=== mem_arbiter ===
==> mem_arbiter/final_congestion.png <==
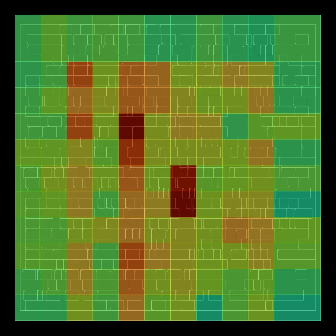

--- config.mk ---
export PLATFORM = sky130hd
export DESIGN_NAME = mem_arbiter
export DESIGN_NICKNAME = d
export VERILOG_FILES = /design/src/rtl/mem_arbiter.sv
export SDC_FILE = /design/constraint.sdc
export NUM_CORES = 1
export LEC_CHECK = 0
export CAP_MARGIN = 10
export CORE_UTILIZATION = 38
export DETAILED_ROUTE_END_ITERATION = 10
export GPL_TIMING_DRIVEN = 0
export PLACE_DENSITY_LB_ADDON = 0.05
export SYNTH_ARGS = -nofsm -noshare
export SYNTH_HDL_FRONTEND = slang
export SYNTH_SLANG_ARGS = --single-unit
--- constraint.sdc ---
create_clock -name clk -period 1.7 [get_ports clk]
set_input_delay 0.34 -clock clk [delete_from_list [all_inputs] [get_ports clk]]
set_output_delay 0.34 -clock clk [all_outputs]
set_load 0.02 [all_outputs]
--- src/rtl/mem_arbiter.sv ---
// Two-requester round-robin arbiter in front of a single-port SRAM.
// Owner holds the bus for one timed access; an optional lock chains up to four accesses.
//
// state    | meaning
// ---------+-------------------------------------------------------------
// S_IDLE   | no owner; arbitrate between pending requests
// S_ACCESS | owner's latched access drives the RAM for WAIT_CYCLES+1 cycles
// S_DONE   | one-cycle ack/err to the owner; optional locked re-entry
module mem_arbiter #(
   parameter int ADDR_WIDTH  = 16,
   parameter int DATA_WIDTH  = 8,
   parameter int WAIT_CYCLES = 1
) (
   input  logic                  clk,
   input  logic                  reset,
   input  logic                  req0,
   input  logic                  req1,
   input  logic                  we0,
   input  logic                  we1,
   input  logic                  lock0,
   input  logic                  lock1,
   input  logic [ADDR_WIDTH-1:0] addr0,
   input  logic [ADDR_WIDTH-1:0] addr1,
   input  logic [DATA_WIDTH-1:0] wdata0,
   input  logic [DATA_WIDTH-1:0] wdata1,
   output logic                  gnt0,
   output logic                  gnt1,
   output logic                  ack0,
   output logic                  ack1,
   output logic [DATA_WIDTH-1:0] rdata,
   output logic                  err,
   output logic [ADDR_WIDTH-1:0] mem_addr,
   output logic [DATA_WIDTH-1:0] mem_wdata,
   input  logic [DATA_WIDTH-1:0] mem_rdata,
   output logic                  mem_cs,
   output logic                  mem_oe,
   output logic                  mem_we
);

   typedef enum logic [1:0] {
      S_IDLE   = 2'd0,
      S_ACCESS = 2'd1,
      S_DONE   = 2'd2
   } state_t;

   localparam logic [2:0] LP_WAIT_LAST  = 3'(WAIT_CYCLES);
   localparam logic [2:0] LP_MAX_GRANTS = 3'd4;

   state_t          r_state;
   logic            r_owner;
   logic            r_prio;
   logic            r_we;
   logic            r_blocked;
   logic [2:0]      r_wait_cnt;
   logic [2:0]      r_grant_cnt;

   logic                  w_any_req;
   logic                  w_pick;
   logic                  w_relock;
   logic                  w_start;
   logic                  w_lat_owner;
   logic                  w_lat_we;
   logic                  w_lat_block;
   logic [ADDR_WIDTH-1:0] w_lat_addr;
   logic [DATA_WIDTH-1:0] w_lat_wdata;

   assign w_any_req   = req0 | req1;
   assign w_pick      = (req0 & req1) ? r_prio : req1;
   assign w_relock    = (r_state == S_DONE)
                        && (r_owner ? (req1 & lock1) : (req0 & lock0))
                        && (r_grant_cnt < LP_MAX_GRANTS);
   assign w_start     = ((r_state == S_IDLE) && w_any_req) || w_relock;
   assign w_lat_owner = (r_state == S_DONE) ? r_owner : w_pick;
   assign w_lat_we    = w_lat_owner ? we1    : we0;
   assign w_lat_addr  = w_lat_owner ? addr1  : addr0;
   assign w_lat_wdata = w_lat_owner ? wdata1 : wdata0;
   // Upper half of the address space has no RAM behind it: time the access, flag err.
   assign w_lat_block = w_lat_addr[ADDR_WIDTH-1];

   always_ff @(posedge clk or posedge reset) begin
      if (reset) begin
         r_state     <= S_IDLE;
         r_owner     <= 1'b0;
         r_prio      <= 1'b0;
         r_we        <= 1'b0;
         r_blocked   <= 1'b0;
         r_wait_cnt  <= 3'd0;
         r_grant_cnt <= 3'd0;
         gnt0        <= 1'b0;
         gnt1        <= 1'b0;
         ack0        <= 1'b0;
         ack1        <= 1'b0;
         err         <= 1'b0;
         rdata       <= '0;
         mem_addr    <= '0;
         mem_wdata   <= '0;
         mem_cs      <= 1'b0;
         mem_oe      <= 1'b0;
         mem_we      <= 1'b0;
      end else if (w_start) begin
         r_state     <= S_ACCESS;
         r_owner     <= w_lat_owner;
         r_we        <= w_lat_we;
         r_blocked   <= w_lat_block;
         r_wait_cnt  <= 3'd0;
         r_grant_cnt <= (r_state == S_DONE) ? r_grant_cnt + 3'd1 : 3'd1;
         if (r_state == S_IDLE)
            r_prio <= ~w_pick;
         gnt0        <= ~w_lat_owner;
         gnt1        <= w_lat_owner;
         ack0        <= 1'b0;
         ack1        <= 1'b0;
         err         <= 1'b0;
         mem_addr    <= w_lat_addr;
         mem_wdata   <= w_lat_wdata;
         mem_cs      <= ~w_lat_block;
         mem_oe      <= ~w_lat_block & ~w_lat_we;
         mem_we      <= ~w_lat_block & w_lat_we;
      end else begin
         case (r_state)
            S_ACCESS: begin
               if (r_wait_cnt == LP_WAIT_LAST) begin
                  r_state <= S_DONE;
                  mem_cs  <= 1'b0;
                  mem_oe  <= 1'b0;
                  mem_we  <= 1'b0;
                  ack0    <= ~r_owner;
                  ack1    <= r_owner;
                  err     <= r_blocked;
                  rdata   <= (r_we | r_blocked) ? '0 : mem_rdata;
               end else begin
                  r_wait_cnt <= r_wait_cnt + 3'd1;
               end
            end
            S_DONE: begin
               r_state <= S_IDLE;
               gnt0    <= 1'b0;
               gnt1    <= 1'b0;
               ack0    <= 1'b0;
               ack1    <= 1'b0;
               err     <= 1'b0;
            end
            default: r_state <= S_IDLE;
         endcase
      end
   end

endmodule

=== pciecfg_ctrl ===
[config.mk]
export PLATFORM = sky130hd
export DESIGN_NAME = pciecfg_ctrl
export DESIGN_NICKNAME = d
export VERILOG_FILES = /design/src/rtl/pciecfg_ctrl.sv
export SDC_FILE = /design/constraint.sdc
export NUM_CORES = 1
export LEC_CHECK = 0
export CAP_MARGIN = 25
export CORE_MARGIN = 8
export CORE_UTILIZATION = 40
export DETAILED_ROUTE_END_ITERATION = 6
export HOLD_SLACK_MARGIN = 0.03
export PLACE_DENSITY_LB_ADDON = 0.25
export SYNTH_ARGS = -nofsm -noshare
export SYNTH_HDL_FRONTEND = slang
export SYNTH_SLANG_ARGS = --single-unit
[constraint.sdc]
create_clock -name clk -period 6.3 [get_ports clk]
set_input_delay 1.89 -clock clk [delete_from_list [all_inputs] [get_ports clk]]
set_output_delay 1.89 -clock clk [all_outputs]
set_load 0.1 [all_outputs]
[src/rtl/pciecfg_ctrl.sv]
// ============================================================================
// Module   : pciecfg_ctrl
// Purpose  : Pops PCIe config requests from a FIFO, runs one cfg_mgmt access
//            at a time with a timeout, and returns a tagged UDP response.
// Revision : 1.0 - initial release
// ============================================================================
`default_nettype none

module pciecfg_ctrl #(
    parameter logic [15:0] TIMEOUT_CYCLES = 16'd1024,
    parameter logic [15:0] UDP_PORT       = 16'h5001
) (
    input  logic        clk,
    input  logic        rst_n,
    input  logic        fifo_empty,
    output logic        fifo_rd_en,
    input  logic [64:0] fifo_dout,
    output logic [9:0]  cfg_mgmt_dwaddr,
    output logic [3:0]  cfg_mgmt_byte_en,
    output logic [31:0] cfg_mgmt_di,
    output logic        cfg_mgmt_wr_en,
    output logic        cfg_mgmt_rd_en,
    output logic        cfg_mgmt_wr_readonly,
    input  logic [31:0] cfg_mgmt_do,
    input  logic        cfg_mgmt_rd_wr_done,
    output logic        resp_valid,
    input  logic        resp_ready,
    output logic [47:0] resp_pkt,
    output logic [15:0] resp_udp_check,
    output logic [15:0] resp_udp_port,
    output logic        resp_err,
    output logic [15:0] stat_req_cnt,
    output logic [15:0] stat_err_cnt
);

    localparam logic [1:0]  c_OP_RD    = 2'b00;
    localparam logic [1:0]  c_OP_WR    = 2'b01;
    localparam logic [31:0] c_ERR_DATA = 32'hFFFF_FFFF;

    typedef enum logic [1:0] {
        ST_IDLE   = 2'd0,
        ST_LOAD   = 2'd1,
        ST_ACCESS = 2'd2,
        ST_RESP   = 2'd3
    } state_t;

    state_t      r_state;
    state_t      w_next;

    logic        r_armed;
    logic [1:0]  r_opcode;
    logic [3:0]  r_byte_mask;
    logic [9:0]  r_dwaddr;
    logic [31:0] r_wdata;
    logic [3:0]  r_byte_en;
    logic [15:0] r_udp_check;
    logic [31:0] r_resp_data;
    logic        r_err;
    logic [15:0] r_tmo;
    logic [15:0] r_req_cnt;
    logic [15:0] r_err_cnt;

    logic        w_dv;
    logic [15:0] w_udp;
    logic [1:0]  w_op;
    logic [3:0]  w_mask;
    logic [9:0]  w_addr;
    logic [31:0] w_data;
    logic        w_op_ok;
    logic        w_tmo_hit;

    assign w_dv      = fifo_dout[64];
    assign w_udp     = fifo_dout[63:48];
    assign w_op      = fifo_dout[47:46];
    assign w_mask    = fifo_dout[45:42];
    assign w_addr    = fifo_dout[41:32];
    assign w_data    = fifo_dout[31:0];
    assign w_op_ok   = (w_op == c_OP_RD) || (w_op == c_OP_WR);
    assign w_tmo_hit = (r_tmo == TIMEOUT_CYCLES - 16'd1);

    function automatic logic [15:0] sat_inc(input logic [15:0] v);
        return (v == 16'hFFFF) ? v : v + 16'd1;
    endfunction

    always_ff @(posedge clk or negedge rst_n) begin
        if (!rst_n) begin
            r_state <= ST_IDLE;
        end else begin
            r_state <= w_next;
        end
    end

    always_comb begin
        w_next         = r_state;
        fifo_rd_en     = 1'b0;
        cfg_mgmt_rd_en = 1'b0;
        cfg_mgmt_wr_en = 1'b0;
        resp_valid     = 1'b0;
        case (r_state)
            ST_IDLE: begin
                // r_armed holds off the first pop until one edge after reset release
                if (r_armed && !fifo_empty) begin
                    fifo_rd_en = 1'b1;
                    w_next     = ST_LOAD;
                end
            end
            ST_LOAD: begin
                if (!w_dv) begin
                    w_next = ST_IDLE;
                end else if (w_op_ok) begin
                    w_next = ST_ACCESS;
                end else begin
                    w_next = ST_RESP;
                end
            end
            ST_ACCESS: begin
                cfg_mgmt_rd_en = (r_opcode == c_OP_RD);
                cfg_mgmt_wr_en = (r_opcode == c_OP_WR);
                if (cfg_mgmt_rd_wr_done || w_tmo_hit) begin
                    w_next = ST_RESP;
                end
            end
            ST_RESP: begin
                resp_valid = 1'b1;
                if (resp_ready) begin
                    w_next = ST_IDLE;
                end
            end
            default: w_next = ST_IDLE;
        endcase
    end

    always_ff @(posedge clk or negedge rst_n) begin
        if (!rst_n) begin
            r_armed     <= 1'b0;
            r_opcode    <= '0;
            r_byte_mask <= '0;
            r_dwaddr    <= '0;
            r_wdata     <= '0;
            r_byte_en   <= '0;
            r_udp_check <= '0;
            r_resp_data <= '0;
            r_err       <= 1'b0;
            r_tmo       <= '0;
            r_req_cnt   <= '0;
            r_err_cnt   <= '0;
        end else begin
            r_armed <= 1'b1;
            if (r_state == ST_LOAD && w_dv) begin
                r_opcode    <= w_op;
                r_byte_mask <= w_mask;
                r_dwaddr    <= w_addr;
                r_wdata     <= w_data;
                r_byte_en   <= (w_op == c_OP_WR) ? w_mask : 4'h0;
                r_udp_check <= w_udp;
                r_tmo       <= '0;
                r_req_cnt   <= sat_inc(r_req_cnt);
                if (w_op_ok) begin
                    r_err <= 1'b0;
                end else begin
                    r_resp_data <= c_ERR_DATA;
                    r_err       <= 1'b1;
                    r_err_cnt   <= sat_inc(r_err_cnt);
                end
            end
            if (r_state == ST_ACCESS) begin
                r_tmo <= r_tmo + 16'd1;
                // A completion on the final timeout cycle still counts as success
                if (cfg_mgmt_rd_wr_done) begin
                    r_resp_data <= (r_opcode == c_OP_RD) ? cfg_mgmt_do : r_wdata;
                    r_err       <= 1'b0;
                end else if (w_tmo_hit) begin
                    r_resp_data <= c_ERR_DATA;
                    r_err       <= 1'b1;
                    r_err_cnt   <= sat_inc(r_err_cnt);
                end
            end
        end
    end

    assign cfg_mgmt_dwaddr      = r_dwaddr;
    assign cfg_mgmt_byte_en     = r_byte_en;
    assign cfg_mgmt_di          = r_wdata;
    assign cfg_mgmt_wr_readonly = 1'b0;
    assign resp_pkt             = {r_opcode, r_byte_mask, r_dwaddr, r_resp_data};
    assign resp_udp_check       = r_udp_check;
    assign resp_udp_port        = UDP_PORT;
    assign resp_err             = r_err;
    assign stat_req_cnt         = r_req_cnt;
    assign stat_err_cnt         = r_err_cnt;

endmodule

`default_nettype wire

=== divu_seq ===
## src/rtl/divu_pkg.sv

```systemverilog
// Shared types and helpers for the sequential restoring divider.
package divu_pkg;

  localparam int DivuWidth    = 32;
  localparam int DivuCntWidth = $clog2(DivuWidth + 1);

  typedef enum logic [1:0] {
    IDLE = 2'd0,
    RUN  = 2'd1,
    DONE = 2'd2
  } divuState_t;

  typedef struct packed {
    logic divByZero;
    logic overflow;
  } divuErr_t;

  // A zero divisor takes precedence; overflow means the quotient cannot fit in WIDTH bits.
  function automatic divuErr_t divuClassify(input logic divisorIsZero,
                                            input logic highGeDivisor);
    divuErr_t err;
    err.divByZero = divisorIsZero;
    err.overflow  = !divisorIsZero && highGeDivisor;
    return err;
  endfunction

endpackage

```

## src/rtl/divu_step.sv

```systemverilog
// One combinational restoring-division step: shift {R,Q} left, trial-subtract, restore on borrow.
module divu_step #(
  parameter int WIDTH = 32
) (
  input  logic [WIDTH:0]   rIn,
  input  logic [WIDTH-1:0] qIn,
  input  logic [WIDTH-1:0] divisor,
  output logic [WIDTH:0]   rOut,
  output logic [WIDTH-1:0] qOut
);

  logic [WIDTH+1:0] rShift;
  logic [WIDTH+1:0] diff;
  logic             noBorrow;

  // The extra top bit of diff acts as the borrow flag of the trial subtraction.
  always_comb begin
    rShift   = {rIn, qIn[WIDTH-1]};
    diff     = rShift - {2'b00, divisor};
    noBorrow = ~diff[WIDTH+1];
    rOut     = noBorrow ? diff[WIDTH:0] : rShift[WIDTH:0];
    qOut     = {qIn[WIDTH-2:0], noBorrow};
  end

endmodule

```

## src/rtl/divu_seq.sv

```systemverilog
// Sequential unsigned divider, one quotient bit per clock, level-held done.
// Optional macro DIVU_FAST_ERR_EN: error cases skip the iterations and finish at once.
module divu_seq
  import divu_pkg::*;
#(
  parameter int WIDTH = DivuWidth
) (
  input  logic             clk,
  input  logic             rst_n,
  input  logic             start,
  input  logic [WIDTH-1:0] dividend_high,
  input  logic [WIDTH-1:0] dividend_low,
  input  logic [WIDTH-1:0] divisor,
  output logic             busy,
  output logic             done,
  output logic [WIDTH-1:0] quotient,
  output logic [WIDTH-1:0] remainder,
  output logic             div_by_zero,
  output logic             overflow
);

  localparam int CntW = $clog2(WIDTH + 1);

  divuState_t       state;
  divuState_t       nextState;
  logic [WIDTH:0]   rReg;
  logic [WIDTH:0]   rStep;
  logic [WIDTH-1:0] qReg;
  logic [WIDTH-1:0] qStep;
  logic [WIDTH-1:0] divisorReg;
  logic [WIDTH-1:0] lowReg;
  logic [CntW-1:0]  cnt;
  divuErr_t         launchErr;
  logic             accept;
  logic             lastStep;

  assign launchErr = divuClassify(divisor == '0, dividend_high >= divisor);
  assign accept    = start && ((state == IDLE) || (state == DONE));
  assign lastStep  = (state == RUN) && (cnt == CntW'(1));

  divu_step #(.WIDTH(WIDTH)) uStep (
    .rIn    (rReg),
    .qIn    (qReg),
    .divisor(divisorReg),
    .rOut   (rStep),
    .qOut   (qStep)
  );

  always_comb begin
    nextState = state;
    case (state)
      IDLE, DONE: begin
        if (start) begin
`ifdef DIVU_FAST_ERR_EN
          nextState = (launchErr.divByZero || launchErr.overflow) ? DONE : RUN;
`else
          nextState = RUN;
`endif
        end
      end
      RUN: begin
        if (cnt == CntW'(1)) nextState = DONE;
      end
      default: nextState = IDLE;
    endcase
  end

  // busy/done are registered copies of the next state so they line up with the result registers.
  always_ff @(posedge clk) begin
    if (!rst_n) begin
      state       <= IDLE;
      busy        <= 1'b0;
      done        <= 1'b0;
      quotient    <= '0;
      remainder   <= '0;
      div_by_zero <= 1'b0;
      overflow    <= 1'b0;
      rReg        <= '0;
      qReg        <= '0;
      divisorReg  <= '0;
      lowReg      <= '0;
      cnt         <= '0;
    end else begin
      state <= nextState;
      busy  <= (nextState == RUN);
      done  <= (nextState == DONE);
      if (accept) begin
        rReg        <= {1'b0, dividend_high};
        qReg        <= dividend_low;
        divisorReg  <= divisor;
        lowReg      <= dividend_low;
        cnt         <= CntW'(WIDTH);
        div_by_zero <= launchErr.divByZero;
        overflow    <= launchErr.overflow;
`ifdef DIVU_FAST_ERR_EN
        if (launchErr.divByZero || launchErr.overflow) begin
          quotient  <= '1;
          remainder <= launchErr.divByZero ? dividend_low : '0;
          cnt       <= '0;
        end
`endif
      end else if (state == RUN) begin
        rReg <= rStep;
        qReg <= qStep;
        cnt  <= cnt - CntW'(1);
        // Error results override whatever the iterations produced.
        if (lastStep) begin
          if (div_by_zero) begin
            quotient  <= '1;
            remainder <= lowReg;
          end else if (overflow) begin
            quotient  <= '1;
            remainder <= '0;
          end else begin
            quotient  <= qStep;
            remainder <= rStep[WIDTH-1:0];
          end
        end
      end
    end
  end

endmodule

```

## config.mk

```make
export PLATFORM = sky130hd
export DESIGN_NAME = divu_seq
export DESIGN_NICKNAME = d
export VERILOG_FILES = /design/src/rtl/divu_pkg.sv /design/src/rtl/divu_step.sv /design/src/rtl/divu_seq.sv
export SDC_FILE = /design/constraint.sdc
export NUM_CORES = 1
export LEC_CHECK = 0
export CELL_PAD_IN_SITES_DETAIL_PLACEMENT = 1
export CELL_PAD_IN_SITES_GLOBAL_PLACEMENT = 2
export CORE_ASPECT_RATIO = 1.5
export CORE_MARGIN = 8
export CORE_UTILIZATION = 32
export CTS_BUF_LIST = sky130_fd_sc_hd__clkbuf_4 sky130_fd_sc_hd__clkbuf_8 sky130_fd_sc_hd__clkbuf_16
export CTS_CLUSTER_SIZE = 12
export DETAILED_ROUTE_END_ITERATION = 10
export PLACE_DENSITY_LB_ADDON = 0.1
export SLEW_MARGIN = 20
export SYNTH_ARGS = -nofsm -noshare
export SYNTH_HDL_FRONTEND = slang
export SYNTH_SLANG_ARGS = --single-unit
```

## constraint.sdc

```tcl
create_clock -name clk -period 3.88 [get_ports clk]
set_clock_uncertainty 0.15 [all_clocks]
set_input_delay 0.776 -clock clk [delete_from_list [all_inputs] [get_ports clk]]
set_output_delay 0.776 -clock clk [all_outputs]
set_load 0.005 [all_outputs]
```

=== flags_register ===
==> config.mk <==
export PLATFORM = sky130hd
export DESIGN_NAME = flags_register
export DESIGN_NICKNAME = d
export VERILOG_FILES = /design/src/rtl/flags_register_pkg.sv /design/src/rtl/flags_stack.sv /design/src/rtl/flags_register.sv
export SDC_FILE = /design/constraint.sdc
export NUM_CORES = 1
export LEC_CHECK = 0
export CAP_MARGIN = 40
export CORE_MARGIN = 1
export CORE_UTILIZATION = 50
export DETAILED_ROUTE_END_ITERATION = 10
export PLACE_DENSITY = 0.93
export SETUP_SLACK_MARGIN = 0.5
export SLEW_MARGIN = 30
export SYNTH_ARGS = -nofsm -noshare
export SYNTH_HDL_FRONTEND = slang
export SYNTH_SLANG_ARGS = --single-unit
==> constraint.sdc <==
create_clock -name clk -period 2.6 [get_ports clk]
set_input_delay 0.26 -clock clk [delete_from_list [all_inputs] [get_ports clk]]
set_output_delay 0.26 -clock clk [all_outputs]
set_load 0.02 [all_outputs]
==> src/rtl/flags_register_pkg.sv <==
// Shared ALU flag definitions: flag bit positions and branch condition codes.
// The ALU, control unit and flag register all import this package.
package flags_register_pkg;

    localparam int FLAG_W   = 5;
    localparam int LCARRY   = 4;
    localparam int ACARRY   = 3;
    localparam int ZERO     = 2;
    localparam int SIGN     = 1;
    localparam int OVERFLOW = 0;

    typedef enum logic [3:0] {
        CC_ALWAYS = 4'd0,
        CC_Z      = 4'd1,
        CC_NZ     = 4'd2,
        CC_C      = 4'd3,
        CC_NC     = 4'd4,
        CC_L      = 4'd5,
        CC_NL     = 4'd6,
        CC_S      = 4'd7,
        CC_NS     = 4'd8,
        CC_O      = 4'd9,
        CC_NO     = 4'd10,
        CC_LT     = 4'd11,
        CC_GE     = 4'd12,
        CC_LE     = 4'd13,
        CC_GT     = 4'd14,
        CC_NEVER  = 4'd15
    } cond_e;

endpackage

==> src/rtl/flags_stack.sv <==
// Small LIFO of saved flag vectors for interrupt entry/exit.
// Simultaneous push and pop is a no-op; overflow/underflow set a sticky error.
module flags_stack
    import flags_register_pkg::*;
#(
    parameter int DEPTH = 4
) (
    input  logic              clk,
    input  logic              reset_n,
    input  logic              push,
    input  logic              pop,
    input  logic [FLAG_W-1:0] din,
    output logic [FLAG_W-1:0] dout,
    output logic              empty,
    output logic              full,
    output logic              err
);

    localparam int CW = $clog2(DEPTH + 1);
    localparam int AW = (DEPTH > 1) ? $clog2(DEPTH) : 1;

    logic [CW-1:0]     count;
    logic [FLAG_W-1:0] mem [DEPTH];
    logic [AW-1:0]     wr_idx;
    logic [AW-1:0]     rd_idx;
    logic              do_push;
    logic              do_pop;

    assign do_push = push & ~pop;
    assign do_pop  = pop & ~push;
    assign empty   = (count == '0);
    assign full    = (count == CW'(DEPTH));
    assign wr_idx  = AW'(count);
    assign rd_idx  = AW'(count - CW'(1));
    assign dout    = mem[rd_idx];

    always_ff @(posedge clk or negedge reset_n) begin
        if (!reset_n) begin
            count <= '0;
            err   <= 1'b0;
        end else if (do_push) begin
            if (full) err <= 1'b1;
            else      count <= count + CW'(1);
        end else if (do_pop) begin
            if (empty) err <= 1'b1;
            else       count <= count - CW'(1);
        end
    end

    // Storage needs no reset: an entry is only read after it has been written.
    always_ff @(posedge clk) begin
        if (do_push && !full) mem[wr_idx] <= din;
    end

endmodule

==> src/rtl/flags_register.sv <==
// ALU flag register with bus load/drive, save/restore LIFO and branch
// condition evaluation for the control unit.
module flags_register
    import flags_register_pkg::*;
#(
    parameter int WIDTH       = 8,
    parameter int STACK_DEPTH = 4
) (
    input  logic              clk,
    input  logic              reset_n,
    input  logic [FLAG_W-1:0] flags_in,
    input  logic              load_alu,
    input  logic              load_bus,
    input  logic [WIDTH-1:0]  bus_in,
    input  logic              assert_bus,
    output logic [WIDTH-1:0]  bus_out,
    output logic              bus_en,
    input  logic              save,
    input  logic              restore,
    input  logic [3:0]        cond,
    output logic              cond_true,
    output logic [FLAG_W-1:0] flags,
    output logic              stack_empty,
    output logic              stack_full,
    output logic              stack_err
);

    logic [FLAG_W-1:0] stk_dout;
    logic              pop_ok;
    logic              lt;

    flags_stack #(.DEPTH(STACK_DEPTH)) u_stack (
        .clk   (clk),
        .reset_n(reset_n),
        .push  (save),
        .pop   (restore),
        .din   (flags),
        .dout  (stk_dout),
        .empty (stack_empty),
        .full  (stack_full),
        .err   (stack_err)
    );

    // A pop that the stack would refuse falls through to the bus/ALU sources.
    assign pop_ok = restore & ~save & ~stack_empty;

    always_ff @(posedge clk or negedge reset_n) begin
        if (!reset_n)      flags <= '0;
        else if (pop_ok)   flags <= stk_dout;
        else if (load_bus) flags <= bus_in[FLAG_W-1:0];
        else if (load_alu) flags <= flags_in;
    end

    assign bus_out = WIDTH'(flags);
    assign bus_en  = ~assert_bus;

    generate
        if (WIDTH > FLAG_W) begin : g_unused
            logic unused_bus_hi;
            assign unused_bus_hi = ^bus_in[WIDTH-1:FLAG_W];
        end
    endgenerate

    assign lt = flags[SIGN] ^ flags[OVERFLOW];

    always_comb begin
        cond_true = 1'b0;
        case (cond_e'(cond))
            CC_ALWAYS: cond_true = 1'b1;
            CC_Z:      cond_true = flags[ZERO];
            CC_NZ:     cond_true = ~flags[ZERO];
            CC_C:      cond_true = flags[ACARRY];
            CC_NC:     cond_true = ~flags[ACARRY];
            CC_L:      cond_true = flags[LCARRY];
            CC_NL:     cond_true = ~flags[LCARRY];
            CC_S:      cond_true = flags[SIGN];
            CC_NS:     cond_true = ~flags[SIGN];
            CC_O:      cond_true = flags[OVERFLOW];
            CC_NO:     cond_true = ~flags[OVERFLOW];
            CC_LT:     cond_true = lt;
            CC_GE:     cond_true = ~lt;
            CC_LE:     cond_true = lt | flags[ZERO];
            CC_GT:     cond_true = ~(lt | flags[ZERO]);
            CC_NEVER:  cond_true = 1'b0;
            default:   cond_true = 1'b0;
        endcase
    end

endmodule

==> divu_seq/met3.png <==
Bar = 50 µm. Cells faint in the background.
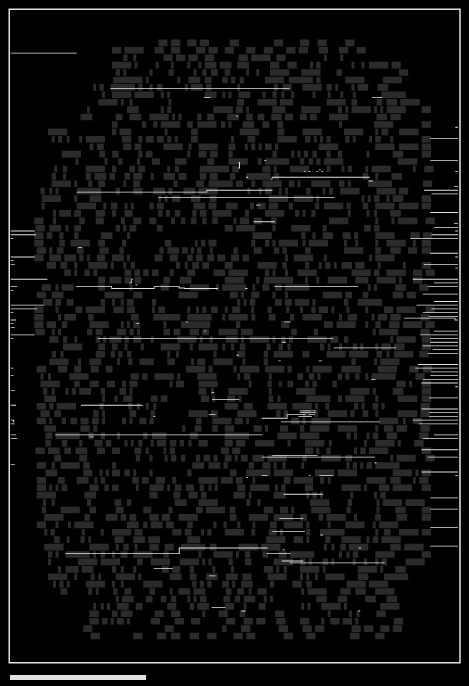
- main direction: horizontal
- share of all routed wire: 3.8%

==> divu_seq/met2.png <==
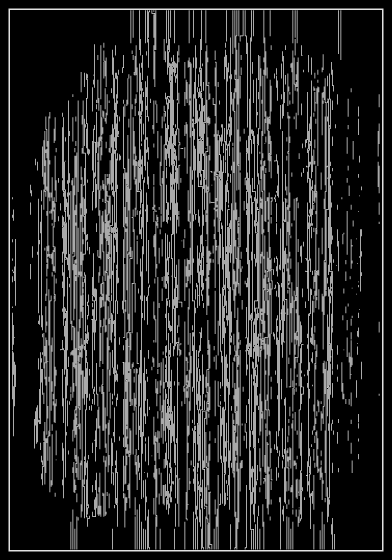
- nets with wire on the layer: 1,420
- longest straight run: 117 µm
- main direction: vertical

==> results_dict.tcl, divu_seq <==
# yosys + openroad results
set metrics [dict create \
    cp_max_fo 5 \
    fin_tns_setup_ps 0 \
    syn_area_per_cell_um2 8.19 \
    drtIter0Drc 344 \
    mostFrequentLayoutCell "nand2_1" \
    core_mm2 0.0326 \
    timing.final.crit_share 0.859 \
    area_dominant_class "logic gates" \
    ys_sh_mux 0.0208 \
    startpoint "divisorReg[6]$_SDFFE_PN0P_" \
    required_ps 4120 \
    topCellsByArea "dfxtp_1 (39%), nand2_1 (8.4%), ha_1 (7.8%)" \
    worstReg2RegEnd "rReg[25]$_SDFFE_PN0P_" \
    synthArstFlopShare 0 \
    htreeDepth 1 \
    initial_core_util 0.326 \
    cts_tree "built" \
    max_freq_mhz 300 \
    status "completed" \
    cpPeakStageDelay_ps 480 \
    insertion_delay_ps 540 \
    dp.cells 1830 \
    grt-ovfl-total 0 \
    highest_layer "met4" \
    logic_area_mm2 0.00590 \
    comb_share 0.435 \
    buf_share 0.142 \
    port_buffers 166 \
    syn_nets 1463 \
    chipArea_mm2 0.0394 \
    netlist_area_mm2 0.0106 \
    clkbuf_count 33 \
    crit_family "AND-OR/OR-AND gates" \
    clockBufferDepth 3 \
    hold_ws_ps 306 \
    ys_ff 205 \
    layout-drive-gt1-share 0.0901 \
    antenna_found_initial 0 \
    dr_wl_met3_mm 1.56 \
    crit_buf_inv 1 \
]
divu_seq: Yosys cell counts, drive strengths merged (2+ instances only):
master,number
a211oi,10
and3,2
a21oi,140
nand3,21
clkbuf,63
nand2,239
dfxtp,205
nor2,71
a22oi,31
or4,2
nor4,10
buf,18
nor2b,5
nand4b,4
o21a,5
xor2,15
o221a,32
o21ai,30
nor3,14
xnor2,20
o32ai,15
a21boi,2
a311oi,3
and2,9
o211ai,7
nand4,11
ha,66
a31oi,39
o2111ai,2
mux2i,21
a221oi,3
o31ai,5
o221ai,8
nand2b,11
inv,83
a221o,3
o22a,4
or3,6
o22ai,19
a21o,30
divu_seq: metrics by stage:
stage	instance area [µm²]	worst slack [ps]	util
final	13600	546	0.416
after global routing	13600	324	0.416
after CTS	13600	514	0.416
after detailed placement	12800	227	0.391
after global placement	12800	301	0.391
after floorplan	10600	1120	-
divu_seq: sequential cells by signal (all words and copies together), names as in the netlist:
register and cells:
rReg 33, divisorReg 32, busy 1, overflow 1
done 1, div_by_zero 1, lowReg 32, qReg 32
state 2, remainder 32, cnt 6, quotient 32
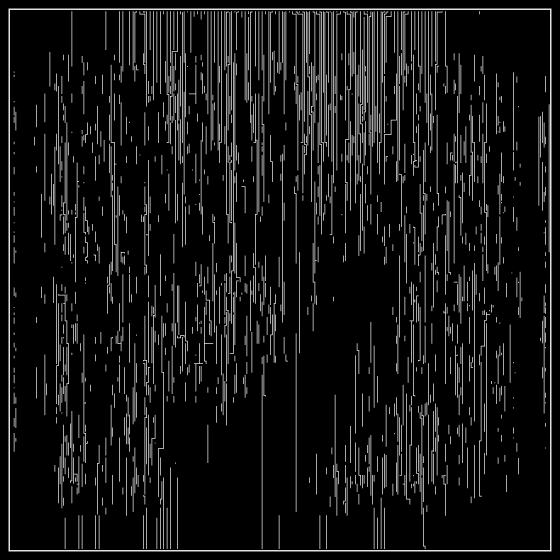
(pciecfg_ctrl/met2.png)
- longest straight run: 56.4 µm
- nets with wire on the layer: 834
- wire length on this layer: 9,040 µm
- share of all routed wire: 46%
- main direction: vertical

==> pciecfg_ctrl/met3.png <==
Bar = 50 µm. Cells faint in the background.
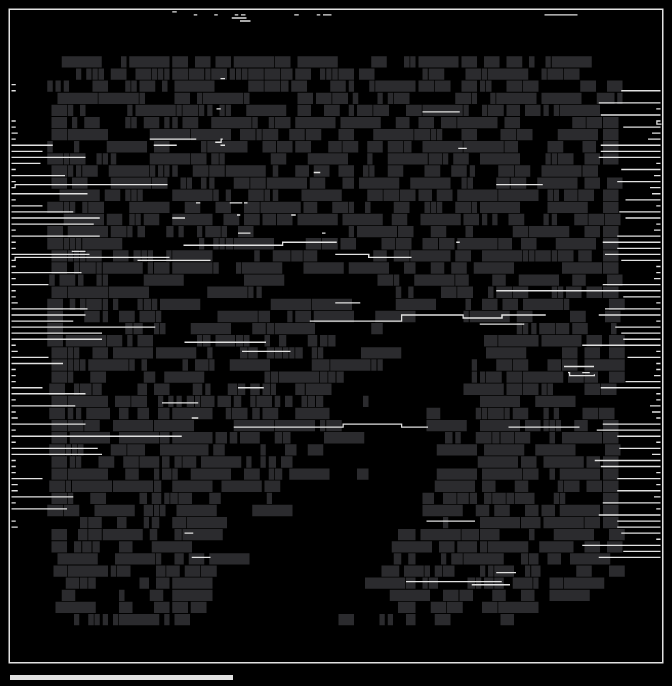
- main direction: horizontal
- nets with wire on the layer: 172
- wire length on this layer: 1,510 µm
- share of all routed wire: 7.6%

==> results_dict.tcl, pciecfg_ctrl <==
# yosys + openroad results
set metrics [dict create \
    post_cts.repair.setup_buffers 0 \
    crit_family "buffers and inverters" \
    hpwlAfterDp_mm 13.9 \
    warnings 26 \
    fp.dieW_um 146 \
    port_buffers 248 \
    yosysTopAreaCellShare 0.560 \
    dp.cells 1107 \
    final_cells 1139 \
    hp-class "register to register" \
    clk_pin_slew_worst_paths_ps 60 \
    mostFrequentLayoutCell "clkdlybuf4s50_1" \
    end_kind "primary output" \
    ctsHoldBuffers 0 \
    setup_viol 0 \
    core_mm2 0.0166 \
    adder_share 0.00553 \
    ys_sh_mux 0.0643 \
    nets 1011 \
    hold_ws_ps 474 \
    path_class "primary input to primary output" \
    status "completed" \
    reg2reg_depth 6 \
    cp_max_fo 2 \
    grt_use_total 0.185 \
    cp_slowest_cell "clkdlybuf4s50_1" \
    design_area_mm2 0.00989 \
    postRouteWirelength_mm 19.8 \
    chipArea_mm2 0.0214 \
    n_fill_cell 1426 \
    tritoncts.num_buffers 17 \
    fp-row-count 47 \
    remaining_drc_errors 0 \
    clockBufferDepth 2 \
    ys_sh_simple 0.218 \
    first_pass_iters 4 \
    edf_count 0 \
    synthDistinctLibCells 47 \
    ys_ff 152 \
    hp-start "resp_udp_check[2]$_DFFE_PN0P_" \
]
pciecfg_ctrl: per-layer routing:
| layer | up-vias | track usage | share of wire |
|---|---|---|---|
| met1 | 2610 | 0.229 | 0.44 |
| met2 | 224 | 0.288 | 0.46 |
| met3 | 36 | 0.0667 | 0.076 |
| met4 | 0 | 0.0752 | 0.029 |
| li1 | 2687 | - | - |
| met5 | - | 0 | 0 |
pciecfg_ctrl: layout make-up:
type	count	area share
repair buffers	256	0.257
clock buffers	18	0.0434
inverters	5	0.00190
clock inverters	14	0.0111
well taps	220	0.0278
flip-flops and latches	152	0.385
multi-input cells	474	0.274
pciecfg_ctrl: state kept, by name, indices dropped and copies added (netlist names), named ones only:
| register | flops |
|---|---|
| cfg_mgmt_byte_en | 4 |
| cfg_mgmt_di | 32 |
| cfg_mgmt_dwaddr | 10 |
| r_armed | 1 |
| r_byte_mask | 4 |
| r_opcode | 2 |
| r_resp_data | 32 |
| r_state | 1 |
| r_tmo | 16 |
| resp_err | 1 |
| resp_udp_check | 16 |
| stat_err_cnt | 16 |
| stat_req_cnt | 16 |
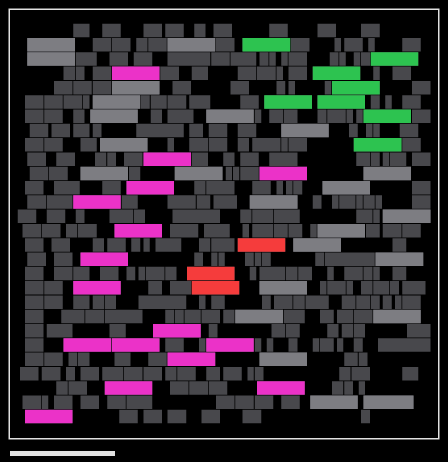
(mem_arbiter/registers.png)
Bar = 20 µm. Other sequential cells in the stronger grey, the rest of the logic in the fainter grey.
- green: rdata (sequential cells 8; where upper right)
- red: r_wait_cnt (sequential cells 3)
- magenta: mem_addr (sequential cells 16)
- not coloured: 24

## Picture notes: mem_arbiter/final_congestion.png
GR Util met3: 0.0562
GRT Total Usage: 0.192
WL/cell: 14.2 µm
grt peak-use layer: met2
Util after Layout: 0.675

==> results_dict.tcl, mem_arbiter <==
# yosys + openroad results
set metrics [dict create \
    status "completed" \
    ff_latch_area_mm2 0.00128 \
    r2r_slack_ps 8 \
    comb.multi_input.count 168 \
    max_freq_mhz 591 \
    rr_startpoint "r_grant_cnt[2]$_DFFE_PP0P_" \
    grt_use_met1 0.245 \
    timing.final.crit_share 0.996 \
    n_fill_cell 478 \
    netlist_area_mm2 0.00240 \
    htreeDepth 2 \
    synth-cells-yosys 239 \
    flop-count 51 \
    inverters 5 \
    grt_pass1_vias 2142 \
]
==> mem_arbiter: synthesized netlist by cell type (2+ instances only) <==
cell type and instances:
nor2_1 32, a31oi_1 3, nand2b_1 4, nor2b_1 4
o21ai_0 12, mux2_1 2, o2bb2ai_1 2, ha_1 3
nand3_1 2, clkbuf_1 3, a21oi_1 30, nand2_1 31
mux2i_1 30, buf_2 7, buf_4 5, inv_1 5
dfrtp_1 51
==> mem_arbiter: repair_timing <==
| action | CTS | global route |
|---|---|---|
| pin swaps | 2 | 2 |
| gates cloned | 0 | 3 |
| buffers inserted | 8 | 8 |
| gates resized | 18 | 57 |
| endpoints found under the setup margin | 35 | 42 |
| hold endpoints to repair | 0 | 0 |
==> mem_arbiter: sequential cells by signal, summed over array words and instances, names as in the netlist, 2 cells and up <==
| name | count |
|---|---|
| mem_addr | 16 |
| mem_wdata | 8 |
| r_grant_cnt | 3 |
| r_state | 2 |
| r_wait_cnt | 3 |
| rdata | 8 |
==> flags_register/met1.png <==
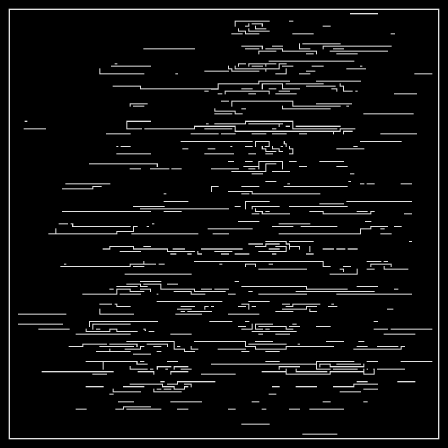
- wire length on this layer: 1,290 µm
- share of all routed wire: 38%

==> results_dict.tcl, flags_register <==
# yosys + openroad results
set metrics [dict create \
    remaining_drc_errors 2 \
    synth.largest_area_cell "edfxtp_1" \
    clk_pin_slew_worst_paths_ps 90 \
    compound_area_frac 0.0993 \
    synthArstFlopShare 0.310 \
    hpwlAfterDp_mm 2.49 \
    initial_core_util 0.520 \
    endpoint "cond_true" \
    core_mm2 0.00303 \
    syn_area_per_cell_um2 11.9 \
    insertion_delay_ps 320 \
    place_congestion 0.755 \
    most_common_cell "edfxtp_1" \
    common_cells "edfxtp_1 (20), nor2_1 (10), dfrtp_1 (9)" \
    cpPeakStageDelay_ps 420 \
    r2r_slack_ps 810 \
    cp_slowest_cell "dfrtp_2" \
    ctsHoldBuffers 0 \
    required_ps 2340 \
    ys_sh_xor 0.0167 \
    fp.dieH_um 58.1 \
    clkCellAreaFrac 0.0346 \
    status "finished, violations left" \
    clock_sink_count 29 \
    grt-ovfl-total 0 \
    fin_worst_skew_ps 7.08 \
    arrival_ps 1770 \
    layout_min_cycle_time_ps 2030 \
    cp.depth 5 \
    topCellsByArea "edfxtp_1 (38%), dfrtp_1 (14%), mux4_2 (7.1%)" \
    antenna_found_initial 0 \
    violations "DRC" \
    sh_seq_area 0.409 \
    drv_cap 0 \
    buffers 43 \
    post-route-util 0.669 \
    postRouteWirelength_mm 3.37 \
    tap_cells 44 \
    edf_count 20 \
    tightestPinTransition_ps 600 \
]
-- flags_register: metal layers --
metal | up-vias | track usage | wire [µm]
li1 | 538 | - | -
met1 | 559 | 0.233 | 1290
met2 | 47 | 0.394 | 1840
met3 | 8 | 0.0402 | 175
met4 | 0 | 0.105 | 62
met5 | - | 0 | 0
-- flags_register: worst reg2reg max path, delay by kind of cell (launching register included) --
family / cells / cell delay, ps
buf+inv: 1 / 110
compound gates: 1 / 210
fa+ha+maj: 1 / 220
flops: 1 / 440
simple gates: 2 / 670
-- flags_register: kinds of logic (layout without fill, tap and decap cells) --
group | after synthesis | after routing
simple gates | 33 | 33
flops | 29 | 29
compound gates | 25 | 25
buf+inv | 22 | 59
mux | 12 | 12
fa+ha+maj | 7 | 7
xor+xnor | 3 | 3
other cells | 1 | 3
-- flags_register: what timing repair did --
item,4_1_cts,5_1_grt
buffers inserted,3,3
resized,5,4
endpoints found under the setup margin,3,2
cloned,0,0

==> layout pictures side by side <==
Congestion heat map.
(a)
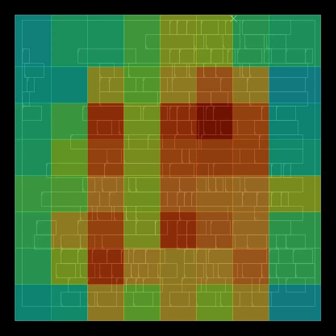
(b)
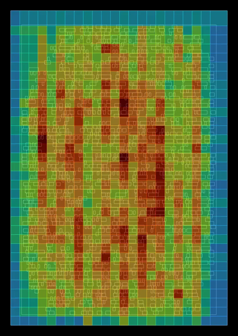
(c)
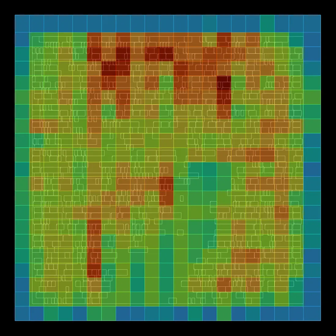
Of these, lowest utilization: (b)
Of these, most wire per cell: (b)
| from | picture |
|---|---|
| divu_seq | (b) |
| flags_register | (a) |
| pciecfg_ctrl | (c) |


=== bin_bcd_display_scan ===
==> bin_bcd_display_scan/met2.png <==
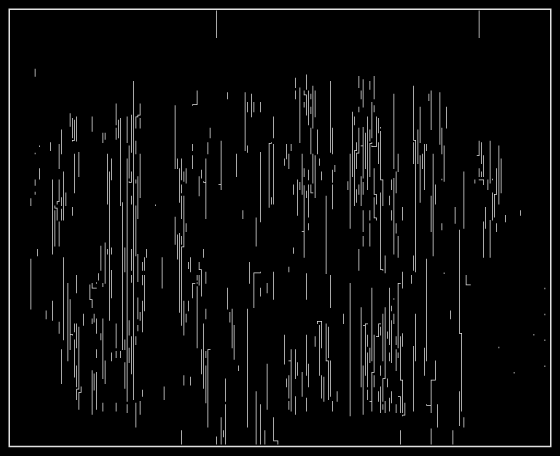

**config.mk**
```make
export PLATFORM = sky130hd
export DESIGN_NAME = bin_bcd_display_scan
export DESIGN_NICKNAME = d
export VERILOG_FILES = /design/src/rtl/bin_bcd_display_scan.sv
export SDC_FILE = /design/constraint.sdc
export NUM_CORES = 1
export LEC_CHECK = 0
export ABC_AREA = 1
export CAP_MARGIN = 10
export CORE_ASPECT_RATIO = 0.8
export CORE_MARGIN = 2
export CORE_UTILIZATION = 29
export DETAILED_ROUTE_END_ITERATION = 7
export MAX_ROUTING_LAYER = met4
export PLACE_DENSITY_LB_ADDON = 0.08
export REMOVE_ABC_BUFFERS = 1
export SLEW_MARGIN = 20
export SYNTH_ARGS = -nofsm -noshare
export SYNTH_HDL_FRONTEND = slang
export SYNTH_SLANG_ARGS = --single-unit
```
**constraint.sdc**
```tcl
create_clock -name clk -period 4.6 [get_ports clk]
set_clock_uncertainty 0.2 [all_clocks]
set_input_delay 0.92 -clock clk [delete_from_list [all_inputs] [get_ports clk]]
set_output_delay 0.92 -clock clk [all_outputs]
set_load 0.005 [all_outputs]
```
**src/rtl/bin_bcd_display_scan.sv**
```systemverilog
// bin_bcd_display_scan
//   Takes an N-bit binary value and converts it to two BCD digits with a
//   sequential shift-add-3 (double-dabble) FSM. The result is shown on digits
//   0 (units) and 1 (tens) of a 4-digit, active-low, seven-segment display
//   using time-multiplexed scanning.
// Ports
//   clk        system clock; all state changes on its rising edge
//   rst        asynchronous, active-high reset
//   bin_in     [N-1:0] binary value to convert
//   bin_valid  conversion request; sampled only while idle
//   busy       high while a conversion is in flight
//   bcd_units  [3:0] units digit of the last completed conversion
//   bcd_tens   [3:0] tens digit of the last completed conversion
//   seg        [6:0] {a,b,c,d,e,f,g}, active low, registered
//   an         [3:0] anode enables, active low, registered
//   dp         decimal point, active low; always off
module bin_bcd_display_scan #(
  parameter int N           = 4,
  parameter int REFRESH_DIV = 100000,
  parameter bit BLANK_LZ    = 1'b1
) (
  input  logic         clk,
  input  logic         rst,
  input  logic [N-1:0] bin_in,
  input  logic         bin_valid,
  output logic         busy,
  output logic [3:0]   bcd_units,
  output logic [3:0]   bcd_tens,
  output logic [6:0]   seg,
  output logic [3:0]   an,
  output logic         dp
);

  localparam int CW = $clog2(N + 1);
  localparam int RW = $clog2(REFRESH_DIV);
  localparam logic [CW-1:0] NBITS = CW'(N);
  localparam logic [RW-1:0] RMAX  = RW'(REFRESH_DIV - 1);

  typedef enum logic [1:0] {S_IDLE, S_SHIFT, S_DONE} state_t;

  state_t          r_state, w_next;
  logic [N-1:0]    r_shreg;
  logic [7:0]      r_scratch;
  logic [CW-1:0]   r_bitcnt;
  logic [7:0]      w_adj;
  logic [RW-1:0]   r_refresh;
  logic            r_sel;
  logic [3:0]      w_an;
  logic [6:0]      w_seg;

  function automatic logic [6:0] seg_pat(input logic [3:0] d);
    case (d)
      4'd0:    seg_pat = 7'b000_0001;
      4'd1:    seg_pat = 7'b100_1111;
      4'd2:    seg_pat = 7'b001_0010;
      4'd3:    seg_pat = 7'b000_0110;
      4'd4:    seg_pat = 7'b100_1100;
      4'd5:    seg_pat = 7'b010_0100;
      4'd6:    seg_pat = 7'b010_0000;
      4'd7:    seg_pat = 7'b000_1111;
      4'd8:    seg_pat = 7'b000_0000;
      4'd9:    seg_pat = 7'b000_0100;
      default: seg_pat = 7'b111_1111;
    endcase
  endfunction

  // ---------------- conversion FSM ----------------
  always_ff @(posedge clk or posedge rst) begin
    if (rst) r_state <= S_IDLE;
    else     r_state <= w_next;
  end

  // SHIFT lasts N+1 cycles: N shifting cycles plus one cycle in which the
  // counter has reached N and the FSM moves on, so busy spans N+2 cycles.
  always_comb begin
    w_next = r_state;
    case (r_state)
      S_IDLE:  if (bin_valid) w_next = S_SHIFT;
      S_SHIFT: if (r_bitcnt == NBITS) w_next = S_DONE;
      S_DONE:  w_next = S_IDLE;
      default: w_next = S_IDLE;
    endcase
  end

  assign busy = (r_state != S_IDLE);

  // add-3 correction on each nibble before it is doubled
  always_comb begin
    w_adj[3:0] = (r_scratch[3:0] >= 4'd5) ? 4'(r_scratch[3:0] + 4'd3) : r_scratch[3:0];
    w_adj[7:4] = (r_scratch[7:4] >= 4'd5) ? 4'(r_scratch[7:4] + 4'd3) : r_scratch[7:4];
  end

  always_ff @(posedge clk or posedge rst) begin
    if (rst) begin
      r_shreg   <= '0;
      r_scratch <= '0;
      r_bitcnt  <= '0;
      bcd_units <= '0;
      bcd_tens  <= '0;
    end else begin
      case (r_state)
        S_IDLE: if (bin_valid) begin
          r_shreg   <= bin_in;
          r_scratch <= '0;
          r_bitcnt  <= '0;
        end
        S_SHIFT: if (r_bitcnt != NBITS) begin
          {r_scratch, r_shreg} <= {w_adj[6:0], r_shreg, 1'b0};
          r_bitcnt             <= r_bitcnt + CW'(1);
        end
        S_DONE: begin
          // both digits on the same edge so a reader never sees a torn value
          bcd_tens  <= r_scratch[7:4];
          bcd_units <= r_scratch[3:0];
        end
        default: ;
      endcase
    end
  end

  // ---------------- display scan ----------------
  always_comb begin
    if (!r_sel) begin
      w_an  = 4'b1110;
      w_seg = seg_pat(bcd_units);
    end else begin
      w_an  = (BLANK_LZ && bcd_tens == 4'd0) ? 4'b1111 : 4'b1101;
      w_seg = seg_pat(bcd_tens);
    end
  end

  always_ff @(posedge clk or posedge rst) begin
    if (rst) begin
      r_refresh <= '0;
      r_sel     <= 1'b0;
      an        <= 4'b1110;
      seg       <= 7'b000_0001;
    end else begin
      if (r_refresh == RMAX) begin
        r_refresh <= '0;
        r_sel     <= ~r_sel;
      end else begin
        r_refresh <= r_refresh + RW'(1);
      end
      an  <= w_an;
      seg <= w_seg;
    end
  end

  assign dp = 1'b1;

endmodule

```
=== n2r_slice_fifo ===
File: config.mk
export PLATFORM = sky130hd
export DESIGN_NAME = n2r_slice_fifo
export DESIGN_NICKNAME = d
export VERILOG_FILES = /design/src/rtl/n2r_slice_fifo.sv
export SDC_FILE = /design/constraint.sdc
export NUM_CORES = 1
export LEC_CHECK = 0
export ABC_AREA = 1
export CAP_MARGIN = 25
export CORE_AREA = 3 3 125 151
export DETAILED_ROUTE_END_ITERATION = 10
export DIE_AREA = 0 0 128 154
export GPL_ROUTABILITY_DRIVEN = 0
export GPL_TIMING_DRIVEN = 0
export HOLD_SLACK_MARGIN = 0.15
export PLACE_DENSITY = 0.84
export SYNTH_ARGS = -nofsm -noshare
export SYNTH_HDL_FRONTEND = slang
export SYNTH_SLANG_ARGS = --single-unit
File: constraint.sdc
create_clock -name clk -period 7.74 [get_ports clk]
set_input_delay 1.935 -clock clk [delete_from_list [all_inputs] [get_ports clk]]
set_output_delay 1.935 -clock clk [all_outputs]
set_load 0.02 [all_outputs]
File: src/rtl/n2r_slice_fifo.sv
// n2r_slice_fifo
//   Elastic buffer behind n2r_buffer. It captures every slice word strobed by
//   in_valid. The upstream side has no backpressure, so a slice that arrives
//   while the buffer is full and not draining is dropped, and the sticky
//   overflow flag is set. Queued slices go to the multi-MAC cores over a
//   first-word-fall-through valid/ready interface. The buffer also tracks each
//   slice's position within the ROWxCOL matrix and flags the last slice.
//
// Ports
//   clk        rising-edge clock
//   rst_n      synchronous reset, active low
//   in_valid   slice strobe (n2r_buffer slice_done)
//   in_data    slice word, OUT_WIDTH bits
//   out_ready  cores accept out_data this cycle
//   out_valid  out_data holds a queued slice
//   out_data   head slice; core c lane is
//              out_data[OUT_WIDTH-1-c*CHUNK_SIZE*WIDTH -: CHUNK_SIZE*WIDTH]
//   out_last   head slice is the final slice of its matrix
//   count      entries held
//   full       count == DEPTH
//   empty      count == 0
//   overflow   sticky, a slice was dropped since reset
module n2r_slice_fifo #(
  parameter int unsigned WIDTH      = 16,
  parameter int unsigned CHUNK_SIZE = 2,
  parameter int unsigned NUM_CORES  = 2,
  parameter int unsigned ROW        = 8,
  parameter int unsigned COL        = 6,
  parameter int unsigned DEPTH      = 4,
  localparam int unsigned OUT_WIDTH = WIDTH * CHUNK_SIZE * NUM_CORES,
  localparam int unsigned CNT_W     = $clog2(DEPTH) + 1
) (
  input  logic                 clk,
  input  logic                 rst_n,
  input  logic                 in_valid,
  input  logic [OUT_WIDTH-1:0] in_data,
  input  logic                 out_ready,
  output logic                 out_valid,
  output logic [OUT_WIDTH-1:0] out_data,
  output logic                 out_last,
  output logic [CNT_W-1:0]     count,
  output logic                 full,
  output logic                 empty,
  output logic                 overflow
);

  localparam int unsigned AW     = $clog2(DEPTH);
  localparam int unsigned SLICES = ROW * COL / (CHUNK_SIZE * NUM_CORES);
  localparam int unsigned IW     = (SLICES > 1) ? $clog2(SLICES) : 1;

  localparam logic [IW-1:0]    LastIdx  = IW'(SLICES - 1);
  localparam logic [CNT_W-1:0] DepthCnt = CNT_W'(DEPTH);

  if ((ROW * COL) % (CHUNK_SIZE * NUM_CORES) != 0) begin : g_bad_slices
    $error("ROW*COL must be a multiple of CHUNK_SIZE*NUM_CORES");
  end
  if ((DEPTH < 2) || ((DEPTH & (DEPTH - 1)) != 0)) begin : g_bad_depth
    $error("DEPTH must be a power of 2 and at least 2");
  end

  logic [OUT_WIDTH-1:0] mem [DEPTH];

  logic [AW-1:0]    wr_ptr_q, wr_ptr_d;
  logic [AW-1:0]    rd_ptr_q, rd_ptr_d;
  logic [CNT_W-1:0] count_q, count_d;
  logic [IW-1:0]    idx_q, idx_d;
  logic             overflow_q, overflow_d;

  logic push;
  logic pop;

  // Status and handshake
  assign empty     = (count_q == '0);
  assign full      = (count_q == DepthCnt);
  assign out_valid = ~empty;
  assign pop       = out_valid & out_ready;
  // A pop in the same cycle frees a slot, so a full buffer can still accept.
  assign push      = in_valid & (~full | pop);

  // Next state
  always_comb begin
    wr_ptr_d   = wr_ptr_q;
    rd_ptr_d   = rd_ptr_q;
    count_d    = count_q;
    idx_d      = idx_q;
    overflow_d = overflow_q;

    // Pointers wrap naturally because DEPTH is a power of 2.
    if (push) begin
      wr_ptr_d = wr_ptr_q + AW'(1);
    end
    if (pop) begin
      rd_ptr_d = rd_ptr_q + AW'(1);
      idx_d    = (idx_q == LastIdx) ? '0 : idx_q + IW'(1);
    end

    case ({push, pop})
      2'b10:   count_d = count_q + CNT_W'(1);
      2'b01:   count_d = count_q - CNT_W'(1);
      default: count_d = count_q;
    endcase

    if (in_valid && !push) begin
      overflow_d = 1'b1;
    end
  end

  // State registers
  always_ff @(posedge clk) begin
    if (!rst_n) begin
      wr_ptr_q   <= '0;
      rd_ptr_q   <= '0;
      count_q    <= '0;
      idx_q      <= '0;
      overflow_q <= 1'b0;
    end else begin
      wr_ptr_q   <= wr_ptr_d;
      rd_ptr_q   <= rd_ptr_d;
      count_q    <= count_d;
      idx_q      <= idx_d;
      overflow_q <= overflow_d;
    end
  end

  // Storage is not reset; out_valid gates its meaning.
  always_ff @(posedge clk) begin
    if (push) begin
      mem[wr_ptr_q] <= in_data;
    end
  end

  // Outputs
  assign out_data = mem[rd_ptr_q];
  assign out_last = out_valid & (idx_q == LastIdx);
  assign count    = count_q;
  assign overflow = overflow_q;

endmodule

=== id_gen_flat ===
**src/rtl/id_gen_if.sv**
```systemverilog
// Request/character-stream bundle between id_gen and whatever drives or consumes it.
// Latency: none, wires only.
// Backpressure: none; the stream is free-running once a request is accepted.
//   master (generator side): start, let_cnt, dig_cnt, let_off, dig_off in; char, valid, busy, done, match_exp out
//   slave  (requester/consumer side): the mirror image
interface id_gen_if;
    logic       start;
    logic [3:0] let_cnt;
    logic [3:0] dig_cnt;
    logic [4:0] let_off;
    logic [3:0] dig_off;
    logic [7:0] char;
    logic       valid;
    logic       busy;
    logic       done;
    logic       match_exp;

    modport master (
        input  start, let_cnt, dig_cnt, let_off, dig_off,
        output char, valid, busy, done, match_exp
    );

    modport slave (
        output start, let_cnt, dig_cnt, let_off, dig_off,
        input  char, valid, busy, done, match_exp
    );
endinterface

```
**src/rtl/id_gen.sv**
```systemverilog
// Identifier stream generator: N letters, M digits, then a separator, one char per clock.
// Latency: first character one cycle after start is accepted; all outputs registered.
// Backpressure: none; start is only honoured in IDLE or on the separator cycle, ignored otherwise.
//   clk, reset (async, active-high) are plain ports; bus (id_gen_if.master) carries the
//   request fields in and char/valid/busy/done/match_exp out.
module id_gen #(
    parameter logic [7:0] SEP_CHAR  = 8'h2F,
    parameter logic [7:0] IDLE_CHAR = 8'h00
) (
    input  logic     clk,
    input  logic     reset,
    id_gen_if.master bus
);

    typedef enum logic [1:0] {S_IDLE, S_LET, S_DIG, S_SEP} state_t;

    state_t     r_state,   w_nx_state;
    logic [3:0] r_let_cnt, w_nx_let_cnt;
    logic [3:0] r_dig_cnt, w_nx_dig_cnt;
    logic [4:0] r_let_off, w_nx_let_off;
    logic [3:0] r_dig_off, w_nx_dig_off;
    logic [3:0] r_let_i,   w_nx_let_i;
    logic [3:0] r_dig_i,   w_nx_dig_i;

    logic [7:0] r_char,  w_nx_char;
    logic       r_valid, w_nx_valid;
    logic       r_busy,  w_nx_busy;
    logic       r_done,  w_nx_done;
    logic       r_match, w_nx_match;

    // Next state, counters and latched request fields. State/index registers describe the
    // character currently on the outputs, so "next" values describe the next character.
    always_comb begin
        w_nx_state   = r_state;
        w_nx_let_cnt = r_let_cnt;
        w_nx_dig_cnt = r_dig_cnt;
        w_nx_let_off = r_let_off;
        w_nx_dig_off = r_dig_off;
        w_nx_let_i   = r_let_i;
        w_nx_dig_i   = r_dig_i;
        case (r_state)
            S_IDLE, S_SEP: begin
                w_nx_state = S_IDLE;
                if (bus.start) begin
                    w_nx_let_cnt = bus.let_cnt;
                    w_nx_dig_cnt = bus.dig_cnt;
                    // Out-of-range offsets fold to the first symbol of the alphabet.
                    w_nx_let_off = (bus.let_off >= 5'd26) ? 5'd0 : bus.let_off;
                    w_nx_dig_off = (bus.dig_off >= 4'd10) ? 4'd0 : bus.dig_off;
                    w_nx_let_i   = 4'd0;
                    w_nx_dig_i   = 4'd0;
                    if (bus.let_cnt != 4'd0)
                        w_nx_state = S_LET;
                    else if (bus.dig_cnt != 4'd0)
                        w_nx_state = S_DIG;
                    else
                        w_nx_state = S_SEP;
                end
            end
            S_LET: begin
                if (r_let_i == r_let_cnt - 4'd1) begin
                    if (r_dig_cnt != 4'd0)
                        w_nx_state = S_DIG;
                    else
                        w_nx_state = S_SEP;
                end else begin
                    w_nx_let_i = r_let_i + 4'd1;
                end
            end
            S_DIG: begin
                if (r_dig_i == r_dig_cnt - 4'd1)
                    w_nx_state = S_SEP;
                else
                    w_nx_dig_i = r_dig_i + 4'd1;
            end
            default: w_nx_state = S_IDLE;
        endcase
    end

    // Alphabet position of the next character. Letter sum peaks at 25+15=40, so one
    // subtract of 26 suffices; digit sum peaks at 9+15=24, which needs two subtracts of 10.
    logic [5:0] w_let_sum, w_let_idx;
    logic [4:0] w_dig_sum, w_dig_r1, w_dig_idx;

    assign w_let_sum = {1'b0, w_nx_let_off} + {2'b00, w_nx_let_i};
    assign w_let_idx = (w_let_sum >= 6'd26) ? (w_let_sum - 6'd26) : w_let_sum;
    assign w_dig_sum = {1'b0, w_nx_dig_off} + {1'b0, w_nx_dig_i};
    assign w_dig_r1  = (w_dig_sum >= 5'd10) ? (w_dig_sum - 5'd10) : w_dig_sum;
    assign w_dig_idx = (w_dig_r1  >= 5'd10) ? (w_dig_r1  - 5'd10) : w_dig_r1;

    always_comb begin
        w_nx_char  = IDLE_CHAR;
        w_nx_valid = 1'b0;
        w_nx_busy  = 1'b0;
        w_nx_done  = 1'b0;
        w_nx_match = 1'b0;
        case (w_nx_state)
            S_LET: begin
                w_nx_char  = 8'h61 + {2'b00, w_let_idx};
                w_nx_valid = 1'b1;
                w_nx_busy  = 1'b1;
            end
            S_DIG: begin
                w_nx_char  = 8'h30 + {3'b000, w_dig_idx};
                w_nx_valid = 1'b1;
                w_nx_busy  = 1'b1;
                // A recognizer only fires on digits that follow at least one letter.
                w_nx_match = (w_nx_let_cnt != 4'd0);
            end
            S_SEP: begin
                w_nx_char  = SEP_CHAR;
                w_nx_valid = 1'b1;
                w_nx_busy  = 1'b1;
                w_nx_done  = 1'b1;
            end
            default: ;
        endcase
    end

    always_ff @(posedge clk or posedge reset) begin
        if (reset) begin
            r_state   <= S_IDLE;
            r_let_cnt <= 4'd0;
            r_dig_cnt <= 4'd0;
            r_let_off <= 5'd0;
            r_dig_off <= 4'd0;
            r_let_i   <= 4'd0;
            r_dig_i   <= 4'd0;
            r_char    <= IDLE_CHAR;
            r_valid   <= 1'b0;
            r_busy    <= 1'b0;
            r_done    <= 1'b0;
            r_match   <= 1'b0;
        end else begin
            r_state   <= w_nx_state;
            r_let_cnt <= w_nx_let_cnt;
            r_dig_cnt <= w_nx_dig_cnt;
            r_let_off <= w_nx_let_off;
            r_dig_off <= w_nx_dig_off;
            r_let_i   <= w_nx_let_i;
            r_dig_i   <= w_nx_dig_i;
            r_char    <= w_nx_char;
            r_valid   <= w_nx_valid;
            r_busy    <= w_nx_busy;
            r_done    <= w_nx_done;
            r_match   <= w_nx_match;
        end
    end

    assign bus.char      = r_char;
    assign bus.valid     = r_valid;
    assign bus.busy      = r_busy;
    assign bus.done      = r_done;
    assign bus.match_exp = r_match;

endmodule

```
**src/flat_wrapper.sv**
```systemverilog
// flat-port wrapper written by rule: the top's interface ports become plain ports
module id_gen_flat 
#(
    parameter logic [7:0] SEP_CHAR  = 8'h2F,
    parameter logic [7:0] IDLE_CHAR = 8'h00
)
  (clk, reset, bus_start, bus_let_cnt, bus_dig_cnt, bus_let_off, bus_dig_off, bus_char, bus_valid, bus_busy, bus_done, bus_match_exp);
  id_gen_if bus_i ();
  input  logic clk;
  input  logic reset;
  input wire logic [$bits(bus_i.start)-1:0] bus_start;
  input wire logic [$bits(bus_i.let_cnt)-1:0] bus_let_cnt;
  input wire logic [$bits(bus_i.dig_cnt)-1:0] bus_dig_cnt;
  input wire logic [$bits(bus_i.let_off)-1:0] bus_let_off;
  input wire logic [$bits(bus_i.dig_off)-1:0] bus_dig_off;
  output wire logic [$bits(bus_i.char)-1:0] bus_char;
  output wire logic [$bits(bus_i.valid)-1:0] bus_valid;
  output wire logic [$bits(bus_i.busy)-1:0] bus_busy;
  output wire logic [$bits(bus_i.done)-1:0] bus_done;
  output wire logic [$bits(bus_i.match_exp)-1:0] bus_match_exp;
  assign bus_i.start = bus_start;
  assign bus_i.let_cnt = bus_let_cnt;
  assign bus_i.dig_cnt = bus_dig_cnt;
  assign bus_i.let_off = bus_let_off;
  assign bus_i.dig_off = bus_dig_off;
  assign bus_char = bus_i.char;
  assign bus_valid = bus_i.valid;
  assign bus_busy = bus_i.busy;
  assign bus_done = bus_i.done;
  assign bus_match_exp = bus_i.match_exp;
  id_gen #(.SEP_CHAR(SEP_CHAR), .IDLE_CHAR(IDLE_CHAR)) u_core (.clk(clk), .reset(reset), .bus(bus_i));
endmodule
```
**config.mk**
```make
export PLATFORM = sky130hd
export DESIGN_NAME = id_gen_flat
export DESIGN_NICKNAME = d
export VERILOG_FILES = /design/src/rtl/id_gen_if.sv /design/src/rtl/id_gen.sv /design/src/flat_wrapper.sv
export SDC_FILE = /design/constraint.sdc
export NUM_CORES = 1
export LEC_CHECK = 0
export CORE_MARGIN = 2
export CORE_UTILIZATION = 58
export CTS_BUF_LIST = sky130_fd_sc_hd__clkbuf_8
export DETAILED_ROUTE_END_ITERATION = 16
export GPL_TIMING_DRIVEN = 0
export MAX_ROUTING_LAYER = met4
export PLACE_DENSITY = 0.82
export SYNTH_ARGS = -nofsm -noshare
export SYNTH_HDL_FRONTEND = slang
export SYNTH_SLANG_ARGS = --single-unit
```
**constraint.sdc**
```tcl
create_clock -name clk -period 5.23 [get_ports clk]
set_input_delay 0.7845 -clock clk [delete_from_list [all_inputs] [get_ports clk]]
set_output_delay 0.7845 -clock clk [all_outputs]
set_load 0.005 [all_outputs]
```
=== dac_timestamp_counter ===
<file path="src/rtl/dac_timestamp_counter.sv">
// dac_timestamp_counter
//   64-bit DAC-domain sample clock feeding util_upack2_timestamp. Advances by
//   SAMPLES_PER_CHANNEL per consumed sample strobe. The host may set the time
//   immediately, or (with DAC_TIMESTAMP_PPS_EN defined) on the next PPS rising
//   edge, and can read back the timestamp captured at the last PPS edge.
//
//   Optional feature macro: DAC_TIMESTAMP_PPS_EN (PPS sync, capture, ARMED state)
//
// Ports
//   dac_clk        in   sole clock
//   reset          in   synchronous, active-high
//   counter_en     in   1: count on sample_strobe, 0: hold
//   sample_strobe  in   one DAC sample consumed
//   load_value     in   [63:0] time to load
//   load_mode      in   0: immediate, 1: on next PPS edge
//   load_req       in   single-cycle load request
//   load_cancel    in   abort an armed PPS load
//   load_busy      out  PPS load armed
//   load_done      out  pulse in the cycle timestamp first shows the loaded value
//   pps_in         in   asynchronous PPS input
//   pps_timestamp  out  [63:0] timestamp captured at the last PPS edge
//   pps_count      out  [31:0] PPS edges seen (wrapping)
//   timestamp      out  [63:0] current time
module dac_timestamp_counter #(
  parameter int unsigned SAMPLES_PER_CHANNEL = 1,
  parameter int unsigned PPS_SYNC_STAGES     = 2
) (
  input  logic        dac_clk,
  input  logic        reset,
  input  logic        counter_en,
  input  logic        sample_strobe,
  input  logic [63:0] load_value,
  input  logic        load_mode,
  input  logic        load_req,
  input  logic        load_cancel,
  output logic        load_busy,
  output logic        load_done,
  input  logic        pps_in,
  output logic [63:0] pps_timestamp,
  output logic [31:0] pps_count,
  output logic [63:0] timestamp
);

  localparam int unsigned TS_W  = 64;
  localparam int unsigned CNT_W = 32;
  localparam logic [TS_W-1:0] STEP = TS_W'(SAMPLES_PER_CHANNEL);

  logic            w_count;
  logic [TS_W-1:0] w_ts_inc;

  assign w_count  = counter_en & sample_strobe;
  assign w_ts_inc = timestamp + STEP;

`ifdef DAC_TIMESTAMP_PPS_EN

  if (PPS_SYNC_STAGES < 2 || PPS_SYNC_STAGES > 4) begin : g_bad_stages
    $error("PPS_SYNC_STAGES must be in 2..4");
  end

  typedef enum logic {
    S_IDLE  = 1'b0,
    S_ARMED = 1'b1
  } state_t;

  state_t                 r_state;
  logic [TS_W-1:0]        r_hold;
  // Synchronizer stages plus one extra flop used as the edge-detect history.
  logic [PPS_SYNC_STAGES:0] r_pps_sync;
  logic                   w_pps_edge;

  assign w_pps_edge = r_pps_sync[PPS_SYNC_STAGES-1] & ~r_pps_sync[PPS_SYNC_STAGES];

  // Counter, PPS capture and load FSM. Later assignments to timestamp give
  // loads priority over the strobe increment.
  always_ff @(posedge dac_clk) begin
    if (reset) begin
      r_state       <= S_IDLE;
      r_hold        <= '0;
      r_pps_sync    <= '0;
      timestamp     <= '0;
      pps_timestamp <= '0;
      pps_count     <= '0;
      load_busy     <= 1'b0;
      load_done     <= 1'b0;
    end else begin
      r_pps_sync <= {r_pps_sync[PPS_SYNC_STAGES-1:0], pps_in};
      load_done  <= 1'b0;

      if (w_count) begin
        timestamp <= w_ts_inc;
      end

      // Capture uses the pre-load value of timestamp.
      if (w_pps_edge) begin
        pps_timestamp <= timestamp;
        pps_count     <= pps_count + CNT_W'(1);
      end

      case (r_state)
        S_IDLE: begin
          if (load_req) begin
            if (load_mode) begin
              r_hold    <= load_value;
              r_state   <= S_ARMED;
              load_busy <= 1'b1;
            end else begin
              timestamp <= load_value;
              load_done <= 1'b1;
            end
          end
        end
        S_ARMED: begin
          // PPS edge beats a same-cycle cancel; load_req is ignored here.
          if (w_pps_edge) begin
            timestamp <= r_hold;
            load_done <= 1'b1;
            load_busy <= 1'b0;
            r_state   <= S_IDLE;
          end else if (load_cancel) begin
            load_busy <= 1'b0;
            r_state   <= S_IDLE;
          end
        end
        default: begin
          load_busy <= 1'b0;
          r_state   <= S_IDLE;
        end
      endcase
    end
  end

`else

  logic w_unused_pps;
  assign w_unused_pps = pps_in ^ load_mode ^ load_cancel;

  // Every request loads immediately; a same-cycle strobe is dropped.
  always_ff @(posedge dac_clk) begin
    if (reset) begin
      timestamp <= '0;
      load_done <= 1'b0;
    end else begin
      load_done <= 1'b0;
      if (load_req) begin
        timestamp <= load_value;
        load_done <= 1'b1;
      end else if (w_count) begin
        timestamp <= w_ts_inc;
      end
    end
  end

  assign load_busy     = 1'b0;
  assign pps_timestamp = '0;
  assign pps_count     = '0;

`endif

endmodule

</file>
<file path="config.mk">
export PLATFORM = sky130hd
export DESIGN_NAME = dac_timestamp_counter
export DESIGN_NICKNAME = d
export VERILOG_FILES = /design/src/rtl/dac_timestamp_counter.sv
export SDC_FILE = /design/constraint.sdc
export NUM_CORES = 1
export LEC_CHECK = 0
export ABC_CLOCK_PERIOD_IN_PS = 2100
export CAP_MARGIN = 10
export CORE_ASPECT_RATIO = 0.6
export CORE_MARGIN = 2
export CORE_UTILIZATION = 37
export CTS_CLUSTER_SIZE = 24
export DETAILED_ROUTE_END_ITERATION = 8
export PLACE_DENSITY = 0.83
export RECOVER_POWER = 25
export SYNTH_ARGS = -nofsm -noshare
export SYNTH_HDL_FRONTEND = slang
export SYNTH_SLANG_ARGS = --single-unit
</file>
<file path="constraint.sdc">
create_clock -name dac_clk -period 2.1 [get_ports dac_clk]
set_input_delay 0.315 -clock dac_clk [delete_from_list [all_inputs] [get_ports dac_clk]]
set_output_delay 0.315 -clock dac_clk [all_outputs]
set_load 0.01 [all_outputs]
</file>

==> layout pictures side by side <==
The metal 2 layer.
image #1
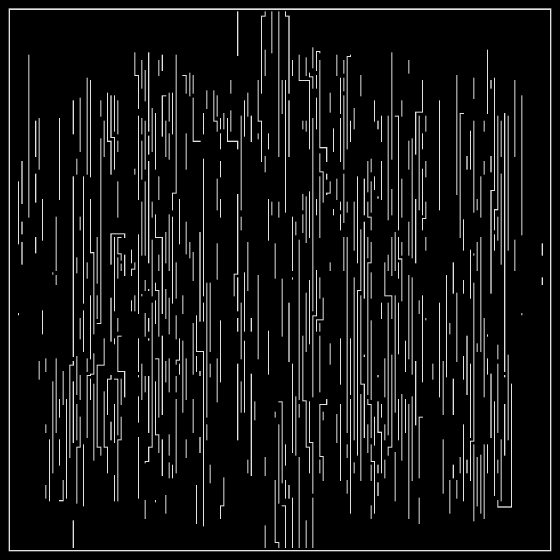
image #2
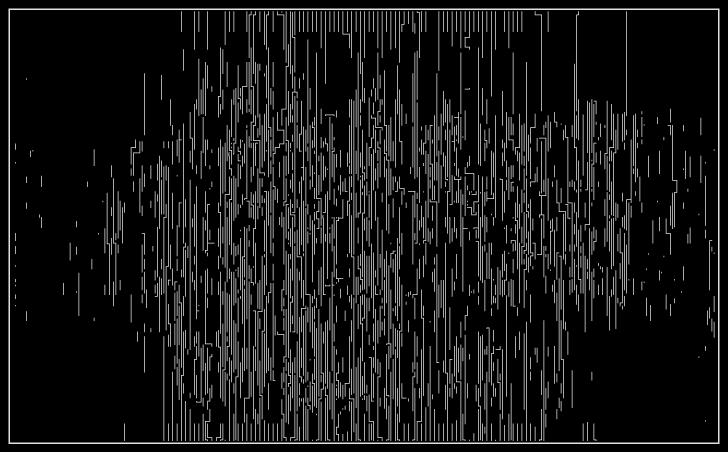
image #3
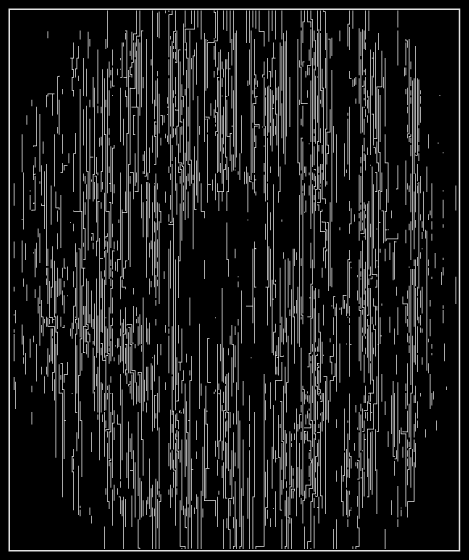
image #1 -> id_gen_flat
image #3 -> n2r_slice_fifo
image #2 -> dac_timestamp_counter

==> n2r_slice_fifo/met4.png <==
Bar = 50 µm.
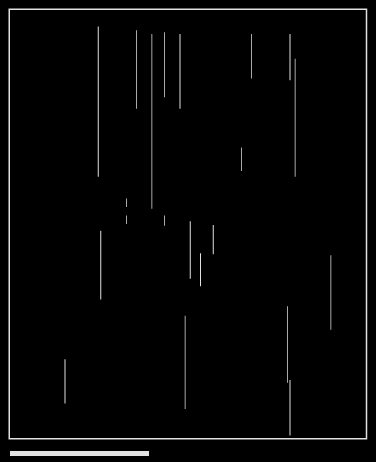
- main direction: vertical
- nets with wire on the layer: 13
- wire length on this layer: 474 µm

==> results_dict.tcl, n2r_slice_fifo <==
# yosys + openroad results
set metrics [dict create \
    fin_tns_setup_ps 0 \
    layout_top_cells "edfxtp_1 (256), clkdlybuf4s50_1 (138), nor2_1 (134)" \
    setup_viol 0 \
    cpPeakStageDelay_ps 650 \
    pwr-share-seq 0.462 \
    cp.depth 5 \
    edf_count 256 \
    ys_seq_frac 0.778 \
    design_area_mm2 0.0129 \
    p_clk_frac 0.311 \
    port_buffers 138 \
    vdd_drop_max_mv 0.227 \
    buffers 188 \
    status "completed" \
    ctsHoldBuffers 0 \
    dp.cells 1082 \
    ioPinCount 140 \
]
[n2r_slice_fifo: cell families (layout without fill, tap and decap cells)]
group,after synthesis,count (layout),synth area share
AND-OR/OR-AND,210,210,0.111
AND/OR/NAND/NOR,165,165,0.0662
flip-flops,270,270,0.778
adder cells (fa/ha/maj),6,6,0.00806
buffers and inverters,65,256,0.0364
[n2r_slice_fifo: layer usage]
metal | global-route usage | wire [µm] | vias to the layer above
met3 | 0.0448 | 1770 | 47
met4 | 0.0753 | 473 | 4
met2 | 0.389 | 11500 | 268
met5 | 0 | 34 | -
met1 | 0.261 | 7820 | 3088
li1 | - | - | 3015
[n2r_slice_fifo: power by group through the flow]
stage	clock (W)	combinational (W)	sequential [W]
final	0.00115	0.000840	0.00171
after global routing	0.00123	0.000899	0.00172
after CTS	0.00117	0.000847	0.00171
after detailed placement	0	0.000842	0.00174
after global placement	0	0.000815	0.00175
after floorplan	0	0.000451	0.00175
[n2r_slice_fifo: sequential cells by signal, summed over array words and instances (netlist names), named ones only]
name	cells
overflow	1
count	3
idx_q	4
wr_ptr_q	2
rd_ptr_q	2
mem	256
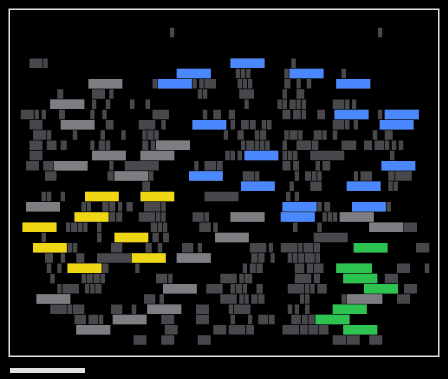
(bin_bcd_display_scan/registers.png)
Bar = 20 µm. Other sequential cells in the stronger grey, the rest of the logic in the fainter grey.
- green: seg (sequential cells 7; where lower right)
- blue: r_refresh (sequential cells 17)
- yellow: r_scratch (sequential cells 8)
- not coloured: 20

Notes on bin_bcd_display_scan/met2.png above:
- share of all routed wire: 41%
- longest straight run: 67.0 µm
- main direction: vertical

==> results_dict.tcl, bin_bcd_display_scan <==
# yosys + openroad results
set metrics [dict create \
    port_buffers 24 \
    netlist_area_mm2 0.00279 \
    drtIter0Drc 64 \
    timing.final.crit_share 0.539 \
    required_ps 3480 \
    ys_sh_mux 0 \
    min_to "r_refresh[0]$_DFF_PP0_" \
    first_pass_iters 4 \
    crit_family "buffers and inverters" \
    vdd_drop_max_mv 0.252 \
    tritoncts.num_buffers 5 \
    synth.largest_area_cell "dfrtp_1" \
    grt_use_total 0.126 \
    relSlewSlack 0.524 \
    clock_sink_count 52 \
    htreeDepth 2 \
    num_vias 2130 \
    endpoint "busy" \
    worstReg2RegEnd "r_shreg[0]$_DFFE_PP0P_" \
    ys_warn_count 0 \
    fin_tns_setup_ps 0 \
    hold_ws_ps 263 \
    root_buffer "clkbuf_16" \
    edf_count 0 \
    via_per_inst 4.49 \
    diodes 0 \
    ys_seq_frac 0.468 \
    status "completed" \
    warnings 36 \
    clockBufferDepth 2 \
    cp_max_fo 4 \
    hp-start "r_refresh[0]$_DFF_PP0_" \
    clk_pin_slew_worst_paths_ps 60 \
    topCellsByArea "dfrtp_1 (45%), nand2_1 (9.4%), ha_1 (7.6%)" \
    syn_area_per_cell_um2 8.44 \
    insertion_delay_ps 290 \
    layout_min_cycle_time_ps 2480 \
]
bin_bcd_display_scan: flip-flops by register name (all words and copies together), names as in the netlist:
register	cells
r_refresh	17
r_bitcnt	3
r_shreg	4
an	2
seg	7
r_sel	1
bcd_tens	4
bcd_units	4
r_scratch	8
r_state	2
bin_bcd_display_scan: report_power, final:
group	switching (W)	internal (W)
sequential	0.000109	0.000591
clock	0.000164	0.000202
combinational	0.000420	0.000335
total	0.000693	0.00113
bin_bcd_display_scan: through the flow:
stage	util	instances	setup slack, ps	instance area, µm²
after floorplan	-	326	2230	2750
after global placement	0.342	466	2130	3140
after detailed placement	0.342	466	2100	3140
after CTS	0.357	474	2100	3280
after global routing	0.357	474	2050	3280
final	0.357	474	2120	3280
bin_bcd_display_scan: layout make-up:
| class | count | area (µm²) |
|---|---|---|
| fill | 975 | 5910 |
| timing repair buffer | 25 | 248 |
| sequential | 52 | 1300 |
| tap | 115 | 144 |
| multi-input combinational | 222 | 1250 |
| clock inverter | 1 | 5.00 |
| inverter | 52 | 196 |
| clock buffer | 7 | 133 |
bin_bcd_display_scan: routing by layer:
metal,routed length (µm),track usage
met4,78,0.0376
met5,0,-
met2,2410,0.182
met3,248,0.0304
met1,3150,0.175
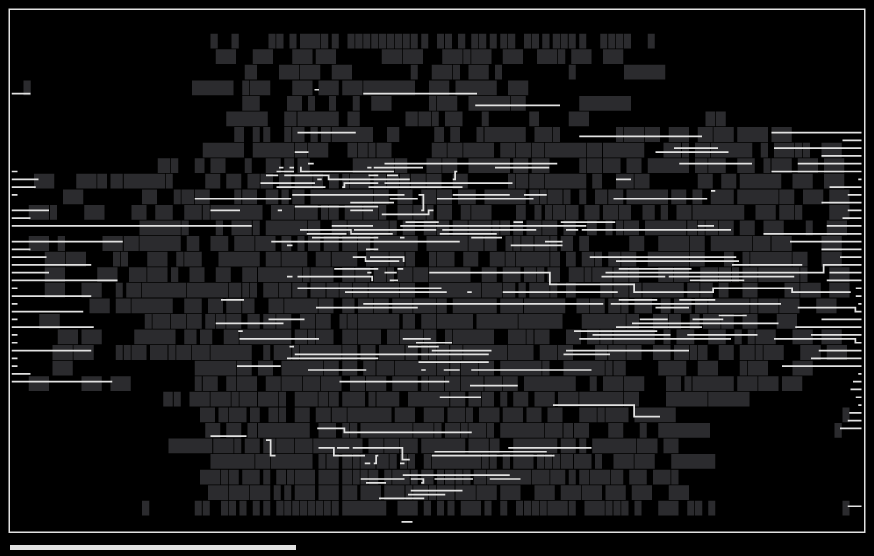
(dac_timestamp_counter/met3.png)
Bar = 50 µm. Cells faint in the background.
- nets with wire on the layer: 166
- share of all routed wire: 11%
- longest straight run: 41.6 µm
- main direction: horizontal

==> results_dict.tcl, dac_timestamp_counter <==
# yosys + openroad results
set metrics [dict create \
    post_drt_wl_per_cell_um 17.9 \
    place_congestion 0.952 \
    tritoncts.num_buffers 9 \
    port_buffers 133 \
    ys_sh_simple 0.320 \
    logic_area_mm2 0.00308 \
    crit_chain "nand4_4, or4_4, or3_4, nor4_2, nor3b_1" \
    crit_family "simple AND/OR/NAND/NOR gates" \
    synthDistinctLibCells 54 \
    power-top-group "clock" \
    grt_use_met2 0.353 \
    remaining_drc_errors 0 \
    max_freq_mhz 474 \
    violations "setup timing" \
    antenna_found_initial 0 \
    compound_area_frac 0.148 \
    required_ps 2320 \
    htreeDepth 3 \
    worstReg2RegEnd "timestamp[57]$_SDFFE_PP0P_" \
    tap_cells 165 \
    diodes 0 \
    place_area_mm2 0.00663 \
    maxSlewViolCount 0 \
    clock_power_w 0.00152 \
    setup_slack_ps -9.37 \
    status "finished, violations left" \
    setup_viol 2 \
    pwr-share-seq 0.370 \
    min_to "timestamp[62]$_SDFFE_PP0P_" \
    fp-row-count 31 \
    ys_sh_xor 0.0543 \
    inverters 11 \
]
-- dac_timestamp_counter: worst max-delay path by stage --
stage / cells past startpoint / start / to / slack [ps]
after CTS: 5 / timestamp[4]$_SDFFE_PP0P_ / timestamp[57]$_SDFFE_PP0P_ / -4
after global routing: 6 / timestamp[21]$_SDFFE_PP0P_ / timestamp[61]$_SDFFE_PP0P_ / -120
after floorplan: 5 / timestamp[8]$_SDFFE_PP0P_ / timestamp[51]$_SDFFE_PP0P_ / -1
after global placement: 6 / counter_en / timestamp[41]$_SDFFE_PP0P_ / -300
after detailed placement: 7 / sample_strobe / timestamp[29]$_SDFFE_PP0P_ / -360
final: 5 / timestamp[5]$_SDFFE_PP0P_ / timestamp[57]$_SDFFE_PP0P_ / -9
-- dac_timestamp_counter: repair_timing --
item	4_1_cts	5_1_grt
setup endpoints to repair	7	29
buffers inserted	1	12
pin swaps	2	18
resized	4	45
hold buffers	0	0
-- dac_timestamp_counter: per-stage QoR --
step                setup slack (ps)  std cells  power, W
global placement                -299        987   0.00226
detailed placement              -363        987   0.00227
global route                    -117       1016   0.00394
CTS                            -4.31       1004   0.00377
floorplan                      -1.05        700   0.00189
finish                         -9.37       1016   0.00382
==> id_gen_flat/final_congestion.png <==
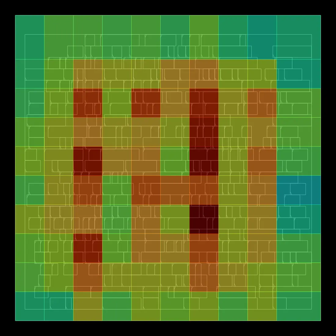
GRT Total Usage: 0.262
Util after Layout: 0.749

==> id_gen_flat/met3.png <==
Bar = 20 µm. Cells faint in the background.
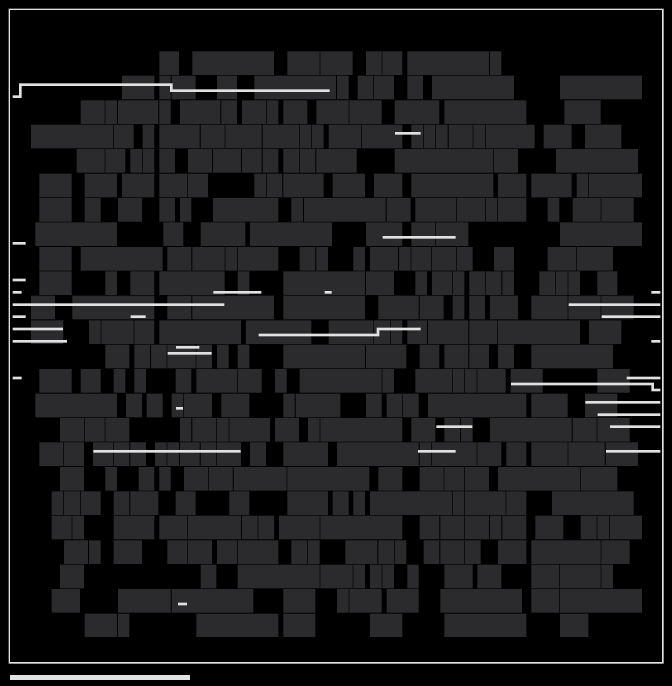
- main direction: horizontal
- nets with wire on the layer: 27
- share of all routed wire: 3.3%
- wire length on this layer: 207 µm
- longest straight run: 23.2 µm

==> results_dict.tcl, id_gen_flat <==
# yosys + openroad results
set metrics [dict create \
    sh_seq_area 0.286 \
    min_to "u_core.r_dig_off[0]$_DFF_PP0_" \
    synthDistinctLibCells 56 \
    required_ps 5400 \
    htreeDepth 2 \
    remaining_drc_errors 0 \
    clkCellAreaFrac 0.0428 \
    grt-busiest-layer "met2" \
    status "completed" \
    place_area_mm2 0.00310 \
    warnings 27 \
    via_per_inst 5.83 \
    ys_ff 38 \
    layout-drive-gt1-share 0.129 \
    ioPinCount 32 \
    crit_path_start_kind "primary input" \
    cp.depth 20 \
    end_kind "register" \
    buffers 43 \
    chipArea_mm2 0.00526 \
    critPathMostFrequentCell "ha_1" \
    relSlewSlack 0.466 \
    synth-cells-yosys 299 \
    first_pass_iters 7 \
    nets 381 \
    n_fill_cell 332 \
    hold_viol 0 \
    initial_core_util 0.613 \
    ff_latch_area_um2 951 \
    post_drt_wl_per_cell_um 15.8 \
    fin_worst_skew_ps 7.38 \
    layout_top_cells "dfrtp_1 (38), clkdlybuf4s50_1 (31), nand2_1 (30)" \
    fin_tns_setup_ps 0 \
    design_area_mm2 0.00333 \
    hold_ws_ps 505 \
    crit_buf_inv 4 \
    timing.final.crit_share 0.941 \
    syn_area_per_cell_um2 9.12 \
    tightestPinTransition_ps 800 \
    post_cts.repair.setup_buffers 0 \
    ys_area_mm2 0.00273 \
    grt_pass1_wl_mm 10.4 \
    clockBufferDepth 2 \
]
-- id_gen_flat: through the flow --
step	total power [W]	instances
global route	0.00229	394
finish	0.00211	394
detailed placement	0.00169	382
CTS	0.00203	390
global placement	0.00165	382
floorplan	0.00139	299
-- id_gen_flat: kinds of logic after synthesis --
logic type	Yosys count	synth area share
XOR/XNOR	21	0.0675
flip-flops	38	0.349
buffers and inverters	30	0.0431
adder cells (fa/ha/maj)	20	0.0973
AND/OR/NAND/NOR	99	0.190
AND-OR/OR-AND	77	0.196
multiplexers	14	0.0574
-- id_gen_flat: where the power goes --
| group | internal (W) | total (W) | switching (W) | leakage, nW |
|---|---|---|---|---|
| Clock | 0.000204 | 0.000313 | 0.000109 | 0.0714 |
| Sequential | 0.000399 | 0.000471 | 0.0000726 | 0.490 |
| Combinational | 0.000590 | 0.00133 | 0.000739 | 0.958 |
-- id_gen_flat: per-layer routing --
layer | share of wire | vias up
met4 | 0.013 | 0
met3 | 0.033 | 7
met5 | 0 | -
met2 | 0.48 | 42
li1 | - | 1155
met1 | 0.47 | 1094


==> layout pictures side by side <==
Congestion heat map.
picture 1
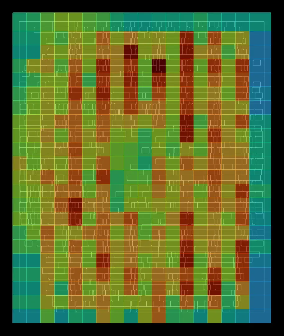
picture 2
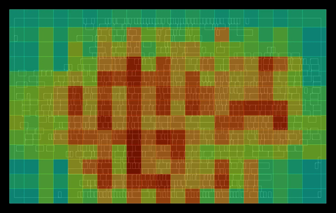
picture 3
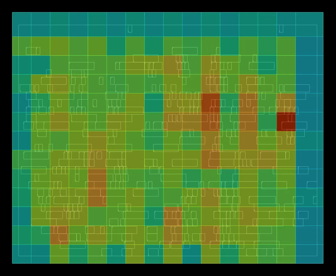
The one with the lowest track usage is picture 3.
picture 3 -> bin_bcd_display_scan
picture 2 -> dac_timestamp_counter
picture 1 -> n2r_slice_fifo


==> notes/layouts.md <==
Pictures saved along the way, in no particular order.

Signal wires on met1.
panel A
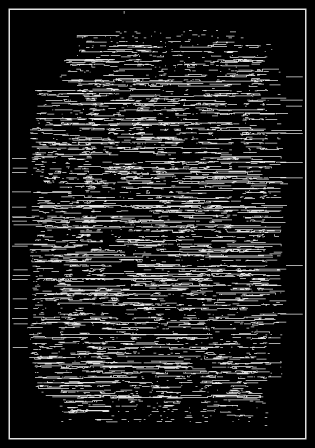
panel B
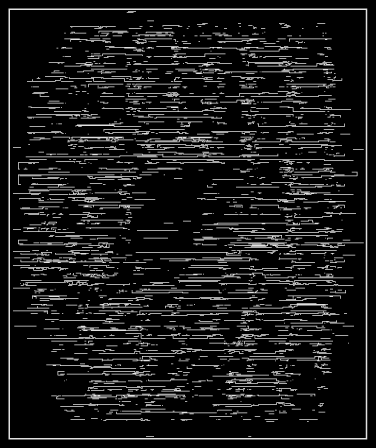
panel C
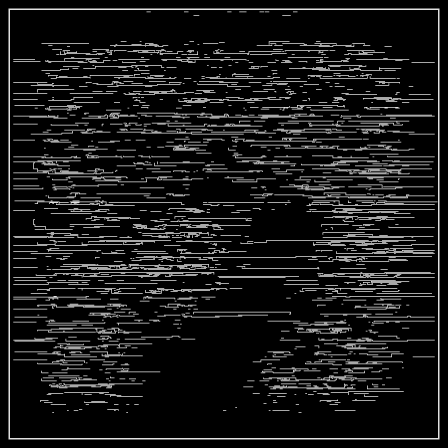
panel D
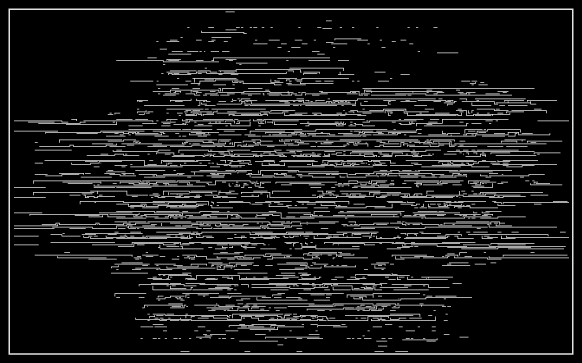
panel E
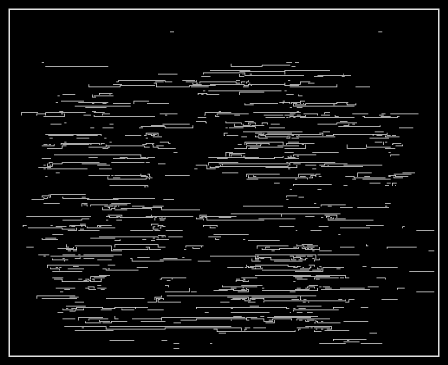
panel F
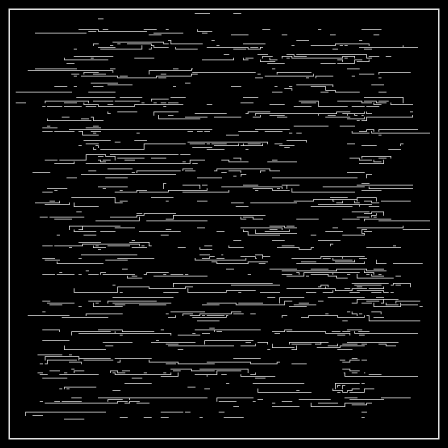
divu_seq: panel A
n2r_slice_fifo: panel B
pciecfg_ctrl: panel C
mem_arbiter: panel F
dac_timestamp_counter: panel D
bin_bcd_display_scan: panel E

Power and IR drop assume default switching activity.
